=== mu0_control ===
Fig. 1: mu0_control, where the registers sit
Other sequential cells in the stronger grey, the rest of the logic in the fainter grey.
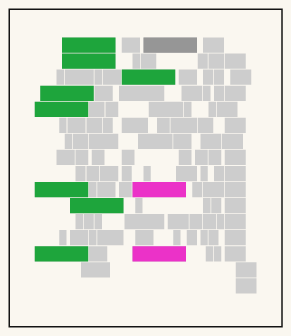

<file path="src/rtl/mu0_control.sv">
// -----------------------------------------------------------------------------
// mu0_control
// Control unit for the MU0 datapath. It runs the fetch/execute sequence for
// the 8-instruction MU0 ISA. It drives the register enables, the mux selects,
// the ALU function and the memory strobes. Every memory access waits for
// MemAck. An access that waits longer than TIMEOUT cycles halts the CPU and
// sets the sticky Err flag.
//
// Ports
//   Clk     in   system clock, rising edge
//   Reset   in   asynchronous, active-high reset
//   F       in   [3:0] opcode, IR[15:12]
//   N       in   ACC negative flag (ACC[15])
//   Z       in   ACC zero flag
//   MemAck  in   memory completes the current Rd/Wr this cycle
//   PCEn    out  PC load enable
//   IREn    out  IR load enable
//   AccEn   out  ACC load enable
//   XSel    out  address mux: 0 = PC, 1 = IR[11:0]
//   YSel    out  ALU Y operand: 0 = memory data, 1 = PC
//   PCSel   out  PC input: 0 = ALU result, 1 = IR[11:0]
//   ALUFn   out  [1:0] 00 = pass Y, 01 = X+Y, 10 = X-Y, 11 = Y+1
//   Rd      out  memory read strobe
//   Wr      out  memory write strobe
//   Fetch   out  high in FETCH state
//   Halted  out  high in HALT state
//   Err     out  sticky bus-timeout flag
//
// Parameters
//   TIMEOUT  maximum consecutive wait cycles before a bus error (1..255)
//   CNT_W    wait counter width; 2**CNT_W must exceed TIMEOUT
// -----------------------------------------------------------------------------
module mu0_control #(
    parameter int TIMEOUT = 15,
    parameter int CNT_W   = 8
) (
    input  logic       Clk,
    input  logic       Reset,
    input  logic [3:0] F,
    input  logic       N,
    input  logic       Z,
    input  logic       MemAck,
    output logic       PCEn,
    output logic       IREn,
    output logic       AccEn,
    output logic       XSel,
    output logic       YSel,
    output logic       PCSel,
    output logic [1:0] ALUFn,
    output logic       Rd,
    output logic       Wr,
    output logic       Fetch,
    output logic       Halted,
    output logic       Err
);

    typedef enum logic [1:0] {
        FETCH = 2'd0,
        EXEC  = 2'd1,
        HALT  = 2'd2
    } state_t;

    state_t           state, next_state;
    logic [CNT_W-1:0] wait_cnt;
    logic             err_q;
    logic             mem_access;   // a memory strobe is held this cycle
    logic             timeout;

    // State, wait counter and sticky error flag.
    // NOTE: sequential state uses non-blocking assignments, so every flop
    // samples the values from before the clock edge.
    always_ff @(posedge Clk or posedge Reset) begin
        if (Reset) begin
            state    <= FETCH;
            wait_cnt <= '0;
            err_q    <= 1'b0;
        end else begin
            state <= next_state;
            err_q <= err_q | timeout;
            if (next_state != state)
                wait_cnt <= '0;
            else if (mem_access && !MemAck)
                wait_cnt <= wait_cnt + 1'b1;
        end
    end

    // Next state and outputs.
    // NOTE: every output gets a default before the case statement. This
    // prevents inferred latches and makes unlisted outputs 0.
    always_comb begin
        next_state = state;
        mem_access = 1'b0;
        timeout    = 1'b0;
        PCEn       = 1'b0;
        IREn       = 1'b0;
        AccEn      = 1'b0;
        XSel       = 1'b0;
        YSel       = 1'b0;
        PCSel      = 1'b0;
        ALUFn      = 2'b00;
        Rd         = 1'b0;
        Wr         = 1'b0;
        Halted     = 1'b0;

        unique case (state)
            FETCH: begin
                Rd         = 1'b1;
                YSel       = 1'b1;
                ALUFn      = 2'b11;     // PC + 1 while IR loads
                mem_access = 1'b1;
                if (MemAck) begin
                    IREn       = 1'b1;
                    PCEn       = 1'b1;
                    next_state = EXEC;
                end
            end

            EXEC: begin
                case (F)
                    4'd0, 4'd2, 4'd3: begin     // LDA / ADD / SUB
                        Rd         = 1'b1;
                        XSel       = 1'b1;
                        mem_access = 1'b1;
                        ALUFn      = (F == 4'd2) ? 2'b01 :
                                     (F == 4'd3) ? 2'b10 : 2'b00;
                        if (MemAck) begin
                            AccEn      = 1'b1;
                            next_state = FETCH;
                        end
                    end
                    4'd1: begin                  // STA
                        Wr         = 1'b1;
                        XSel       = 1'b1;
                        mem_access = 1'b1;
                        if (MemAck)
                            next_state = FETCH;
                    end
                    4'd4: begin                  // JMP
                        PCSel      = 1'b1;
                        PCEn       = 1'b1;
                        next_state = FETCH;
                    end
                    4'd5: begin                  // JGE
                        PCSel      = 1'b1;
                        PCEn       = ~N;
                        next_state = FETCH;
                    end
                    4'd6: begin                  // JNE
                        PCSel      = 1'b1;
                        PCEn       = ~Z;
                        next_state = FETCH;
                    end
                    4'd7:    next_state = HALT;  // STP
                    default: next_state = FETCH; // undefined opcodes act as NOP
                endcase
            end

            HALT: Halted = 1'b1;

            default: next_state = FETCH;
        endcase

        // The access has waited too long and MemAck has not arrived.
        // The enables are already 0 because they are gated by MemAck. A
        // MemAck in the same cycle completes the access normally instead.
        if (mem_access && !MemAck && (wait_cnt == CNT_W'(TIMEOUT))) begin
            timeout    = 1'b1;
            next_state = HALT;
        end

        // While Reset is held, the strobes and enables stay 0 even though
        // the state register already shows FETCH.
        if (Reset) begin
            PCEn  = 1'b0;
            IREn  = 1'b0;
            AccEn = 1'b0;
            Rd    = 1'b0;
            Wr    = 1'b0;
        end
    end

    assign Fetch = (state == FETCH);
    assign Err   = err_q;

endmodule

</file>
<file path="config.mk">
export PLATFORM = sky130hd
export DESIGN_NAME = mu0_control
export DESIGN_NICKNAME = d
export VERILOG_FILES = /design/src/rtl/mu0_control.sv
export SDC_FILE = /design/constraint.sdc
export NUM_CORES = 1
export LEC_CHECK = 0
export CORE_ASPECT_RATIO = 1.2
export CORE_MARGIN = 4
export CORE_UTILIZATION = 45
export CTS_BUF_LIST = sky130_fd_sc_hd__clkbuf_8
export CTS_CLUSTER_SIZE = 14
export DETAILED_ROUTE_END_ITERATION = 6
export GPL_TIMING_DRIVEN = 0
export MAX_ROUTING_LAYER = met4
export PLACE_DENSITY = 0.74
export REMOVE_ABC_BUFFERS = 1
export SLEW_MARGIN = 15
export SYNTH_ARGS = -nofsm -noshare
export SYNTH_HDL_FRONTEND = slang
export SYNTH_SLANG_ARGS = --single-unit
</file>
<file path="constraint.sdc">
create_clock -name Clk -period 3.5 [get_ports Clk]
set_clock_uncertainty 0.15 [all_clocks]
set_input_delay 0.525 -clock Clk [delete_from_list [all_inputs] [get_ports Clk]]
set_output_delay 0.525 -clock Clk [all_outputs]
set_load 0.02 [all_outputs]
</file>
=== fetch_unit ===
==> config.mk <==
export PLATFORM = sky130hd
export DESIGN_NAME = fetch_unit
export DESIGN_NICKNAME = d
export VERILOG_FILES = /design/src/rtl/riscv_pkg.sv /design/src/rtl/fetch_fifo.sv /design/src/rtl/fetch_unit.sv
export SDC_FILE = /design/constraint.sdc
export NUM_CORES = 1
export LEC_CHECK = 0
export ABC_AREA = 1
export CORE_MARGIN = 8
export CORE_UTILIZATION = 33
export DETAILED_ROUTE_END_ITERATION = 6
export PLACE_DENSITY = 0.65
export SYNTH_ARGS = -nofsm -noshare
export SYNTH_HDL_FRONTEND = slang
export SYNTH_HIERARCHICAL = 1
export SYNTH_SLANG_ARGS = --single-unit
==> constraint.sdc <==
create_clock -name clk -period 14.4 [get_ports clk]
set_clock_uncertainty 0.1 [all_clocks]
set_input_delay 2.88 -clock clk [delete_from_list [all_inputs] [get_ports clk]]
set_output_delay 2.88 -clock clk [all_outputs]
set_load 0.03 [all_outputs]
==> src/rtl/riscv_pkg.sv <==
// Shared RV32 fetch-side definitions: datapath width, reset vector default,
// canonical NOP encoding and the instruction buffer entry layout.
package riscv_pkg;

  localparam int XLEN = 32;
  localparam logic [XLEN-1:0] RESET_PC_DEFAULT = 32'h0000_0000;
  localparam logic [XLEN-1:0] NOP = 32'h0000_0013;

  typedef struct packed {
    logic [XLEN-1:0] pc;
    logic [XLEN-1:0] instr;
  } fetch_entry_t;

endpackage

==> src/rtl/fetch_fifo.sv <==
// Small synchronous FIFO with a single-cycle flush; the head entry is shown
// combinationally and reads as zero while the FIFO is empty.
module fetch_fifo #(
  parameter int WIDTH = 32,
  parameter int DEPTH = 2,
  localparam int CW = $clog2(DEPTH + 1),
  localparam int AW = (DEPTH > 1) ? $clog2(DEPTH) : 1
) (
  input  logic             clk,
  input  logic             rst,
  input  logic             flush,
  input  logic             push,
  input  logic [WIDTH-1:0] push_data,
  input  logic             pop,
  output logic [WIDTH-1:0] head,
  output logic             empty,
  output logic [CW-1:0]    count
);

  logic [WIDTH-1:0] mem [DEPTH];
  logic [AW-1:0]    rd_ptr;
  logic [AW-1:0]    wr_ptr;
  logic             full;
  logic             do_push;
  logic             do_pop;

  function automatic logic [AW-1:0] ptr_inc(input logic [AW-1:0] p);
    return (p == AW'(DEPTH - 1)) ? '0 : p + AW'(1);
  endfunction

  assign empty   = (count == '0);
  assign full    = (count == CW'(DEPTH));
  assign do_pop  = pop && !empty;
  assign do_push = push && (!full || do_pop);
  assign head    = empty ? '0 : mem[rd_ptr];

  // Flush wins over any push or pop presented in the same cycle.
  always_ff @(posedge clk or negedge rst) begin
    if (!rst) begin
      rd_ptr <= '0;
      wr_ptr <= '0;
      count  <= '0;
    end else if (flush) begin
      rd_ptr <= '0;
      wr_ptr <= '0;
      count  <= '0;
    end else begin
      if (do_push) wr_ptr <= ptr_inc(wr_ptr);
      if (do_pop)  rd_ptr <= ptr_inc(rd_ptr);
      if (do_push && !do_pop)      count <= count + CW'(1);
      else if (!do_push && do_pop) count <= count - CW'(1);
    end
  end

  always_ff @(posedge clk) begin
    if (do_push && !flush) mem[wr_ptr] <= push_data;
  end

endmodule

==> src/rtl/fetch_unit.sv <==
// Instruction fetch stage: credit-limited request issue, in-order response
// matching against an in-flight PC queue, and redirect handling with drop counting.
module fetch_unit
  import riscv_pkg::*;
#(
  parameter logic [XLEN-1:0] RESET_PC = RESET_PC_DEFAULT,
  parameter int DEPTH = 2
) (
  input  logic            clk,
  input  logic            rst,
  output logic            imem_req_valid,
  input  logic            imem_req_ready,
  output logic [XLEN-1:0] imem_addr,
  input  logic            imem_rsp_valid,
  input  logic [XLEN-1:0] imem_rsp_data,
  input  logic            redirect_valid,
  input  logic [XLEN-1:0] redirect_pc,
  output logic            if_valid,
  input  logic            if_ready,
  output logic [XLEN-1:0] if_instr,
  output logic [XLEN-1:0] if_pc
);

  localparam int CW = $clog2(DEPTH + 1);
  localparam int OW = CW + 2;

  logic [XLEN-1:0] pc;
  logic [XLEN-1:0] inflight_pc;
  logic [CW-1:0]   inflight_count;
  logic [CW-1:0]   buf_count;
  logic [CW-1:0]   drop_cnt;
  logic            inflight_empty;
  logic            buf_empty;
  fetch_entry_t    buf_head;
  fetch_entry_t    buf_push_entry;
  logic [OW-1:0]   occupancy;
  logic [OW-1:0]   drop_total;
  logic            req_fire;
  logic            rsp_accept;
  logic            rsp_drop;
  logic            if_pop;

  assign if_valid = !buf_empty && !redirect_valid;
  assign if_pop   = if_valid && if_ready;
  assign if_instr = buf_head.instr;
  assign if_pc    = buf_head.pc;

  // Requests still owed by memory (tracked or marked for dropping) plus buffered
  // instructions; an entry leaving the buffer this cycle frees its slot at once,
  // which is what sustains one instruction per cycle with DEPTH = 2.
  assign occupancy      = OW'(inflight_count) + OW'(drop_cnt) + OW'(buf_count) - OW'(if_pop);
  assign imem_req_valid = rst && !redirect_valid && (occupancy < OW'(DEPTH));
  assign imem_addr      = pc;
  assign req_fire       = imem_req_valid && imem_req_ready;

  assign rsp_drop   = imem_rsp_valid && !redirect_valid && (drop_cnt != '0);
  assign rsp_accept = imem_rsp_valid && !redirect_valid && (drop_cnt == '0) && !inflight_empty;
  assign drop_total = OW'(inflight_count) + OW'(drop_cnt);
  assign buf_push_entry = '{pc: inflight_pc, instr: imem_rsp_data};

  always_ff @(posedge clk or negedge rst) begin
    if (!rst) begin
      pc <= RESET_PC;
    end else if (redirect_valid) begin
      pc <= {redirect_pc[XLEN-1:2], 2'b00};
    end else if (req_fire) begin
      pc <= pc + XLEN'(4);
    end
  end

  // A redirect turns every request still owed by memory into a drop, except a
  // response landing in the redirect cycle itself, which is discarded directly.
  always_ff @(posedge clk or negedge rst) begin
    if (!rst) begin
      drop_cnt <= '0;
    end else if (redirect_valid) begin
      if (imem_rsp_valid && (drop_total != '0)) drop_cnt <= CW'(drop_total - OW'(1));
      else                                      drop_cnt <= CW'(drop_total);
    end else if (rsp_drop) begin
      drop_cnt <= drop_cnt - CW'(1);
    end
  end

  fetch_fifo #(
    .WIDTH (XLEN),
    .DEPTH (DEPTH)
  ) u_inflight_q (
    .clk       (clk),
    .rst       (rst),
    .flush     (redirect_valid),
    .push      (req_fire),
    .push_data (pc),
    .pop       (rsp_accept),
    .head      (inflight_pc),
    .empty     (inflight_empty),
    .count     (inflight_count)
  );

  fetch_fifo #(
    .WIDTH ($bits(fetch_entry_t)),
    .DEPTH (DEPTH)
  ) u_instr_buf (
    .clk       (clk),
    .rst       (rst),
    .flush     (redirect_valid),
    .push      (rsp_accept),
    .push_data (buf_push_entry),
    .pop       (if_pop),
    .head      (buf_head),
    .empty     (buf_empty),
    .count     (buf_count)
  );

endmodule

=== lighthouse_report_arbiter ===
## config.mk

```make
export PLATFORM = sky130hd
export DESIGN_NAME = lighthouse_report_arbiter
export DESIGN_NICKNAME = d
export VERILOG_FILES = /design/src/rtl/lighthouse_report_arbiter.sv
export SDC_FILE = /design/constraint.sdc
export NUM_CORES = 1
export LEC_CHECK = 0
export ABC_AREA = 1
export CAP_MARGIN = 10
export CORE_ASPECT_RATIO = 0.9
export CORE_MARGIN = 2
export CORE_UTILIZATION = 45
export DETAILED_ROUTE_END_ITERATION = 12
export PLACE_DENSITY_LB_ADDON = 0.12
export SLEW_MARGIN = 15
export SYNTH_ARGS = -nofsm -noshare
export SYNTH_HDL_FRONTEND = slang
export SYNTH_SLANG_ARGS = --single-unit
```

## constraint.sdc

```tcl
create_clock -name clk -period 6.88 [get_ports clk]
set_input_delay 1.72 -clock clk [delete_from_list [all_inputs] [get_ports clk]]
set_output_delay 1.72 -clock clk [all_outputs]
set_load 0.005 [all_outputs]
```

## src/rtl/lighthouse_report_arbiter.sv

```systemverilog
// -----------------------------------------------------------------------------
// lighthouse_report_arbiter
//
// Shares one downstream record sink between NUM lighthouse sensor channels.
// Each channel owns a one-record holding buffer. Buffered records are forwarded
// one at a time, in round-robin order, through a registered valid/ready output
// stage and tagged with the source channel. A record that arrives while its
// channel's buffer is still occupied is dropped. Every drop sets a sticky
// per-channel flag and adds to a saturating counter.
//
// Ports:
//   clk          system clock
//   reset        asynchronous active-low reset
//   in_data      NUM packed records; channel k is in_data[k*WIDTH +: WIDTH]
//   in_strobe    one-cycle record-valid pulse for each channel
//   out_data     forwarded record (registered)
//   out_id       source channel of out_data (registered)
//   out_valid    out_data/out_id hold a record (registered)
//   out_ready    sink accepts the presented record this cycle
//   drop_flags   sticky per-channel overrun flags
//   drop_count   saturating total count of dropped records
//   clear_drops  synchronous clear of drop_flags and drop_count
// -----------------------------------------------------------------------------
module lighthouse_report_arbiter #(
    parameter int NUM     = 4,
    parameter int WIDTH   = 72,
    parameter int ID_BITS = 2
) (
    input  logic                 clk,
    input  logic                 reset,
    input  logic [NUM*WIDTH-1:0] in_data,
    input  logic [NUM-1:0]       in_strobe,
    output logic [WIDTH-1:0]     out_data,
    output logic [ID_BITS-1:0]   out_id,
    output logic                 out_valid,
    input  logic                 out_ready,
    output logic [NUM-1:0]       drop_flags,
    output logic [7:0]           drop_count,
    input  logic                 clear_drops
);

    typedef enum logic {EMPTY = 1'b0, FULL = 1'b1} out_state_t;

    out_state_t           state_r;
    out_state_t           state_next_s;
    logic [WIDTH-1:0]     hold_r [NUM];
    logic [NUM-1:0]       pending_r;
    logic [ID_BITS-1:0]   rr_ptr_r;

    logic                 load_s;
    logic                 grant_valid_s;
    logic [ID_BITS-1:0]   grant_idx_s;
    logic [ID_BITS-1:0]   cand_s;
    logic [NUM-1:0]       grant_mask_s;
    logic [NUM-1:0]       capture_s;
    logic [NUM-1:0]       drop_s;
    logic [NUM-1:0]       pending_next_s;
    logic [NUM-1:0]       drop_flags_next_s;
    logic [7:0]           count_base_s;
    logic [8:0]           count_sum_s;
    logic [7:0]           drop_count_next_s;

    // Number of set bits in a channel vector, wide enough for any NUM <= 8.
    function automatic logic [7:0] popcount(input logic [NUM-1:0] v);
        logic [7:0] c;
        c = 8'd0;
        for (int i = 0; i < NUM; i++) begin
            c = c + {7'd0, v[i]};
        end
        return c;
    endfunction

    // The output stage can take a new record when empty or when the sink drains it.
    assign load_s    = (state_r == EMPTY) || out_ready;
    assign out_valid = (state_r == FULL);

    // Round-robin search: first pending channel strictly after rr_ptr, wrapping.
    always_comb begin
        grant_valid_s = 1'b0;
        grant_idx_s   = '0;
        cand_s        = '0;
        for (int i = 1; i <= NUM; i++) begin
            cand_s = ID_BITS'((int'(rr_ptr_r) + i) % NUM);
            grant_idx_s   = (load_s && !grant_valid_s && pending_r[cand_s]) ? cand_s : grant_idx_s;
            grant_valid_s = grant_valid_s || (load_s && pending_r[cand_s]);
        end
    end

    // Per-channel capture/drop decision. A channel being granted this cycle
    // frees its buffer, so a same-cycle strobe refills it instead of dropping.
    always_comb begin
        grant_mask_s = '0;
        capture_s    = '0;
        drop_s       = '0;
        for (int k = 0; k < NUM; k++) begin
            grant_mask_s[k] = grant_valid_s && (grant_idx_s == ID_BITS'(k));
            capture_s[k]    = in_strobe[k] && (!pending_r[k] || grant_mask_s[k]);
            drop_s[k]       = in_strobe[k] && !capture_s[k];
        end
        pending_next_s = (pending_r & ~grant_mask_s) | capture_s;
    end

    // Drop bookkeeping. A clear in the same cycle as a drop keeps only that cycle's drops.
    always_comb begin
        count_base_s = drop_count;
        if (clear_drops) begin
            count_base_s      = 8'd0;
            drop_flags_next_s = drop_s;
        end else begin
            drop_flags_next_s = drop_flags | drop_s;
        end
        count_sum_s       = {1'b0, count_base_s} + {1'b0, popcount(drop_s)};
        drop_count_next_s = count_sum_s[8] ? 8'd255 : count_sum_s[7:0];
    end

    // Output-stage next state.
    always_comb begin
        state_next_s = state_r;
        case (state_r)
            EMPTY:   state_next_s = grant_valid_s ? FULL : EMPTY;
            FULL: begin
                if (out_ready) begin
                    state_next_s = grant_valid_s ? FULL : EMPTY;
                end else begin
                    state_next_s = FULL;
                end
            end
            default: state_next_s = EMPTY;
        endcase
    end

    // Output-stage state register.
    always_ff @(posedge clk or negedge reset) begin
        if (!reset) begin
            state_r <= EMPTY;
        end else begin
            state_r <= state_next_s;
        end
    end

    // Channel buffers, output payload, round-robin pointer and drop counters.
    always_ff @(posedge clk or negedge reset) begin
        if (!reset) begin
            for (int k = 0; k < NUM; k++) begin
                hold_r[k] <= '0;
            end
            pending_r  <= '0;
            rr_ptr_r   <= ID_BITS'(NUM - 1);
            out_data   <= '0;
            out_id     <= '0;
            drop_flags <= '0;
            drop_count <= 8'd0;
        end else begin
            for (int k = 0; k < NUM; k++) begin
                if (capture_s[k]) begin
                    hold_r[k] <= in_data[k*WIDTH +: WIDTH];
                end
            end
            pending_r <= pending_next_s;
            if (grant_valid_s) begin
                out_data <= hold_r[grant_idx_s];
                out_id   <= grant_idx_s;
                rr_ptr_r <= grant_idx_s;
            end
            drop_flags <= drop_flags_next_s;
            drop_count <= drop_count_next_s;
        end
    end

endmodule
```

Fig. 2: lighthouse_report_arbiter, metal layers overlaid
Two of the layers only.
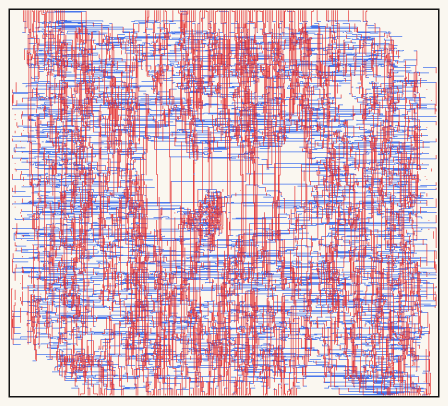
layer	colour	wire length
M1	blue	26.2 mm
M2	red	28.3 mm

==> out/qor.txt, lighthouse_report_arbiter <==
RSZ-0062 raised after global routing = false
Wire length on met2 = 28270 um
Hold Crit Start = hold_r[45]
Adder Area Share = 0.004094
Max reg flops = 288
Routed len/inst = 19.56 um
Pre-Repair DR Iteration Count = 5
Fp util = 0.4589
Placed cell count = 3000
R2r startpoint = rr_ptr_r[0]
Tot Pwr = 0.01270 W
CTS tree = built
Initial DRC count = 1386
Post-synth ARST share = 1.000
Status = finished clean
Post-synthesis cell type count = 27
Top Layout Cells = 920 x nand2_1, 397 x nand3_1, 379 x dfrtp_1, 377 x clkdlybuf4s50_1, 168 x inv_1
Chip area in the Yosys report = 17720 um2
Dominant register cell = dfrtp_1
CTS Buf Count = 40
Reg-to-reg endpoint = drop_count[3]
HP Class = flip-flop to flip-flop
Clock Power Share = 0.174
Logic area = 6967 um2
Post_cts resized = 0
Fmax achieved = 179.0 MHz
Fin crit period = 5.587 ns
Most instantiated logic cell after routing = nand2_1
Final hold vios = 0
GRT busiest layer = met2
CP Class = input pin to flip-flop
Post-Synth XOR/XNOR Area = 0.0004941
Largest registers = hold_r (288), out_data (72), drop_count (8)
Worst Setup Start Kind = input pin
==> lighthouse_report_arbiter: critical path: stages <==
cell and delay (ns):
clkdlybuf4s50_1 0.45, inv_1 0.04, nand2_1 0.23, nand3_1 0.25, nand4_1 0.25, nand2_1 0.12, nor2_4 0.50, nand3_1 0.22
nand2_4 0.11, nor2_1 0.08, fa_1 0.51, inv_1 0.05, fa_1 0.38, inv_1 0.09, fa_1 0.21, nand4_1 0.16
nor2_1 0.26, nand3_1 0.24, o21ai_0 0.15
Fig. 3: mu0_control, layout detail
Region (21, 1) to (46, 26) um. Cells in grey, sequential cells in the stronger grey; small squares are vias.
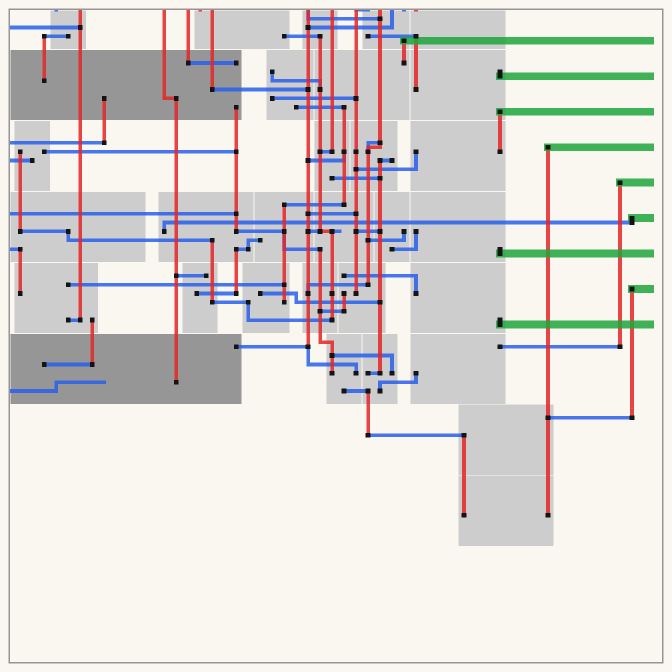
layer	colour
M2	red
M1	blue
M3	green
cells with their middle in the window	31
netlist names of flops here include	state (2)
sequential cells in the window	2
most frequent	clkdlybuf4s50_1 (11), nor2_1 (4), nand2_1 (4)

Fig. 4: mu0_control, metal layers overlaid
Two of the layers only.
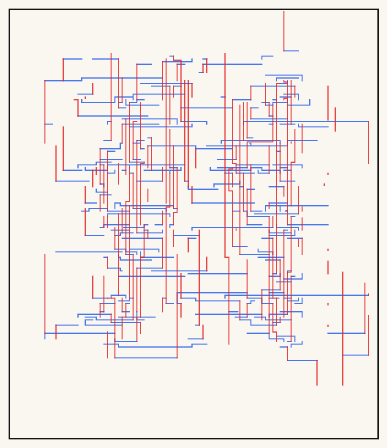
layer	colour	wire length
M1	blue	686 um
M2	red	746 um

About Fig. 1:
signal	colour	sequential cells
wait_cnt	green	8
state	magenta	2
sequential power: 0.000142 W
Seq/total area: 0.2667

==> out/qor.txt, mu0_control <==
Status = finished clean
Cell area power density = 350.6 nW/um2
Dominant register cell = dfrtp_1
Power share of the combinational group = 0.267
Worst slew pin tran = 0.4212 ns
Crit path to = AccEn
N_diodes = 0
Sink Count = 11
Synthesized area = 778.2 um2
Most instantiated logic cell after routing = clkdlybuf4s50_1
Vias in the first global route = 613
Most instantiated library cell after synthesis = nor2_1
Nets = 118
CP Depth = 5
Final Wtd Congestion = 0.8176
Fp util = 0.4741
Hpwl dp = 1254 um
Final Cycle Share = 0.8493
CP Data Arrival Time = 2.30 ns
HP Class = flip-flop to flip-flop
Global-route wire length before repair = 2780 um
Total grt overflow = 0
Top cells, area = dfrtp_1 35%, xor2_1 6.8%, nor2_1 6.3%
mu0_control: metrics by stage:
step	cell area, um2	power, W
finish	1032	0.0003619
global route	1032	0.0003834
CTS	1032	0.0003672
detailed placement	987.2	0.0002417
global placement	987.2	0.0002408
floorplan	754.5	0.0001948
mu0_control: flip-flops by register name (all words and copies together), names as in the netlist:
name      cells
wait_cnt      8
Err           1
state         2
mu0_control: worst register-to-register path, cell delays in order (launching register included):
cell and delay [ns]:
dfrtp_1 0.50, nor3b_4 0.31, nand4_2 0.18, a21oi_4 0.31, nor2_1 0.09
Fig. 5: fetch_unit, metal layers overlaid
Two of the layers only.
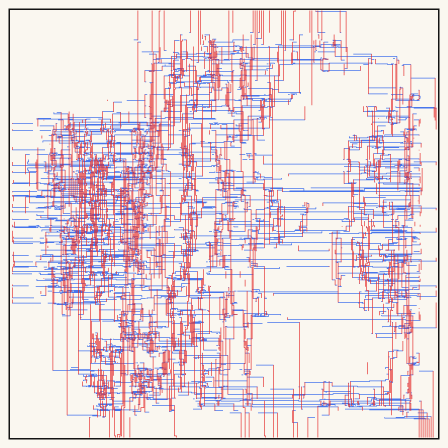
layer	colour	wire length
M1	blue	12200 um
M2	red	11600 um
total global-route track usage: 0.1352
vias: 7573
routed len/inst: 16.55 um
final wirelength: 26240 um

==> out/qor.txt, fetch_unit <==
Status = finished clean
Largest type area fraction = 0.5471
Hold buffer count at CTS = 0
Via/cell ratio = 4.775
Highest-power group = registers
Post-synth ARST share = 0.1724
Num rows = 65
Worst VDD drop = 0.08510 mV
Fp util = 0.3348
Slew margin rel. = 0.2828
Max-cap check violation count = 0
Pleak = 4.725 nW
Top sig layer = met4
N_diodes = 0
Filler Cells Inserted = 2965
Dominant register cell = edfxtp_1
P&R area growth vs syn = 27.16%
Top Ports = 168
Initial antenna violation count = 0
CTS tree = built
Placed cell count = 1539
Seq pwr share = 0.459
Reg-to-reg endpoint = u_inflight_q/mem[0][31]
Drt drc = 0
Wire length on met2 = 11620 um
Post-route setup TNS = 0 ns
Final Wtd Congestion = 0.9005
==> fetch_unit: final cells by class <==
cell class	count	area (um2)	share of cell area
Inverter	42	158.9	0.01186
Sequential cell	232	6768	0.5051
Clock buffer	29	683.2	0.05099
Timing Repair Buffer	172	1694	0.1264
Multi-Input combinational cell	691	3393	0.2532
Tap cell	402	503.0	0.03754
Clock inverter	18	198.9	0.01485

=== io_board_interface ===
==> src/rtl/io_board_interface.sv <==
// Board-side IO bridge: debounces KEY/SW pins into io_input_bus and registers
// io_output_bus onto the HEX segment and LED pins.
module io_board_interface #(
   parameter int DEBOUNCE_CYCLES = 500000,
   parameter int CNT_WIDTH       = 20,
   parameter bit HEX_ACTIVE_LOW  = 1'b1
) (
   input  logic        clock,
   input  logic        reset,
   input  logic [3:0]  key_pins,
   input  logic [9:0]  sw_pins,
   output logic [13:0] io_input_bus,
   input  logic [51:0] io_output_bus,
   output logic [6:0]  hex0,
   output logic [6:0]  hex1,
   output logic [6:0]  hex2,
   output logic [6:0]  hex3,
   output logic [6:0]  hex4,
   output logic [6:0]  hex5,
   output logic [9:0]  led
);

   localparam logic [CNT_WIDTH-1:0] CNT_MAX = CNT_WIDTH'(DEBOUNCE_CYCLES - 1);
   localparam logic [CNT_WIDTH-1:0] CNT_ONE = CNT_WIDTH'(1);
   localparam logic [6:0]           SEG_MASK = {7{HEX_ACTIVE_LOW}};

   // Keys are inverted ahead of the synchronizer so a released key resets to 0
   logic [13:0] w_raw;
   assign w_raw = {~key_pins, sw_pins};

   logic [13:0] r_sync1;
   logic [13:0] r_sync2;
   logic [13:0] r_stable;

   genvar gi;
   generate
      for (gi = 0; gi < 14; gi++) begin : g_chan
         logic [CNT_WIDTH-1:0] r_cnt;

         always_ff @(posedge clock) begin
            if (!reset) begin
               r_sync1[gi]  <= 1'b0;
               r_sync2[gi]  <= 1'b0;
               r_stable[gi] <= 1'b0;
               r_cnt        <= '0;
            end else begin
               r_sync1[gi] <= w_raw[gi];
               r_sync2[gi] <= r_sync1[gi];
               if (r_sync2[gi] == r_stable[gi]) begin
                  r_cnt <= '0;
               end else if (r_cnt == CNT_MAX) begin
                  r_stable[gi] <= r_sync2[gi];
                  r_cnt        <= '0;
               end else begin
                  r_cnt <= r_cnt + CNT_ONE;
               end
            end
         end
      end
   endgenerate

   assign io_input_bus = r_stable;

   logic [51:0] r_out;

   always_ff @(posedge clock) begin
      if (!reset) begin
         r_out <= '0;
      end else begin
         r_out <= io_output_bus;
      end
   end

   // Inversion by a constant mask only, so the pins stay directly registered
   assign hex0 = r_out[16:10] ^ SEG_MASK;
   assign hex1 = r_out[23:17] ^ SEG_MASK;
   assign hex2 = r_out[30:24] ^ SEG_MASK;
   assign hex3 = r_out[37:31] ^ SEG_MASK;
   assign hex4 = r_out[44:38] ^ SEG_MASK;
   assign hex5 = r_out[51:45] ^ SEG_MASK;
   assign led  = r_out[9:0];

endmodule

==> config.mk <==
export PLATFORM = sky130hd
export DESIGN_NAME = io_board_interface
export DESIGN_NICKNAME = d
export VERILOG_FILES = /design/src/rtl/io_board_interface.sv
export SDC_FILE = /design/constraint.sdc
export NUM_CORES = 1
export LEC_CHECK = 0
export CORE_UTILIZATION = 52
export CTS_CLUSTER_DIAMETER = 30
export DETAILED_ROUTE_END_ITERATION = 8
export PLACE_DENSITY = 0.76
export SLEW_MARGIN = 20
export SYNTH_ARGS = -nofsm -noshare
export SYNTH_HDL_FRONTEND = slang
export SYNTH_SLANG_ARGS = --single-unit
==> constraint.sdc <==
create_clock -name clock -period 2.1 [get_ports clock]
set_input_delay 0.525 -clock clock [delete_from_list [all_inputs] [get_ports clock]]
set_output_delay 0.525 -clock clock [all_outputs]
set_load 0.005 [all_outputs]
=== emmc_blk_pattern_flat ===
--- src/rtl/emmc_blk_pattern_pkg.sv ---
// Shared types and LFSR helpers for the eMMC block pattern generator/checker.
package emmc_pat_p;

  typedef logic [2:0] pat_state_t;

  localparam pat_state_t ST_IDLE    = 3'd0;
  localparam pat_state_t ST_W_START = 3'd1;
  localparam pat_state_t ST_W_XFER  = 3'd2;
  localparam pat_state_t ST_R_START = 3'd3;
  localparam pat_state_t ST_R_XFER  = 3'd4;
  localparam pat_state_t ST_DONE    = 3'd5;

  // x^8+x^6+x^5+x^4+1, shifting toward the MSB
  localparam logic [7:0] LFSR_TAPS = 8'hB8;

  function automatic logic [7:0] lfsr_next(input logic [7:0] cur);
    return {cur[6:0], ^(cur & LFSR_TAPS)};
  endfunction

endpackage

--- src/rtl/emmc_blk_pattern_if.sv ---
// Byte-side handshake between the pattern block (master) and emmc_sm (slave).
interface emmc_blk_pattern_if;
  logic       start;
  logic       we;
  logic [7:0] wdat;
  logic       ready;
  logic       dvalid;
  logic [7:0] rdat;

  modport master (output start, we, wdat, input ready, dvalid, rdat);
  modport slave  (input start, we, wdat, output ready, dvalid, rdat);
endinterface

--- src/rtl/emmc_blk_pattern_lfsr.sv ---
// Pattern LFSR shared by the write and read phases; load takes priority over step.
module pattern_lfsr
  import emmc_pat_p::*;
#(
  parameter logic [7:0] SEED = 8'h01
) (
  input  logic       clk_core,
  input  logic       rst_tk,
  input  logic       load_i,
  input  logic       step_i,
  input  logic [7:0] seed_i,
  output logic [7:0] byte_o
);

  logic [7:0] lfsr_q, lfsr_d;

  always_comb begin
    lfsr_d = lfsr_q;
    if (load_i) begin
      // an all-zero LFSR would lock up
      lfsr_d = (seed_i == 8'h00) ? 8'h01 : seed_i;
    end else if (step_i) begin
      lfsr_d = lfsr_next(lfsr_q);
    end
  end

  always_ff @(posedge clk_core or posedge rst_tk) begin
    if (rst_tk) lfsr_q <= SEED;
    else        lfsr_q <= lfsr_d;
  end

  assign byte_o = lfsr_q;

endmodule

--- src/rtl/emmc_blk_pattern.sv ---
// eMMC test traffic: alternating single-block write/read passes through emmc_sm,
// LFSR payload on writes, read-back compare and status counters.
module emmc_blk_pattern
  import emmc_pat_p::*;
#(
  parameter int         BLK_BYTES = 512,
  parameter logic [7:0] SEED      = 8'h01,
  parameter int         MAX_PASS  = 0
) (
  input  logic               clk_core,
  input  logic               rst_tk,
  input  logic               enable_i,
  emmc_blk_pattern_if.master bus,
  output logic [15:0]        pass_cnt_o,
  output logic [15:0]        err_cnt_o,
  output logic               len_err_o,
  output logic [15:0]        fail_idx_o,
  output logic               done_o
);

  localparam int               CNT_W   = $clog2(BLK_BYTES) + 1;
  localparam logic [CNT_W-1:0] BLK_CNT = CNT_W'(BLK_BYTES);
  localparam logic [15:0]      MAX_CNT = 16'(MAX_PASS);

  pat_state_t       state_q, state_d;
  logic             start_q, start_d;
  logic             we_q, we_d;
  logic [CNT_W-1:0] byte_cnt_q, byte_cnt_d;
  logic [15:0]      pass_q, pass_d;
  logic [15:0]      err_q, err_d;
  logic [15:0]      fail_idx_q, fail_idx_d;
  logic             fail_seen_q, fail_seen_d;
  logic             len_err_q, len_err_d;
  logic             done_q, done_d;

  logic             lfsr_load, lfsr_step;
  logic [7:0]       lfsr_byte;
  logic             xfer, take_byte;
  logic [CNT_W-1:0] byte_cnt_inc, cnt_now;

  pattern_lfsr #(.SEED(SEED)) u_lfsr (
    .clk_core (clk_core),
    .rst_tk   (rst_tk),
    .load_i   (lfsr_load),
    .step_i   (lfsr_step),
    .seed_i   (SEED ^ pass_q[7:0]),
    .byte_o   (lfsr_byte)
  );

  always_comb begin
    state_d     = state_q;
    start_d     = start_q;
    we_d        = we_q;
    byte_cnt_d  = byte_cnt_q;
    pass_d      = pass_q;
    err_d       = err_q;
    fail_idx_d  = fail_idx_q;
    fail_seen_d = fail_seen_q;
    len_err_d   = len_err_q;
    done_d      = done_q;
    lfsr_load   = 1'b0;
    lfsr_step   = 1'b0;

    xfer         = (state_q == ST_W_XFER) || (state_q == ST_R_XFER);
    take_byte    = xfer && bus.dvalid;
    byte_cnt_inc = (byte_cnt_q == '1) ? byte_cnt_q : byte_cnt_q + 1'b1;
    // count including a byte that arrives with the exit edge
    cnt_now      = take_byte ? byte_cnt_inc : byte_cnt_q;

    if (take_byte) begin
      lfsr_step  = 1'b1;
      byte_cnt_d = byte_cnt_inc;
    end

    if (state_q == ST_R_XFER && bus.dvalid && bus.rdat != lfsr_byte) begin
      if (err_q != 16'hFFFF) err_d = err_q + 16'd1;
      if (!fail_seen_q) begin
        fail_seen_d = 1'b1;
        fail_idx_d  = 16'(byte_cnt_q);
      end
    end

    case (state_q)
      ST_IDLE: begin
        if (enable_i && bus.ready && !done_q) begin
          state_d    = ST_W_START;
          start_d    = 1'b1;
          we_d       = 1'b1;
          byte_cnt_d = '0;
          lfsr_load  = 1'b1;
        end
      end
      ST_W_START: begin
        if (!bus.ready) begin
          state_d = ST_W_XFER;
          start_d = 1'b0;
        end
      end
      ST_W_XFER: begin
        if (bus.ready) begin
          if (cnt_now != BLK_CNT) len_err_d = 1'b1;
          state_d    = ST_R_START;
          start_d    = 1'b1;
          we_d       = 1'b0;
          byte_cnt_d = '0;
          lfsr_load  = 1'b1;
        end
      end
      ST_R_START: begin
        if (!bus.ready) begin
          state_d = ST_R_XFER;
          start_d = 1'b0;
        end
      end
      ST_R_XFER: begin
        if (bus.ready) begin
          if (cnt_now != BLK_CNT) len_err_d = 1'b1;
          pass_d = pass_q + 16'd1;
          if (MAX_PASS != 0 && pass_d == MAX_CNT) begin
            state_d = ST_DONE;
            done_d  = 1'b1;
          end else begin
            state_d = ST_IDLE;
          end
        end
      end
      ST_DONE: ;
      default: state_d = ST_IDLE;
    endcase
  end

  always_ff @(posedge clk_core or posedge rst_tk) begin
    if (rst_tk) begin
      state_q     <= ST_IDLE;
      start_q     <= 1'b0;
      we_q        <= 1'b1;
      byte_cnt_q  <= '0;
      pass_q      <= '0;
      err_q       <= '0;
      fail_idx_q  <= '0;
      fail_seen_q <= 1'b0;
      len_err_q   <= 1'b0;
      done_q      <= 1'b0;
    end else begin
      state_q     <= state_d;
      start_q     <= start_d;
      we_q        <= we_d;
      byte_cnt_q  <= byte_cnt_d;
      pass_q      <= pass_d;
      err_q       <= err_d;
      fail_idx_q  <= fail_idx_d;
      fail_seen_q <= fail_seen_d;
      len_err_q   <= len_err_d;
      done_q      <= done_d;
    end
  end

  assign bus.start  = start_q;
  assign bus.we     = we_q;
  assign bus.wdat   = lfsr_byte;
  assign pass_cnt_o = pass_q;
  assign err_cnt_o  = err_q;
  assign len_err_o  = len_err_q;
  assign fail_idx_o = fail_idx_q;
  assign done_o     = done_q;

endmodule

--- src/flat_wrapper.sv ---
// flat-port wrapper written by rule: the top's interface ports become plain ports
module emmc_blk_pattern_flat import emmc_pat_p::*;
#(
  parameter int         BLK_BYTES = 512,
  parameter logic [7:0] SEED      = 8'h01,
  parameter int         MAX_PASS  = 0
)
  (clk_core, rst_tk, enable_i, pass_cnt_o, err_cnt_o, len_err_o, fail_idx_o, done_o, bus_start, bus_we, bus_wdat, bus_ready, bus_dvalid, bus_rdat);
  emmc_blk_pattern_if bus_i ();
  input  logic clk_core;
  input  logic rst_tk;
  input  logic enable_i;
  output logic [15:0] pass_cnt_o;
  output logic [15:0] err_cnt_o;
  output logic len_err_o;
  output logic [15:0] fail_idx_o;
  output logic done_o;
  output wire logic [$bits(bus_i.start)-1:0] bus_start;
  output wire logic [$bits(bus_i.we)-1:0] bus_we;
  output wire logic [$bits(bus_i.wdat)-1:0] bus_wdat;
  input wire logic [$bits(bus_i.ready)-1:0] bus_ready;
  input wire logic [$bits(bus_i.dvalid)-1:0] bus_dvalid;
  input wire logic [$bits(bus_i.rdat)-1:0] bus_rdat;
  assign bus_start = bus_i.start;
  assign bus_we = bus_i.we;
  assign bus_wdat = bus_i.wdat;
  assign bus_i.ready = bus_ready;
  assign bus_i.dvalid = bus_dvalid;
  assign bus_i.rdat = bus_rdat;
  emmc_blk_pattern #(.BLK_BYTES(BLK_BYTES), .SEED(SEED), .MAX_PASS(MAX_PASS)) u_core (.clk_core(clk_core), .rst_tk(rst_tk), .enable_i(enable_i), .bus(bus_i), .pass_cnt_o(pass_cnt_o), .err_cnt_o(err_cnt_o), .len_err_o(len_err_o), .fail_idx_o(fail_idx_o), .done_o(done_o));
endmodule
--- config.mk ---
export PLATFORM = sky130hd
export DESIGN_NAME = emmc_blk_pattern_flat
export DESIGN_NICKNAME = d
export VERILOG_FILES = /design/src/rtl/emmc_blk_pattern_pkg.sv /design/src/rtl/emmc_blk_pattern_if.sv /design/src/rtl/emmc_blk_pattern_lfsr.sv /design/src/rtl/emmc_blk_pattern.sv /design/src/flat_wrapper.sv
export SDC_FILE = /design/constraint.sdc
export NUM_CORES = 1
export LEC_CHECK = 0
export CORE_MARGIN = 2
export CORE_UTILIZATION = 55
export DETAILED_ROUTE_END_ITERATION = 10
export PLACE_DENSITY_LB_ADDON = 0.3
export SLEW_MARGIN = 20
export SYNTH_ARGS = -nofsm -noshare
export SYNTH_HDL_FRONTEND = slang
export SYNTH_SLANG_ARGS = --single-unit
--- constraint.sdc ---
create_clock -name clk_core -period 3.12 [get_ports clk_core]
set_input_delay 0.624 -clock clk_core [delete_from_list [all_inputs] [get_ports clk_core]]
set_output_delay 0.624 -clock clk_core [all_outputs]
set_load 0.01 [all_outputs]
Fig. 6: io_board_interface, layout detail
Region (119, 31) to (144, 56) um. Cells in grey, sequential cells in the stronger grey; small squares are vias.
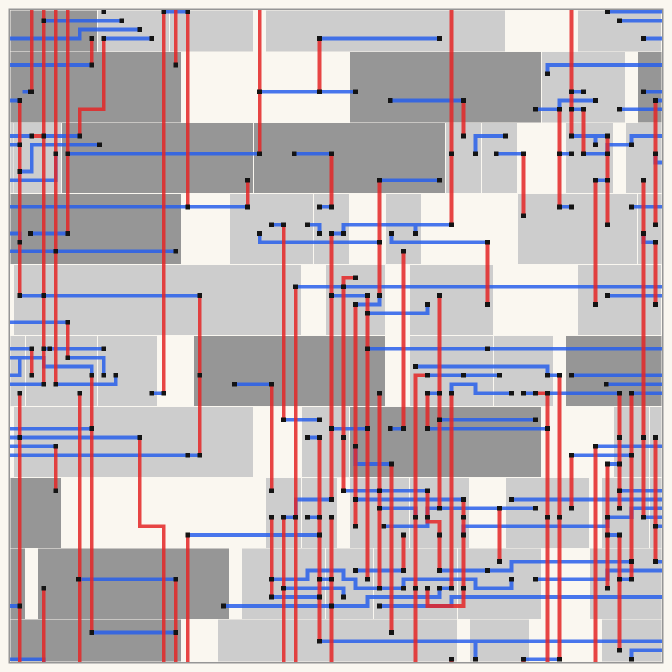
layer	colour
M1	blue
M2	red
sequential cells in the window	10
netlist names of flops here include	g_chan.r_cnt (10)
cells with their middle in the window	50
most frequent	dfxtp_1 (10), nor2_1 (6)

Fig. 7: io_board_interface, track usage over the die
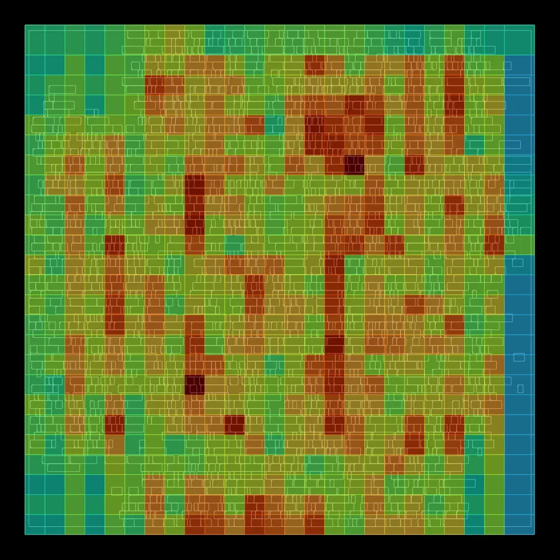
met1 usage: 0.2611
GRT busiest layer: met2
total global-route track usage: 0.2169
routed len/inst: 13.54 um
met2 Use GR: 0.3813

==> out/qor.txt, io_board_interface <==
Status = finished clean
Synth cell count leaders = 374 x dfxtp_1, 244 x nor2_1, 107 x xnor2_1, 99 x inv_1, 99 x nand4_1
Die area = 30970 um2
CP max stage delay = 0.56 ns
Ratio of cells with drive above 1 in the final layout = 0.1151
Top sig layer = met4
Post-synthesis cell type count = 48
Highest-power group = the clock network
CP top delay family = buffers and inverters
Total grt overflow = 0
N_diodes = 0
I/O Buffers = 133
DRT antenna net count = 0
Slew margin rel. = 0.6186
Final Wtd Congestion = 0.8379
Compound Share, Synth = 0.06622
Worst Setup End Kind = output port
Critical path's slowest cell = clkdlybuf4s50_1
Clock-cell share = 0.1394
Vias in the first global route = 12880
Worst-path clk slew = 0.05 ns
Req. time, crit path = 1.57 ns
Routed met1 length = 15030 um
Drt drc = 0
Seq pwr share = 0.351
Crit path to = io_input_bus[3]
Nets = 2089
Chip Width = 176.0 um
Post-synth EDFFs = 0
Fmax achieved = 491.2 MHz
==> io_board_interface: stage by stage <==
| step | cells | setup WS (ns) | area [um2] |
|---|---|---|---|
| after detailed placement | 2313 | 0.1052 | 17770 |
| final | 2467 | 0.06426 | 20660 |
| after CTS | 2467 | 0.03547 | 20650 |
| after floorplan | 1788 | 0.1617 | 15740 |
| after global routing | 2467 | -0.0002975 | 20660 |
| after global placement | 2313 | 0.1155 | 17770 |
==> io_board_interface: registers in the layout, summed over array words and instances, names as in the netlist <==
register and flops:
g_chan.r_cnt 280, io_input_bus 14, r_out 52, r_sync1 14, r_sync2 14
Fig. 8: emmc_blk_pattern_flat, metal layers overlaid
Two of the layers only.
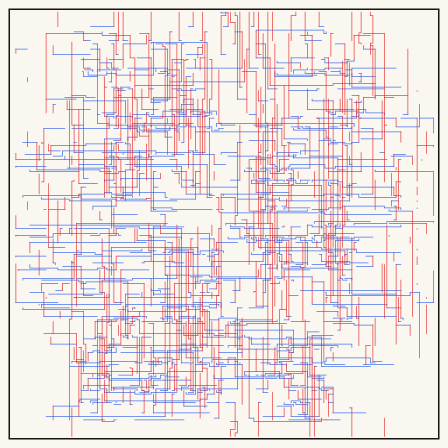
layer	colour	wire length
M2	red	3550 um
M1	blue	3460 um

Fig. 9: emmc_blk_pattern_flat, where the registers sit
Other sequential cells in the stronger grey, the rest of the logic in the fainter grey.
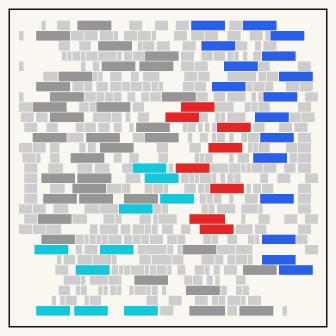
signal	colour	sequential cells
u_core.pass_cnt_o	blue	16
u_core.byte_cnt_q	cyan	10
u_core.u_lfsr.byte_o	red	8
not coloured	33

==> out/qor.txt, emmc_blk_pattern_flat <==
R2r startpoint = u_core.state_q[1]
Clk_skew = 0.008973 ns
Fin crit period = 2.184 ns
Fp util = 0.5630
Synthesized area = 3555 um2
Post-route setup TNS = 0 ns
CP max stage delay = 0.48 ns
Top Ports = 73
Cells along the critical path = clkdlybuf4s50_1 > nand2b_1 > nor3b_1 > o21a_1 > nor2b_1 > buf_4 > mux2_1
Post_cts resized = 0
Signal buffers = 72
Max-cap check violation count = 0
Synth mux share = 0.04329
Crit path to = u_core.fail_idx_o[0]
I/O Buffers = 65
Tot Pwr = 0.002966 W
Top cells, area = dfrtp_1 46%, xnor2_1 8.4%, xor2_1 3.7%
WP buf/inv = 2
Logic inverters = 5
N_taps = 77
Layout Cells excl Fill = 487
Status = finished clean
Pre-Repair DR Iteration Count = 4
Hold buffer count at CTS = 0
Worst Setup Start Kind = input pin
Initial antenna violation count = 0
Seq pwr share = 0.432
Critical path's slowest cell = clkdlybuf4s50_1
Req. time, crit path = 3.34 ns
CP Depth = 7
Slew margin rel. = 0.6035
Synth cell count leaders = 65 x dfrtp_1, 34 x xnor2_1, 32 x nor2_1, 30 x nand2_1, 17 x buf_4
Non-clock buffers, area share = 0.1612
[emmc_blk_pattern_flat: flip-flops by register name, indices dropped and copies added (netlist names)]
name,count
u_core.u_lfsr.byte_o,8
u_core.bus.start,1
u_core.state_q,3
u_core.byte_cnt_q,10
u_core.err_cnt_o,16
u_core.len_err_o,1
u_core.bus.we,1
u_core.fail_idx_o,10
u_core.fail_seen_q,1
u_core.pass_cnt_o,16
[emmc_blk_pattern_flat: metal layers]
metal,vias up,global-route usage,wire length [um]
met3,9,0.04818,266
met1,1296,0.3008,3459
li1,1303,-,-
met2,57,0.3600,3552
met5,-,0,0
met4,0,0.07215,119

==> layout pictures side by side <==
PDN straps and rails.
Plate I
Bar = 50 um. Pins as bars on the die edge. Tap cells in grey.
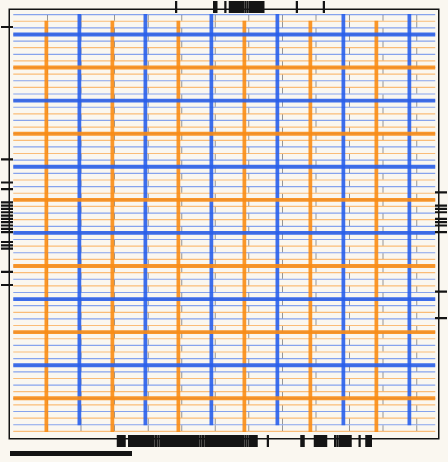
Plate II
Bar = 20 um. Pins as bars on the die edge. Tap cells in grey.
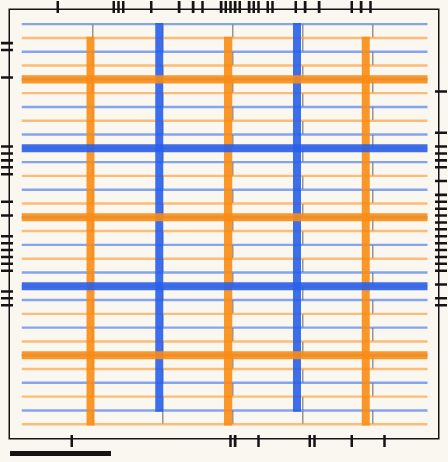
emmc_blk_pattern_flat -> Plate II
io_board_interface -> Plate I


=== pkt_buf ===
## src/rtl/pkt_pkg.sv

```systemverilog
// Shared types and widths for the packet capture buffer.
package pkt_pkg;

    typedef enum logic [1:0] {
        R_IDLE,
        R_DRAIN,
        R_WAIT
    } rd_state_t;

    localparam int TS_W       = 32;
    localparam int DROP_CNT_W = 16;

endpackage

```

## src/rtl/pkt_buf_mem.sv

```systemverilog
// Simple dual-port storage for pkt_buf: one write port, one read port with a registered output.
module pkt_buf_mem #(
    parameter int DEPTH = 64,
    parameter int WIDTH = 9,
    parameter int AW    = $clog2(DEPTH)
) (
    input  logic             clk,
    input  logic             reset,
    input  logic             i_we,
    input  logic [AW-1:0]    i_waddr,
    input  logic [WIDTH-1:0] i_wdata,
    input  logic             i_re,
    input  logic [AW-1:0]    i_raddr,
    output logic [WIDTH-1:0] o_rdata
);

    logic [WIDTH-1:0] r_mem [DEPTH];

    always_ff @(posedge clk) begin
        if (i_we)
            r_mem[i_waddr] <= i_wdata;
    end

    always_ff @(posedge clk or posedge reset) begin
        if (reset)
            o_rdata <= '0;
        else if (i_re)
            o_rdata <= r_mem[i_raddr];
    end

endmodule

```

## src/rtl/pkt_buf.sv

```systemverilog
// Packet capture buffer: stores only complete packets and drains one per rd_ctrl/wr_ctrl handshake.
// Optional feature macro: PKT_BUF_TIMESTAMP_EN adds a per-packet sop timestamp on out_ts.
module pkt_buf
    import pkt_pkg::*;
#(
    parameter int DATA_W   = 8,
    parameter int DEPTH    = 64,
    parameter int MAX_PKTS = 8
) (
    input  logic                  clk,
    input  logic                  reset,
    input  logic                  in_valid,
    input  logic [DATA_W-1:0]     in_data,
    input  logic                  in_sop,
    input  logic                  in_eop,
    output logic                  new_request,
    input  logic                  rd_ctrl,
    input  logic                  wr_ctrl,
    output logic                  out_valid,
    output logic [DATA_W-1:0]     out_data,
    output logic                  out_eop,
    output logic                  busy,
`ifdef PKT_BUF_TIMESTAMP_EN
    output logic [TS_W-1:0]       out_ts,
`endif
    output logic [DROP_CNT_W-1:0] drop_cnt
);

    localparam int AW    = $clog2(DEPTH);
    localparam int PTR_W = AW + 1;
    localparam int CNT_W = $clog2(MAX_PKTS) + 1;

    rd_state_t          r_state;
    logic [PTR_W-1:0]   r_wr_ptr, r_rd_ptr, r_wr_start;
    logic [CNT_W-1:0]   r_pkt_cnt;
    logic               r_in_pkt, r_out_valid, r_wr_latched;

    logic [PTR_W-1:0]   w_base, w_used, w_wr_ptr_n, w_start_n;
    logic               w_in_pkt_n, w_we, w_commit, w_sop_acc;
    logic [1:0]         w_drop_inc;
    logic [DROP_CNT_W:0] w_drop_sum;
    logic [DATA_W:0]    w_rdata;
    logic               w_rd_eop, w_rd_en, w_release, w_drain_start;

    assign w_rd_eop      = r_out_valid & w_rdata[DATA_W];
    assign w_drain_start = (r_state == R_IDLE) && rd_ctrl && (r_pkt_cnt != '0);
    assign w_release     = (r_state == R_DRAIN) && w_rd_eop;
    assign w_rd_en       = w_drain_start || ((r_state == R_DRAIN) && !w_rd_eop);

    assign new_request = (r_state == R_IDLE) && (r_pkt_cnt != '0);
    assign busy        = (r_state != R_IDLE);
    assign out_valid   = r_out_valid;
    assign out_data    = w_rdata[DATA_W-1:0];
    assign out_eop     = w_rd_eop;

    // A new sop on an open packet rewinds to its start; the full check is made against the rewound base.
    always_comb begin
        w_base     = r_wr_ptr;
        w_start_n  = r_wr_start;
        w_in_pkt_n = r_in_pkt;
        w_wr_ptr_n = r_wr_ptr;
        w_we       = 1'b0;
        w_commit   = 1'b0;
        w_sop_acc  = 1'b0;
        w_drop_inc = 2'd0;
        w_used     = '0;
        if (in_valid) begin
            if (in_sop) begin
                w_sop_acc = 1'b1;
                if (r_in_pkt) begin
                    w_drop_inc = w_drop_inc + 2'd1;
                    w_base     = r_wr_start;
                end
                w_start_n  = w_base;
                w_in_pkt_n = 1'b1;
            end
            if (w_in_pkt_n) begin
                w_used = w_base - r_rd_ptr;
                if (w_used == PTR_W'(DEPTH)) begin
                    w_drop_inc = w_drop_inc + 2'd1;
                    w_wr_ptr_n = w_start_n;
                    w_in_pkt_n = 1'b0;
                end else begin
                    w_we       = 1'b1;
                    w_wr_ptr_n = w_base + PTR_W'(1);
                    if (in_eop) begin
                        w_in_pkt_n = 1'b0;
                        if ((r_pkt_cnt < CNT_W'(MAX_PKTS)) || w_release) begin
                            w_commit = 1'b1;
                        end else begin
                            w_drop_inc = w_drop_inc + 2'd1;
                            w_wr_ptr_n = w_start_n;
                        end
                    end
                end
            end
        end
    end

    assign w_drop_sum = {1'b0, drop_cnt} + (DROP_CNT_W+1)'(w_drop_inc);

    always_ff @(posedge clk or posedge reset) begin
        if (reset) begin
            r_wr_ptr   <= '0;
            r_wr_start <= '0;
            r_in_pkt   <= 1'b0;
            r_pkt_cnt  <= '0;
            drop_cnt   <= '0;
        end else begin
            r_wr_ptr   <= w_wr_ptr_n;
            r_wr_start <= w_start_n;
            r_in_pkt   <= w_in_pkt_n;
            drop_cnt   <= w_drop_sum[DROP_CNT_W] ? '1 : w_drop_sum[DROP_CNT_W-1:0];
            if (w_commit && !w_release)
                r_pkt_cnt <= r_pkt_cnt + CNT_W'(1);
            else if (w_release && !w_commit)
                r_pkt_cnt <= r_pkt_cnt - CNT_W'(1);
        end
    end

    // The read register already shows the current byte, so the eop decision uses the displayed entry.
    always_ff @(posedge clk or posedge reset) begin
        if (reset) begin
            r_state      <= R_IDLE;
            r_rd_ptr     <= '0;
            r_out_valid  <= 1'b0;
            r_wr_latched <= 1'b0;
        end else begin
            r_out_valid <= w_rd_en;
            if (w_rd_en)
                r_rd_ptr <= r_rd_ptr + PTR_W'(1);
            case (r_state)
                R_IDLE: begin
                    r_wr_latched <= 1'b0;
                    if (w_drain_start)
                        r_state <= R_DRAIN;
                end
                R_DRAIN: begin
                    if (wr_ctrl)
                        r_wr_latched <= 1'b1;
                    if (w_rd_eop) begin
                        r_state      <= (r_wr_latched || wr_ctrl) ? R_IDLE : R_WAIT;
                        r_wr_latched <= 1'b0;
                    end
                end
                R_WAIT: begin
                    if (wr_ctrl)
                        r_state <= R_IDLE;
                end
                default: r_state <= R_IDLE;
            endcase
        end
    end

    pkt_buf_mem #(
        .DEPTH (DEPTH),
        .WIDTH (DATA_W + 1),
        .AW    (AW)
    ) u_mem (
        .clk     (clk),
        .reset   (reset),
        .i_we    (w_we),
        .i_waddr (w_base[AW-1:0]),
        .i_wdata ({in_eop, in_data}),
        .i_re    (w_rd_en),
        .i_raddr (r_rd_ptr[AW-1:0]),
        .o_rdata (w_rdata)
    );

`ifdef PKT_BUF_TIMESTAMP_EN
    localparam int TSI_W = (MAX_PKTS > 1) ? $clog2(MAX_PKTS) : 1;

    logic [TS_W-1:0]  r_cycle, r_ts_cap;
    logic [TS_W-1:0]  r_ts_mem [MAX_PKTS];
    logic [TSI_W-1:0] r_ts_wr, r_ts_rd;

    always_ff @(posedge clk) begin
        if (w_commit)
            r_ts_mem[r_ts_wr] <= w_sop_acc ? r_cycle : r_ts_cap;
    end

    always_ff @(posedge clk or posedge reset) begin
        if (reset) begin
            r_cycle  <= '0;
            r_ts_cap <= '0;
            r_ts_wr  <= '0;
            r_ts_rd  <= '0;
            out_ts   <= '0;
        end else begin
            r_cycle <= r_cycle + TS_W'(1);
            if (w_sop_acc)
                r_ts_cap <= r_cycle;
            if (w_commit)
                r_ts_wr <= (r_ts_wr == TSI_W'(MAX_PKTS-1)) ? '0 : r_ts_wr + TSI_W'(1);
            if (w_drain_start) begin
                out_ts  <= r_ts_mem[r_ts_rd];
                r_ts_rd <= (r_ts_rd == TSI_W'(MAX_PKTS-1)) ? '0 : r_ts_rd + TSI_W'(1);
            end
        end
    end
`endif

endmodule

```

## config.mk

```make
export PLATFORM = sky130hd
export DESIGN_NAME = pkt_buf
export DESIGN_NICKNAME = d
export VERILOG_FILES = /design/src/rtl/pkt_pkg.sv /design/src/rtl/pkt_buf_mem.sv /design/src/rtl/pkt_buf.sv
export SDC_FILE = /design/constraint.sdc
export NUM_CORES = 1
export LEC_CHECK = 0
export CAP_MARGIN = 15
export CORE_ASPECT_RATIO = 0.9
export CORE_UTILIZATION = 50
export CTS_CLUSTER_DIAMETER = 30
export DETAILED_ROUTE_END_ITERATION = 8
export PLACE_DENSITY = 0.64
export SYNTH_ARGS = -nofsm -noshare
export SYNTH_HDL_FRONTEND = slang
export SYNTH_SLANG_ARGS = --single-unit
```

## constraint.sdc

```tcl
create_clock -name clk -period 15.65 [get_ports clk]
set_input_delay 2.3475 -clock clk [delete_from_list [all_inputs] [get_ports clk]]
set_output_delay 2.3475 -clock clk [all_outputs]
set_load 0.05 [all_outputs]
```

=== divm_sequencer ===
==> src/rtl/divm_sequencer.sv <==
// DIVM step sequencer: drives operand-handler step codes, memory reads and divider start.
// Optional divider watchdog enabled by defining DIVM_TIMEOUT_EN.
module divm_sequencer #(
  parameter int unsigned MEM_LAT        = 1,
  parameter int unsigned TIMEOUT_CYCLES = 64
) (
  input  logic       clk,
  input  logic       reset,
  input  logic       start,
  input  logic       div_done,
  input  logic       div_zero,
  output logic [2:0] divm_op,
  output logic       mem_rd,
  output logic       div_start,
  output logic       busy,
  output logic       done,
  output logic       div0_exc,
  output logic       timeout
);

  typedef enum logic [3:0] {
    S_IDLE, S_LATCH, S_ADDR_A, S_WAIT_A, S_READ_A, S_WAIT_B, S_READ_B, S_DIV, S_FINISH
  } state_t;

  localparam logic [3:0] WAIT_LAST = (MEM_LAT == 0) ? 4'd0 : 4'(MEM_LAT - 1);

  state_t     state_q, state_d;
  logic [3:0] wait_q, wait_d;
  logic       first_q, first_d;
  logic       div0_q, div0_d;
`ifdef DIVM_TIMEOUT_EN
  localparam logic [15:0] TO_LAST = 16'(TIMEOUT_CYCLES - 1);
  logic [15:0] wd_q, wd_d;
  logic        to_q, to_d;
`endif

  always_ff @(posedge clk or negedge reset) begin
    if (!reset) begin
      state_q <= S_IDLE;
      wait_q  <= '0;
      first_q <= 1'b0;
      div0_q  <= 1'b0;
`ifdef DIVM_TIMEOUT_EN
      wd_q    <= '0;
      to_q    <= 1'b0;
`endif
    end else begin
      state_q <= state_d;
      wait_q  <= wait_d;
      first_q <= first_d;
      div0_q  <= div0_d;
`ifdef DIVM_TIMEOUT_EN
      wd_q    <= wd_d;
      to_q    <= to_d;
`endif
    end
  end

  always_comb begin
    state_d = state_q;
    wait_d  = wait_q;
    first_d = 1'b0;
    div0_d  = div0_q;
`ifdef DIVM_TIMEOUT_EN
    wd_d    = wd_q;
    to_d    = to_q;
`endif
    unique case (state_q)
      S_IDLE:   if (start) state_d = S_LATCH;
      S_LATCH:  state_d = S_ADDR_A;
      S_ADDR_A: begin
        wait_d  = '0;
        state_d = (MEM_LAT == 0) ? S_READ_A : S_WAIT_A;
      end
      S_WAIT_A: begin
        if (wait_q == WAIT_LAST) begin
          wait_d  = '0;
          state_d = S_READ_A;
        end else begin
          wait_d = wait_q + 4'd1;
        end
      end
      S_READ_A: begin
        wait_d  = '0;
        state_d = (MEM_LAT == 0) ? S_READ_B : S_WAIT_B;
      end
      S_WAIT_B: begin
        if (wait_q == WAIT_LAST) begin
          wait_d  = '0;
          state_d = S_READ_B;
        end else begin
          wait_d = wait_q + 4'd1;
        end
      end
      S_READ_B: begin
        state_d = S_DIV;
        first_d = 1'b1;
`ifdef DIVM_TIMEOUT_EN
        wd_d    = '0;
`endif
      end
      S_DIV: begin
        // divider status is not trusted on the cycle div_start is issued
        if (!first_q && div_zero) begin
          state_d = S_FINISH;
          div0_d  = 1'b1;
        end else if (!first_q && div_done) begin
          state_d = S_FINISH;
        end
`ifdef DIVM_TIMEOUT_EN
        else if (wd_q == TO_LAST) begin
          state_d = S_FINISH;
          to_d    = 1'b1;
        end else begin
          wd_d = wd_q + 16'd1;
        end
`endif
      end
      S_FINISH: begin
        state_d = S_IDLE;
        div0_d  = 1'b0;
`ifdef DIVM_TIMEOUT_EN
        to_d    = 1'b0;
`endif
      end
      default:  state_d = S_IDLE;
    endcase
  end

  always_comb begin
    divm_op   = 3'd0;
    mem_rd    = 1'b0;
    div_start = 1'b0;
    busy      = (state_q != S_IDLE);
    done      = 1'b0;
    div0_exc  = 1'b0;
    timeout   = 1'b0;
    unique case (state_q)
      S_IDLE:   divm_op = 3'd0;
      S_LATCH:  divm_op = 3'd1;
      S_ADDR_A: begin divm_op = 3'd2; mem_rd = 1'b1; end
      S_WAIT_A: begin divm_op = 3'd4; mem_rd = 1'b1; end
      S_READ_A: begin divm_op = 3'd3; mem_rd = 1'b1; end
      S_WAIT_B: begin divm_op = 3'd4; mem_rd = 1'b1; end
      S_READ_B: divm_op = 3'd5;
      S_DIV: begin
        divm_op   = 3'd6;
        div_start = first_q;
      end
      S_FINISH: begin
        divm_op  = 3'd7;
        done     = 1'b1;
        div0_exc = div0_q;
`ifdef DIVM_TIMEOUT_EN
        timeout  = to_q;
`endif
      end
      default:  divm_op = 3'd0;
    endcase
  end

endmodule

==> config.mk <==
export PLATFORM = sky130hd
export DESIGN_NAME = divm_sequencer
export DESIGN_NICKNAME = d
export VERILOG_FILES = /design/src/rtl/divm_sequencer.sv
export SDC_FILE = /design/constraint.sdc
export NUM_CORES = 1
export LEC_CHECK = 0
export ABC_AREA = 1
export CAP_MARGIN = 10
export CORE_MARGIN = 5
export CORE_UTILIZATION = 44
export CTS_CLUSTER_DIAMETER = 200
export CTS_CLUSTER_SIZE = 40
export DETAILED_ROUTE_END_ITERATION = 16
export HOLD_SLACK_MARGIN = 0.15
export PLACE_DENSITY = 0.83
export SYNTH_ARGS = -nofsm -noshare
export SYNTH_HDL_FRONTEND = slang
export SYNTH_SLANG_ARGS = --single-unit
==> constraint.sdc <==
create_clock -name clk -period 1.45 [get_ports clk]
set_input_delay 0.29 -clock clk [delete_from_list [all_inputs] [get_ports clk]]
set_output_delay 0.29 -clock clk [all_outputs]
set_load 0.01 [all_outputs]
=== alu_seq ===
$ cat config.mk
export PLATFORM = sky130hd
export DESIGN_NAME = alu_seq
export DESIGN_NICKNAME = d
export VERILOG_FILES = /design/src/rtl/alu_seq.sv
export SDC_FILE = /design/constraint.sdc
export NUM_CORES = 1
export LEC_CHECK = 0
export ABC_AREA = 1
export CORE_UTILIZATION = 54
export CTS_CLUSTER_SIZE = 20
export DETAILED_ROUTE_END_ITERATION = 10
export MAX_ROUTING_LAYER = met4
export PLACE_DENSITY_LB_ADDON = 0.12
export SKIP_CTS_REPAIR_TIMING = 1
export SYNTH_ARGS = -nofsm -noshare
export SYNTH_HDL_FRONTEND = slang
export SYNTH_SLANG_ARGS = --single-unit
export TNS_END_PERCENT = 20
$ cat constraint.sdc
create_clock -name clk -period 2.4 [get_ports clk]
set_clock_uncertainty 0.15 [all_clocks]
set_input_delay 0.36 -clock clk [delete_from_list [all_inputs] [get_ports clk]]
set_output_delay 0.36 -clock clk [all_outputs]
set_load 0.005 [all_outputs]
$ cat src/rtl/alu_seq.sv
// Sequential ALU with a valid/ready handshake on each side, registered flags that
// chain carry/borrow across ops, and a multi-cycle shift-add multiplier.
module alu_seq #(
  parameter int WIDTH = 8,
  parameter int CNT_W = 4
) (
  input  logic             clk,
  input  logic             rst_n,
  input  logic             in_valid,
  output logic             in_ready,
  input  logic [3:0]       op,
  input  logic [WIDTH-1:0] A,
  input  logic [WIDTH-1:0] B,
  output logic             out_valid,
  input  logic             out_ready,
  output logic [WIDTH-1:0] O,
  output logic             c,
  output logic             z,
  output logic             n,
  output logic             v
);
  localparam int M = WIDTH - 1;

  localparam logic [3:0] OP_PASS = 4'h1, OP_ADD = 4'h2, OP_SUB = 4'h3,
                         OP_AND  = 4'h4, OP_OR  = 4'h5, OP_XOR = 4'h6,
                         OP_NOT  = 4'h7, OP_ADC = 4'h8, OP_SBB = 4'h9,
                         OP_SHL  = 4'hA, OP_SHR = 4'hB, OP_MUL = 4'hC,
                         OP_CMP  = 4'hD;

  typedef enum logic [1:0] {IDLE, MUL, DONE} state_t;

  state_t             state, state_nx;
  logic [2*WIDTH-1:0] acc, mcand, prod;
  logic [WIDTH-1:0]   mplier;
  logic [CNT_W-1:0]   cnt;
  logic               mul_last;
  logic [WIDTH:0]     res;
  logic               res_v, keep_o;

  assign in_ready  = (state == IDLE);
  assign out_valid = (state == DONE);
  assign mul_last  = (cnt == CNT_W'(WIDTH - 1));
  assign prod      = acc + (mplier[0] ? mcand : '0);

  always_ff @(posedge clk) begin
    if (!rst_n) state <= IDLE;
    else        state <= state_nx;
  end

  always_comb begin
    state_nx = state;
    case (state)
      IDLE:    if (in_valid) state_nx = (op == OP_MUL) ? MUL : DONE;
      MUL:     if (mul_last) state_nx = DONE;
      DONE:    if (out_ready) state_nx = IDLE;
      default: state_nx = IDLE;
    endcase
  end

  // Single-cycle ops; bit WIDTH of res is the carry (or borrow for subtracts).
  always_comb begin
    res    = '0;
    res_v  = 1'b0;
    keep_o = 1'b0;
    case (op)
      OP_PASS: res = {1'b0, B};
      OP_ADD, OP_ADC: begin
        res   = {1'b0, A} + {1'b0, B} + ((op == OP_ADC) ? (WIDTH+1)'(c) : '0);
        res_v = (A[M] == B[M]) && (res[M] != A[M]);
      end
      OP_SUB, OP_SBB, OP_CMP: begin
        res    = {1'b0, A} - {1'b0, B} - ((op == OP_SBB) ? (WIDTH+1)'(c) : '0);
        res_v  = (A[M] != B[M]) && (res[M] != A[M]);
        keep_o = (op == OP_CMP);
      end
      OP_AND:  res = {1'b0, A & B};
      OP_OR:   res = {1'b0, A | B};
      OP_XOR:  res = {1'b0, A ^ B};
      OP_NOT:  res = {1'b0, ~A};
      OP_SHL:  res = {A, 1'b0};
      OP_SHR:  res = {A[0], 1'b0, A[M:1]};
      default: res = '0;
    endcase
  end

  always_ff @(posedge clk) begin
    if (!rst_n) begin
      O      <= '0;
      c      <= 1'b0;
      z      <= 1'b1;
      n      <= 1'b0;
      v      <= 1'b0;
      acc    <= '0;
      mcand  <= '0;
      mplier <= '0;
      cnt    <= '0;
    end else begin
      case (state)
        IDLE: if (in_valid) begin
          if (op == OP_MUL) begin
            acc    <= '0;
            cnt    <= '0;
            mcand  <= {{WIDTH{1'b0}}, A};
            mplier <= B;
          end else begin
            if (!keep_o) O <= res[M:0];
            c <= res[WIDTH];
            z <= (res[M:0] == '0);
            n <= res[M];
            v <= res_v;
          end
        end
        MUL: begin
          acc    <= prod;
          mcand  <= mcand << 1;
          mplier <= mplier >> 1;
          cnt    <= cnt + CNT_W'(1);
          if (mul_last) begin
            O <= prod[M:0];
            c <= |prod[2*WIDTH-1:WIDTH];
            z <= (prod[M:0] == '0);
            n <= prod[M];
            v <= 1'b0;
          end
        end
        default: ;
      endcase
    end
  end
endmodule

=== transport_frame_tx ===
### src/rtl/transport_pkg.sv
// Shared definitions for the transport link: FSM states, header layout, cmd codes
// and the running checksum step used by both the transmit and receive ends.
package transport_pkg;

  typedef enum logic [2:0] {
    ST_IDLE    = 3'd0,
    ST_HDR     = 3'd1,
    ST_DATA_HI = 3'd2,
    ST_DATA_LO = 3'd3,
    ST_CSUM    = 3'd4
  } tx_state_t;

  localparam int CMD_MSB = 7;
  localparam int CMD_LSB = 6;
  localparam int LEN_MSB = 5;
  localparam int LEN_LSB = 0;

  localparam logic [1:0] CMD_0 = 2'b00;
  localparam logic [1:0] CMD_1 = 2'b01;
  localparam logic [1:0] CMD_2 = 2'b10;
  localparam logic [1:0] CMD_3 = 2'b11;

  function automatic logic [7:0] csum_step(input logic [7:0] acc, input logic [7:0] b);
    return acc ^ b;
  endfunction

  function automatic logic [7:0] make_header(input logic [1:0] c, input logic [5:0] len);
    logic [7:0] h;
    h = '0;
    h[CMD_MSB:CMD_LSB] = c;
    h[LEN_MSB:LEN_LSB] = len;
    return h;
  endfunction

endpackage

### src/rtl/transport_word_fifo.sv
// Show-ahead 16-bit word FIFO with occupancy count. Also exposes the high byte of
// the word behind the head so the framer can register it without a bubble.
module transport_word_fifo #(
  parameter int DEPTH_LOG2 = 4
) (
  input  logic                  clk,
  input  logic                  reset,
  input  logic                  push,
  input  logic [15:0]           push_data,
  input  logic                  pop,
  output logic [15:0]           head,
  output logic [7:0]            next_head_hi,
  output logic [DEPTH_LOG2:0]   count,
  output logic                  full,
  output logic                  empty
);

  localparam int DEPTH = 1 << DEPTH_LOG2;
  localparam logic [DEPTH_LOG2-1:0] PTR_ONE  = {{(DEPTH_LOG2-1){1'b0}}, 1'b1};
  localparam logic [DEPTH_LOG2:0]   CNT_ONE  = {{DEPTH_LOG2{1'b0}}, 1'b1};
  localparam logic [DEPTH_LOG2:0]   CNT_FULL = {1'b1, {DEPTH_LOG2{1'b0}}};

  logic [15:0]           mem [DEPTH];
  logic [DEPTH_LOG2-1:0] wr_ptr;
  logic [DEPTH_LOG2-1:0] rd_ptr;
  logic [DEPTH_LOG2-1:0] rd_next;
  logic                  do_push;
  logic                  do_pop;
  logic [15:0]           next_word;

  assign full         = (count == CNT_FULL);
  assign empty        = (count == '0);
  assign do_push      = push && !full;
  assign do_pop       = pop && !empty;
  assign rd_next      = rd_ptr + PTR_ONE;
  assign head         = mem[rd_ptr];
  assign next_word    = mem[rd_next];
  assign next_head_hi = next_word[15:8];

  always_ff @(posedge clk or negedge reset) begin
    if (!reset) begin
      wr_ptr <= '0;
      rd_ptr <= '0;
      count  <= '0;
    end else begin
      if (do_push) wr_ptr <= wr_ptr + PTR_ONE;
      if (do_pop)  rd_ptr <= rd_next;
      case ({do_push, do_pop})
        2'b10:   count <= count + CNT_ONE;
        2'b01:   count <= count - CNT_ONE;
        default: count <= count;
      endcase
    end
  end

  // Storage needs no reset: occupancy is tracked by the pointers and count.
  always_ff @(posedge clk) begin
    if (do_push) mem[wr_ptr] <= push_data;
  end

endmodule

### src/rtl/transport_frame_tx.sv
// Transmit end of the transport link: buffers session words and emits frames of
// {cmd,len} header, MSB-first data bytes and an XOR checksum on an 8-bit link.
module transport_frame_tx
  import transport_pkg::*;
#(
  parameter int DEPTH_LOG2 = 4,
  parameter int MAX_WORDS  = 8
) (
  input  logic                  clk,
  input  logic                  reset,
  input  logic [1:0]            cmd,
  input  logic [15:0]           data,
  input  logic                  wrEn,
  input  logic                  sendData,
  input  logic                  linkReady,
  output logic                  sending,
  output logic [7:0]            packetOut,
  output logic                  busy,
  output logic [DEPTH_LOG2:0]   ready_data_count,
  output logic                  overrun,
  output tx_state_t             fsm_state
);

  localparam logic [DEPTH_LOG2:0] MAX_CNT = (DEPTH_LOG2+1)'(MAX_WORDS);

  // Link handshake: a byte transfers on every rising edge where sending=1 and
  // linkReady=1; while linkReady=0 packetOut and sending hold their values.
  logic        accept;
  logic        start;
  logic [1:0]  cur_cmd;
  logic        pend_valid;
  logic [1:0]  pend_cmd;
  logic [15:0] pend_word;
  logic        flush_req;
  logic        push_wr;
  logic        to_pend;
  logic        push_pend;
  logic        fifo_push;
  logic [15:0] fifo_data;
  logic        fifo_pop;
  logic [15:0] head;
  logic [7:0]  next_head_hi;
  logic        fifo_full;
  logic        fifo_empty;
  logic [5:0]  len_now;
  logic [5:0]  words_left;
  logic [7:0]  csum;

  assign busy      = fifo_full | pend_valid;
  assign push_wr   = wrEn && !busy && (fifo_empty || (cmd == cur_cmd));
  assign to_pend   = wrEn && !busy && !fifo_empty && (cmd != cur_cmd);
  assign push_pend = pend_valid && fifo_empty;
  assign fifo_push = push_wr || push_pend;
  assign fifo_data = push_pend ? pend_word : data;
  assign accept    = sending && linkReady;
  assign fifo_pop  = (fsm_state == ST_DATA_LO) && accept;
  assign start     = (fsm_state == ST_IDLE) && !fifo_empty &&
                     (flush_req || pend_valid || (ready_data_count >= MAX_CNT));
  assign len_now   = (ready_data_count >= MAX_CNT) ? 6'(MAX_WORDS) : 6'(ready_data_count);

  transport_word_fifo #(.DEPTH_LOG2(DEPTH_LOG2)) u_fifo (
    .clk          (clk),
    .reset        (reset),
    .push         (fifo_push),
    .push_data    (fifo_data),
    .pop          (fifo_pop),
    .head         (head),
    .next_head_hi (next_head_hi),
    .count        (ready_data_count),
    .full         (fifo_full),
    .empty        (fifo_empty)
  );

  // A word with a new cmd waits in the pending slot until the current run drains.
  always_ff @(posedge clk or negedge reset) begin
    if (!reset) begin
      cur_cmd    <= '0;
      pend_valid <= 1'b0;
      pend_cmd   <= '0;
      pend_word  <= '0;
      flush_req  <= 1'b0;
      overrun    <= 1'b0;
    end else begin
      if (to_pend) begin
        pend_valid <= 1'b1;
        pend_cmd   <= cmd;
        pend_word  <= data;
      end else if (push_pend) begin
        pend_valid <= 1'b0;
      end
      if (push_wr)        cur_cmd <= cmd;
      else if (push_pend) cur_cmd <= pend_cmd;
      if (start)          flush_req <= 1'b0;
      else if (sendData)  flush_req <= 1'b1;
      if (wrEn && busy)   overrun <= 1'b1;
    end
  end

  always_ff @(posedge clk or negedge reset) begin
    if (!reset) begin
      fsm_state  <= ST_IDLE;
      sending    <= 1'b0;
      packetOut  <= '0;
      words_left <= '0;
      csum       <= '0;
    end else begin
      case (fsm_state)
        ST_IDLE: begin
          if (start) begin
            fsm_state  <= ST_HDR;
            sending    <= 1'b1;
            packetOut  <= make_header(cur_cmd, len_now);
            csum       <= make_header(cur_cmd, len_now);
            words_left <= len_now;
          end
        end
        ST_HDR: begin
          if (accept) begin
            fsm_state <= ST_DATA_HI;
            packetOut <= head[15:8];
            csum      <= csum_step(csum, head[15:8]);
          end
        end
        ST_DATA_HI: begin
          if (accept) begin
            fsm_state <= ST_DATA_LO;
            packetOut <= head[7:0];
            csum      <= csum_step(csum, head[7:0]);
          end
        end
        ST_DATA_LO: begin
          if (accept) begin
            words_left <= words_left - 6'd1;
            if (words_left == 6'd1) begin
              fsm_state <= ST_CSUM;
              packetOut <= csum;
            end else begin
              // Head is popped this edge, so the next word's high byte comes from behind it.
              fsm_state <= ST_DATA_HI;
              packetOut <= next_head_hi;
              csum      <= csum_step(csum, next_head_hi);
            end
          end
        end
        ST_CSUM: begin
          if (accept) begin
            fsm_state <= ST_IDLE;
            sending   <= 1'b0;
            packetOut <= '0;
          end
        end
        default: begin
          fsm_state <= ST_IDLE;
          sending   <= 1'b0;
          packetOut <= '0;
        end
      endcase
    end
  end

endmodule

### config.mk
export PLATFORM = sky130hd
export DESIGN_NAME = transport_frame_tx
export DESIGN_NICKNAME = d
export VERILOG_FILES = /design/src/rtl/transport_pkg.sv /design/src/rtl/transport_word_fifo.sv /design/src/rtl/transport_frame_tx.sv
export SDC_FILE = /design/constraint.sdc
export NUM_CORES = 1
export LEC_CHECK = 0
export CORE_MARGIN = 3
export CORE_UTILIZATION = 57
export CTS_BUF_LIST = sky130_fd_sc_hd__clkbuf_4
export DETAILED_ROUTE_END_ITERATION = 7
export PLACE_DENSITY = 0.8
export REMOVE_ABC_BUFFERS = 1
export SLEW_MARGIN = 20
export SYNTH_ARGS = -nofsm -noshare
export SYNTH_HDL_FRONTEND = slang
export SYNTH_HIERARCHICAL = 1
export SYNTH_SLANG_ARGS = --single-unit
export TNS_END_PERCENT = 30
### constraint.sdc
create_clock -name clk -period 4.08 [get_ports clk]
set_input_delay 0.408 -clock clk [delete_from_list [all_inputs] [get_ports clk]]
set_output_delay 0.408 -clock clk [all_outputs]
set_load 0.01 [all_outputs]
Fig. 10: pkt_buf, PDN straps and rails
Bar = 50 um. Pins as bars on the die edge. Tap cells in grey.
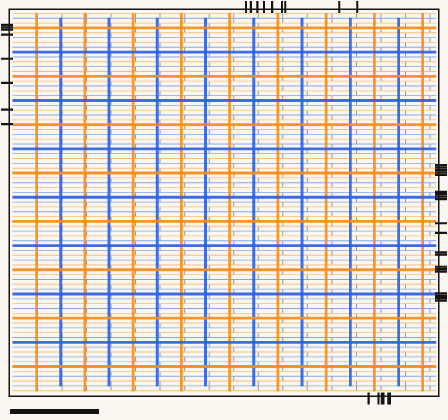
net	colour
VSS	orange
VDD	blue
rows	78
met5 straps	15

==> out/qor.txt, pkt_buf <==
Routed len/inst = 26.14 um
Combinational cell power = 0.00155 W
Worst VDD drop = 0.1234 mV
Initial DRC count = 1278
Sw frac = 0.2996
Top Layout Cells = 576 x edfxtp_1, 160 x mux4_2, 113 x clkbuf_16, 88 x nor2_1, 61 x nand2_1
Mapped Cells = 1321
Logic inverters = 17
Final hold vios = 0
Final Max-Slew Violation Tally = 0
Status = finished clean
GRT busiest layer = met1
Top Ports = 43
Tot Pwr = 0.006060 W
Chip area in the Yosys report = 25630 um2
HP Class = flip-flop to flip-flop
Seq share, synth = 0.7284
Cells along the critical path = clkdlybuf4s50_1 > nand2_4 > inv_2 > mux2_2 > ha_1 > a221o_1 > a31oi_1 > xnor2_1 > nor4_4 > a211oi_1 > a211oi_1 > ha_1 > inv_1 > fa_1 > nor2_1 > and3_1 > and2_1 > and4_1 > nand4_1 > o21ai_0
Synth cell count leaders = 576 x edfxtp_1, 160 x mux4_2, 88 x nor2_1, 61 x nand2_1, 55 x dfrtp_1
Nets at Floorplan = 1353
Fp util = 0.5071
Reg-to-reg endpoint = drop_cnt[6]
Drt drc = 0
Die area = 52180 um2
Pre-Repair DR Iteration Count = 5
Via/cell ratio = 5.867
Clock-cell share = 0.1275
Post-route setup TNS = 0 ns
Critical path's slowest cell = nor4_4
CTS tree = built
Sequential Area = 18680 um2
Place WS = 7.126 ns
Crit path to = drop_cnt[6]
Power share of the combinational group = 0.256
Logic share of the area = 0.2123
#MultiIn Comb = 594
Post-synth EDFFs = 576
Clk_skew = 0.02490 ns
Hold buffer count at CTS = 0
Post-synth ARST share = 0.08716
Max-cap check violation count = 0
Met1 usage = 0.3421
Setup bufs post-CTS = 0
Num rows = 78
Largest type area fraction = 0.6747
## pkt_buf: metrics by stage
stage | util | std cells
3_3_place_gp | 0.5258 | 1981
3_5_place_dp | 0.5258 | 1981
4_1_cts | 0.6027 | 2190
6_report | 0.6035 | 2192
2_1_floorplan | - | 1321
5_1_grt | 0.6035 | 2192
## pkt_buf: kinds of logic (layout without fill, tap and decap cells)
family	after synthesis	count (layout)	share of synthesized area
mux	222	222	0.1657
xor+xnor	32	32	0.01093
buf+inv	96	287	0.01918
simple gates	227	227	0.04203
fa+ha+maj	17	17	0.008883
flops	631	631	0.7284
compound gates	96	96	0.02484
Fig. 11: alu_seq, track usage over the die
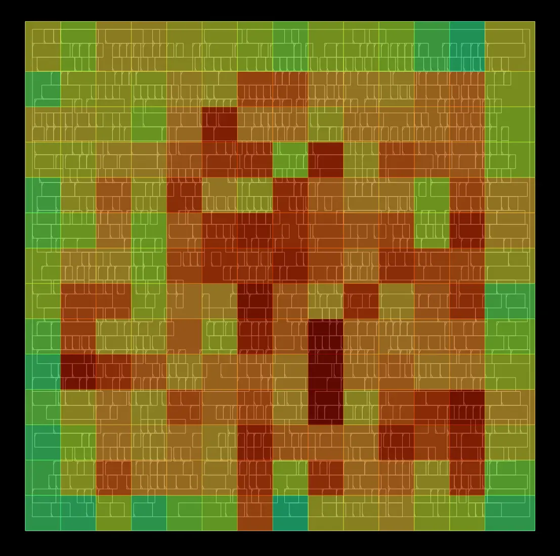
routed len/inst: 15.10 um
met1 usage: 0.4799
total global-route track usage: 0.3634
met2 Use GR: 0.5646
Final Util: 0.7496

==> out/qor.txt, alu_seq <==
Status = finished with violations
Failing checks = setup timing
Final number of setup-violating endpoints = 7
Die Span Y = 99.47 um
Top Ports = 38
Reg-to-reg endpoint = z
Final wirelength = 17000 um
Logic inverters = 130
Post-synth EDFFs = 0
Die area = 9893 um2
Pre-Repair DR Iteration Count = 5
Initial DRC count = 432
Clock-cell share = 0.02764
Post-synth ARST share = 0
Chip Width = 99.47 um
Final WS setup = -0.09707 ns
[alu_seq: kinds of logic (layout without fill, tap and decap cells)]
kind of cell	Yosys count	after routing	synth area share
adders and majority gates	51	51	0.1317
xor gates and xnor gates	8	8	0.01366
DFF	58	58	0.2263
buffers and inverters	151	282	0.1168
and+or+nand+nor	485	485	0.3880
AOI/OAI and AO/OA	113	113	0.1234
[alu_seq: flip-flops by register name, summed over array words and instances (netlist names)]
signal and cells:
mplier 8, n 1, z 1, mcand 16
cnt 4, acc 16, O 8, v 1
c 1, state 2
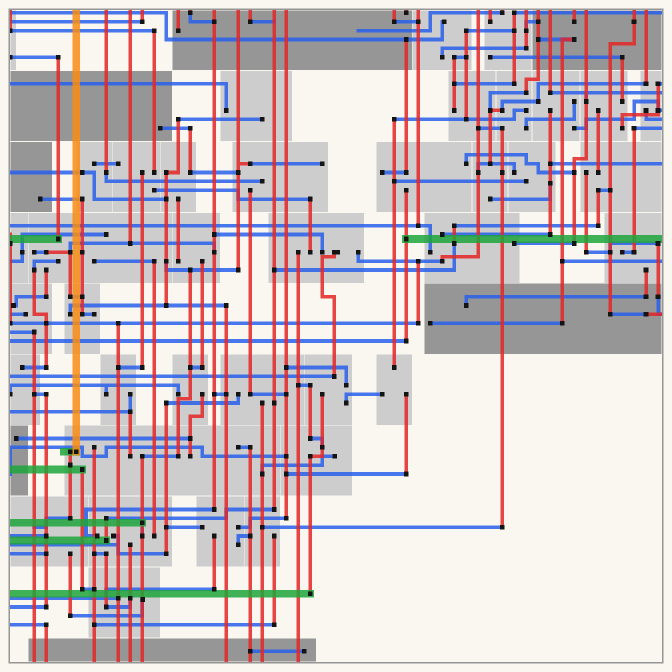
Fig. 12. Layout detail (transport_frame_tx).
Region (112, 29) to (137, 54) um. Cells in grey, sequential cells in the stronger grey; small squares are vias.
layer	colour
M4	orange
M3	green
M2	red
M1	blue
sequential cells in the window	4
netlist names of flops here include	csum (2)
most frequent	nand2_1 (11), mux2i_1 (5), o21ai_0 (5)
cells with their middle in the window	39

==> out/qor.txt, transport_frame_tx <==
Status = finished clean
Synth mux share = 0.1730
CP Max Fanout = 8
Chip area in the Yosys report = 14630 um2
Flip-flops = 318
Adder Area Share = 0.01077
Final wirelength = 34380 um
Largest registers = u_fifo/mem (256), pend_word (16)
Worst-path clk slew = 0.07 ns
Worst reg2reg path depth = 18
Layout clock buffer count = 123
R2R Setup Slk = 0.51 ns
Max-cap check violation count = 0
Sw Pwr = 0.004986 W
Synthesized area = 14630 um2
Simple-gate area share of the yosys netlist = 0.06592
Met1 usage = 0.3280
Wire length on met2 = 16870 um
-- transport_frame_tx: through the flow --
| step | hold slack, ns | instance area [um2] | setup TNS, ns | setup WS [ns] | utilization |
|---|---|---|---|---|---|
| after global placement | 0.4517 | 15550 | 0 | 0.6348 | 0.6174 |
| after floorplan | 0.1124 | 14330 | -47.55 | -3.145 | - |
| after detailed placement | 0.4482 | 15550 | 0 | 0.4865 | 0.6174 |
| after CTS | 0.2271 | 16600 | 0 | 0.5267 | 0.6591 |
| final | 0.2828 | 16600 | 0 | 0.5093 | 0.6592 |
| after global routing | 0.2666 | 16600 | 0 | 0.2595 | 0.6592 |
Fig. 13: divm_sequencer, metal layers overlaid
Two of the layers only.
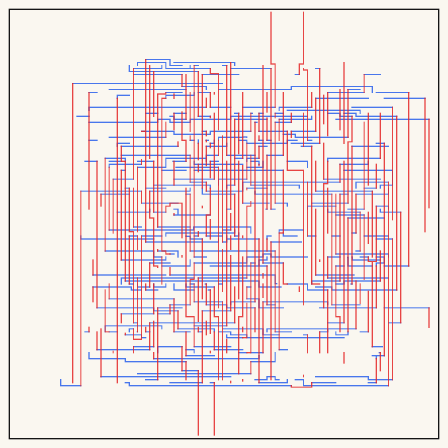
layer	colour	wire length
M1	blue	1100 um
M2	red	1480 um
routed len/inst: 19.43 um
final wirelength: 3050 um

==> out/qor.txt, divm_sequencer <==
Status = finished with violations
Failing checks = setup timing
Worst VDD drop = 1.409 mV
Post_cts resized = 63
Final number of setup-violating endpoints = 12
Seq cells post-synth = 10
Fmax achieved = 514.1 MHz
R2R Setup Slk = -0.12 ns
I/O Buffers = 12
Sequential Area = 252.7 um2
Syn_area_per_cell = 7.063 um2
Logic inverters = 15
Top Layout Cells = 26 x buf_4, 16 x nand2_1, 9 x inv_1, 9 x buf_6
RSZ-0062 raised after global routing = true
Post-synth EDFFs = 0
Wire length on met2 = 1483 um
Synth cell count leaders = 23 x nand2_1, 13 x inv_1, 12 x nor2_1, 10 x dfrtp_1, 8 x nand3_1
Final WS setup = -0.4950 ns
Insertion Delay late pin = 0.27 ns
CP Data Arrival Time = 1.65 ns
Top cells, area = dfrtp_1 38%, nand2_1 13%, inv_1 7.4%
Number of H-tree levels = 1
Final Util = 0.8528
Placed cell count = 134
Met3 Usage GRT = 0.06748
Post-synthesis cell type count = 21
Signal buffers = 45
Yosys warnings = 0
Mapped Cells = 93
Most area-hungry cell type in the Yosys netlist = dfrtp_1
==> divm_sequencer: final timing paths <==
check | startpoint | end | cells after the start
max in group asynchronous | reset | state_q[3] | 1
worst min-delay path | reset | first_q | 1
min in group clk | div0_q | div0_q | 2
worst max register to register | state_q[2] | state_q[1] | 10
worst max-delay path | state_q[3] | divm_op[2] | 6
worst min register to register | div0_q | div0_q | 2
==> divm_sequencer: power by group <==
part / total (W) / internal, W / leakage [nW] / switching [W]
combinational: 0.00220 / 0.00106 / 0.532 / 0.00113
clock: 0.000262 / 0.000153 / 0.0210 / 0.000109
sequential: 0.000433 / 0.000357 / 0.128 / 0.0000757

==> gallery <==
Signal wires on met4.
Cells faint in the background.
(a)
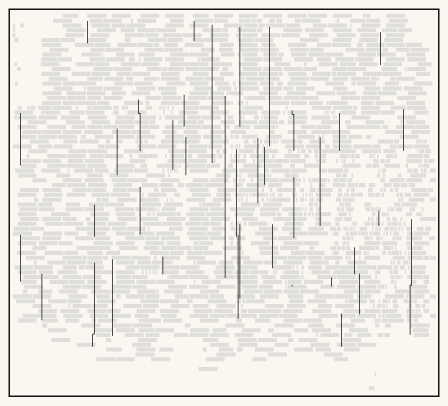
(b)
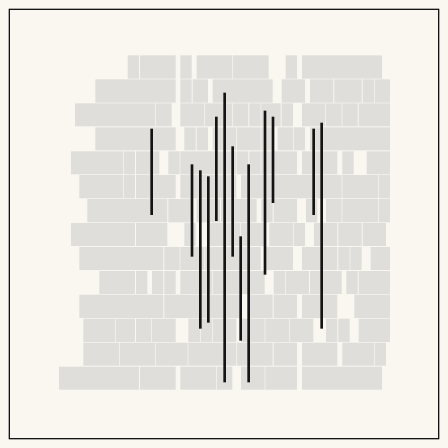
(c)
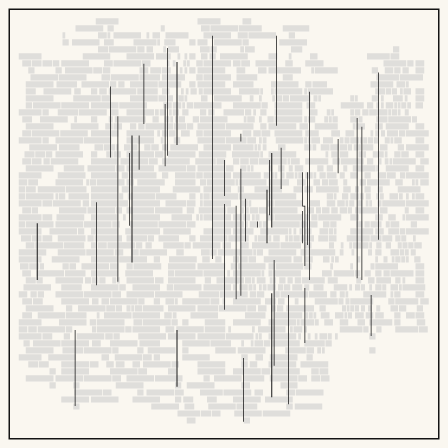
(d)
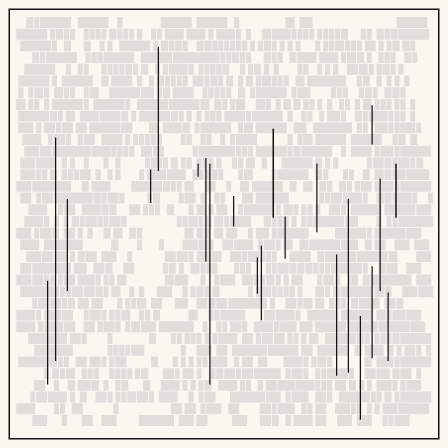
alu_seq -> (d)
pkt_buf -> (a)
transport_frame_tx -> (c)
divm_sequencer -> (b)

Key to (d):
share of all routed wire	2.7%
main direction	vertical
longest straight run	51.7 um
wire length on this layer	463 um
nets with wire on the layer	18



## Gallery

Track usage over the die.
shot_01.png
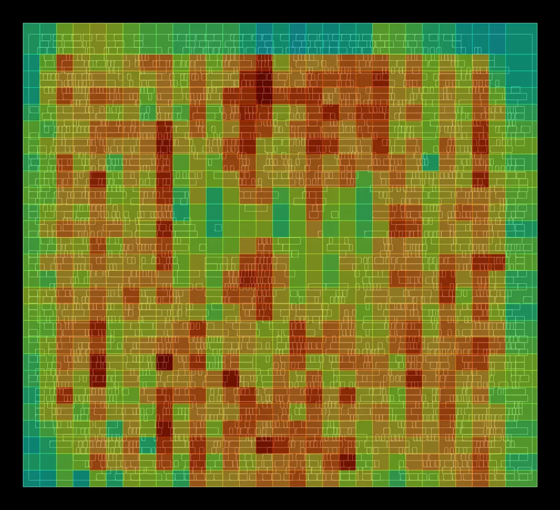
shot_02.png
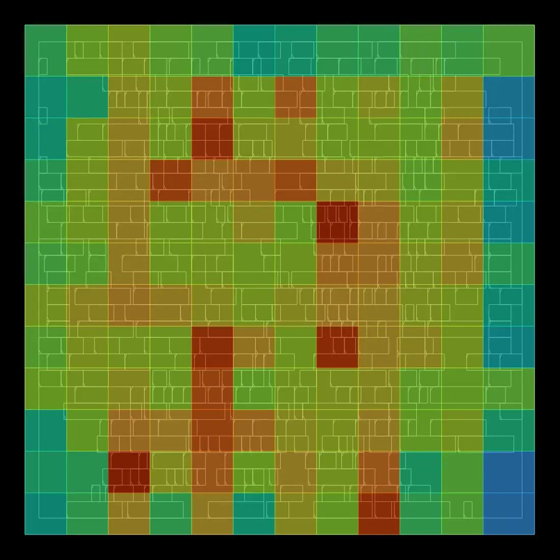
shot_03.png
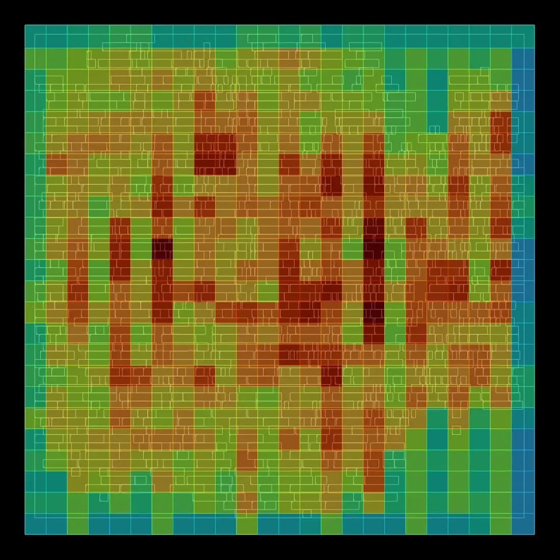
shot_04.png
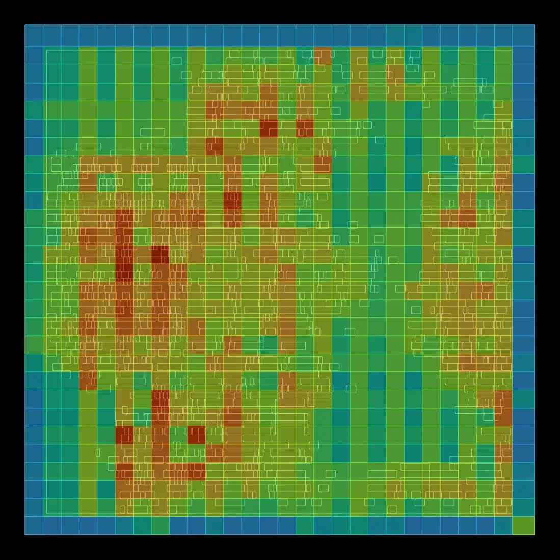
shot_05.png
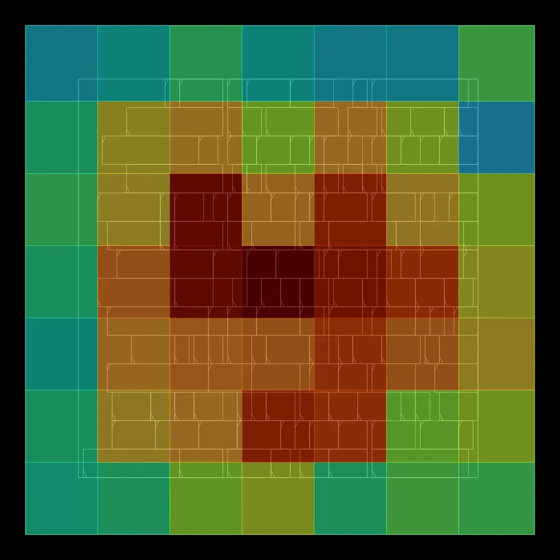
shot_06.png
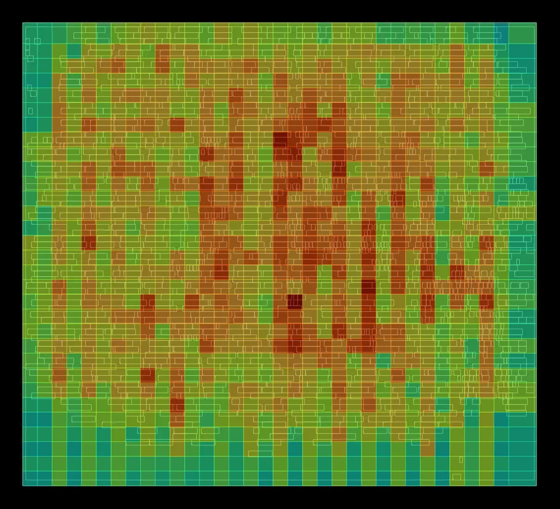
shot_02.png -> emmc_blk_pattern_flat
shot_05.png -> divm_sequencer
shot_04.png -> fetch_unit
shot_03.png -> transport_frame_tx
shot_06.png -> pkt_buf
shot_01.png -> lighthouse_report_arbiter
The one with the highest track usage is shot_01.png.
The one with the lowest utilization is shot_04.png.


## Gallery

Metal layers overlaid.
Two of the layers only.
picture 1
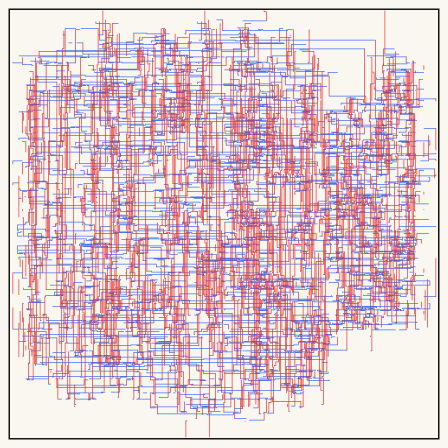
picture 2
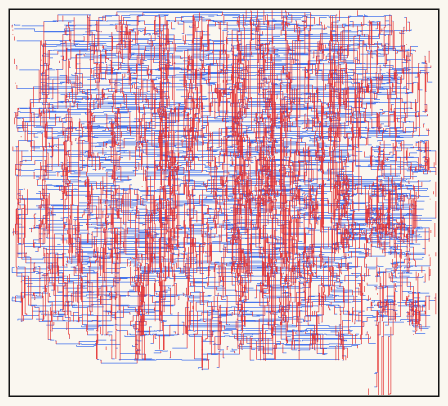
picture 3
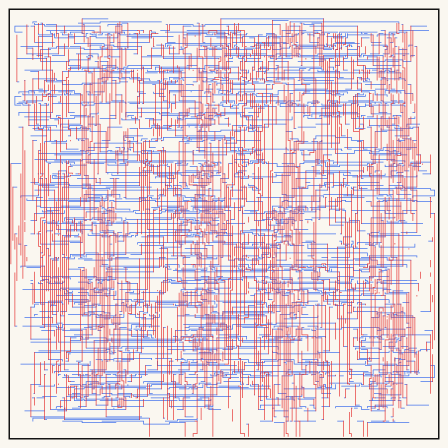
picture 4
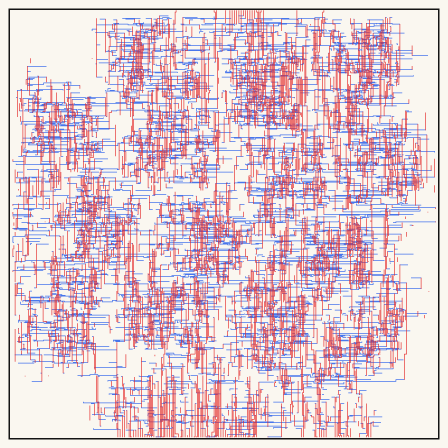
picture 3: alu_seq
picture 4: io_board_interface
picture 2: pkt_buf
picture 1: transport_frame_tx
The one with the most wire is picture 2.

Key to picture 4:
layer	colour	wire length
M1	blue	15000 um
M2	red	16500 um

Power is estimated from default activity; no workload was simulated.
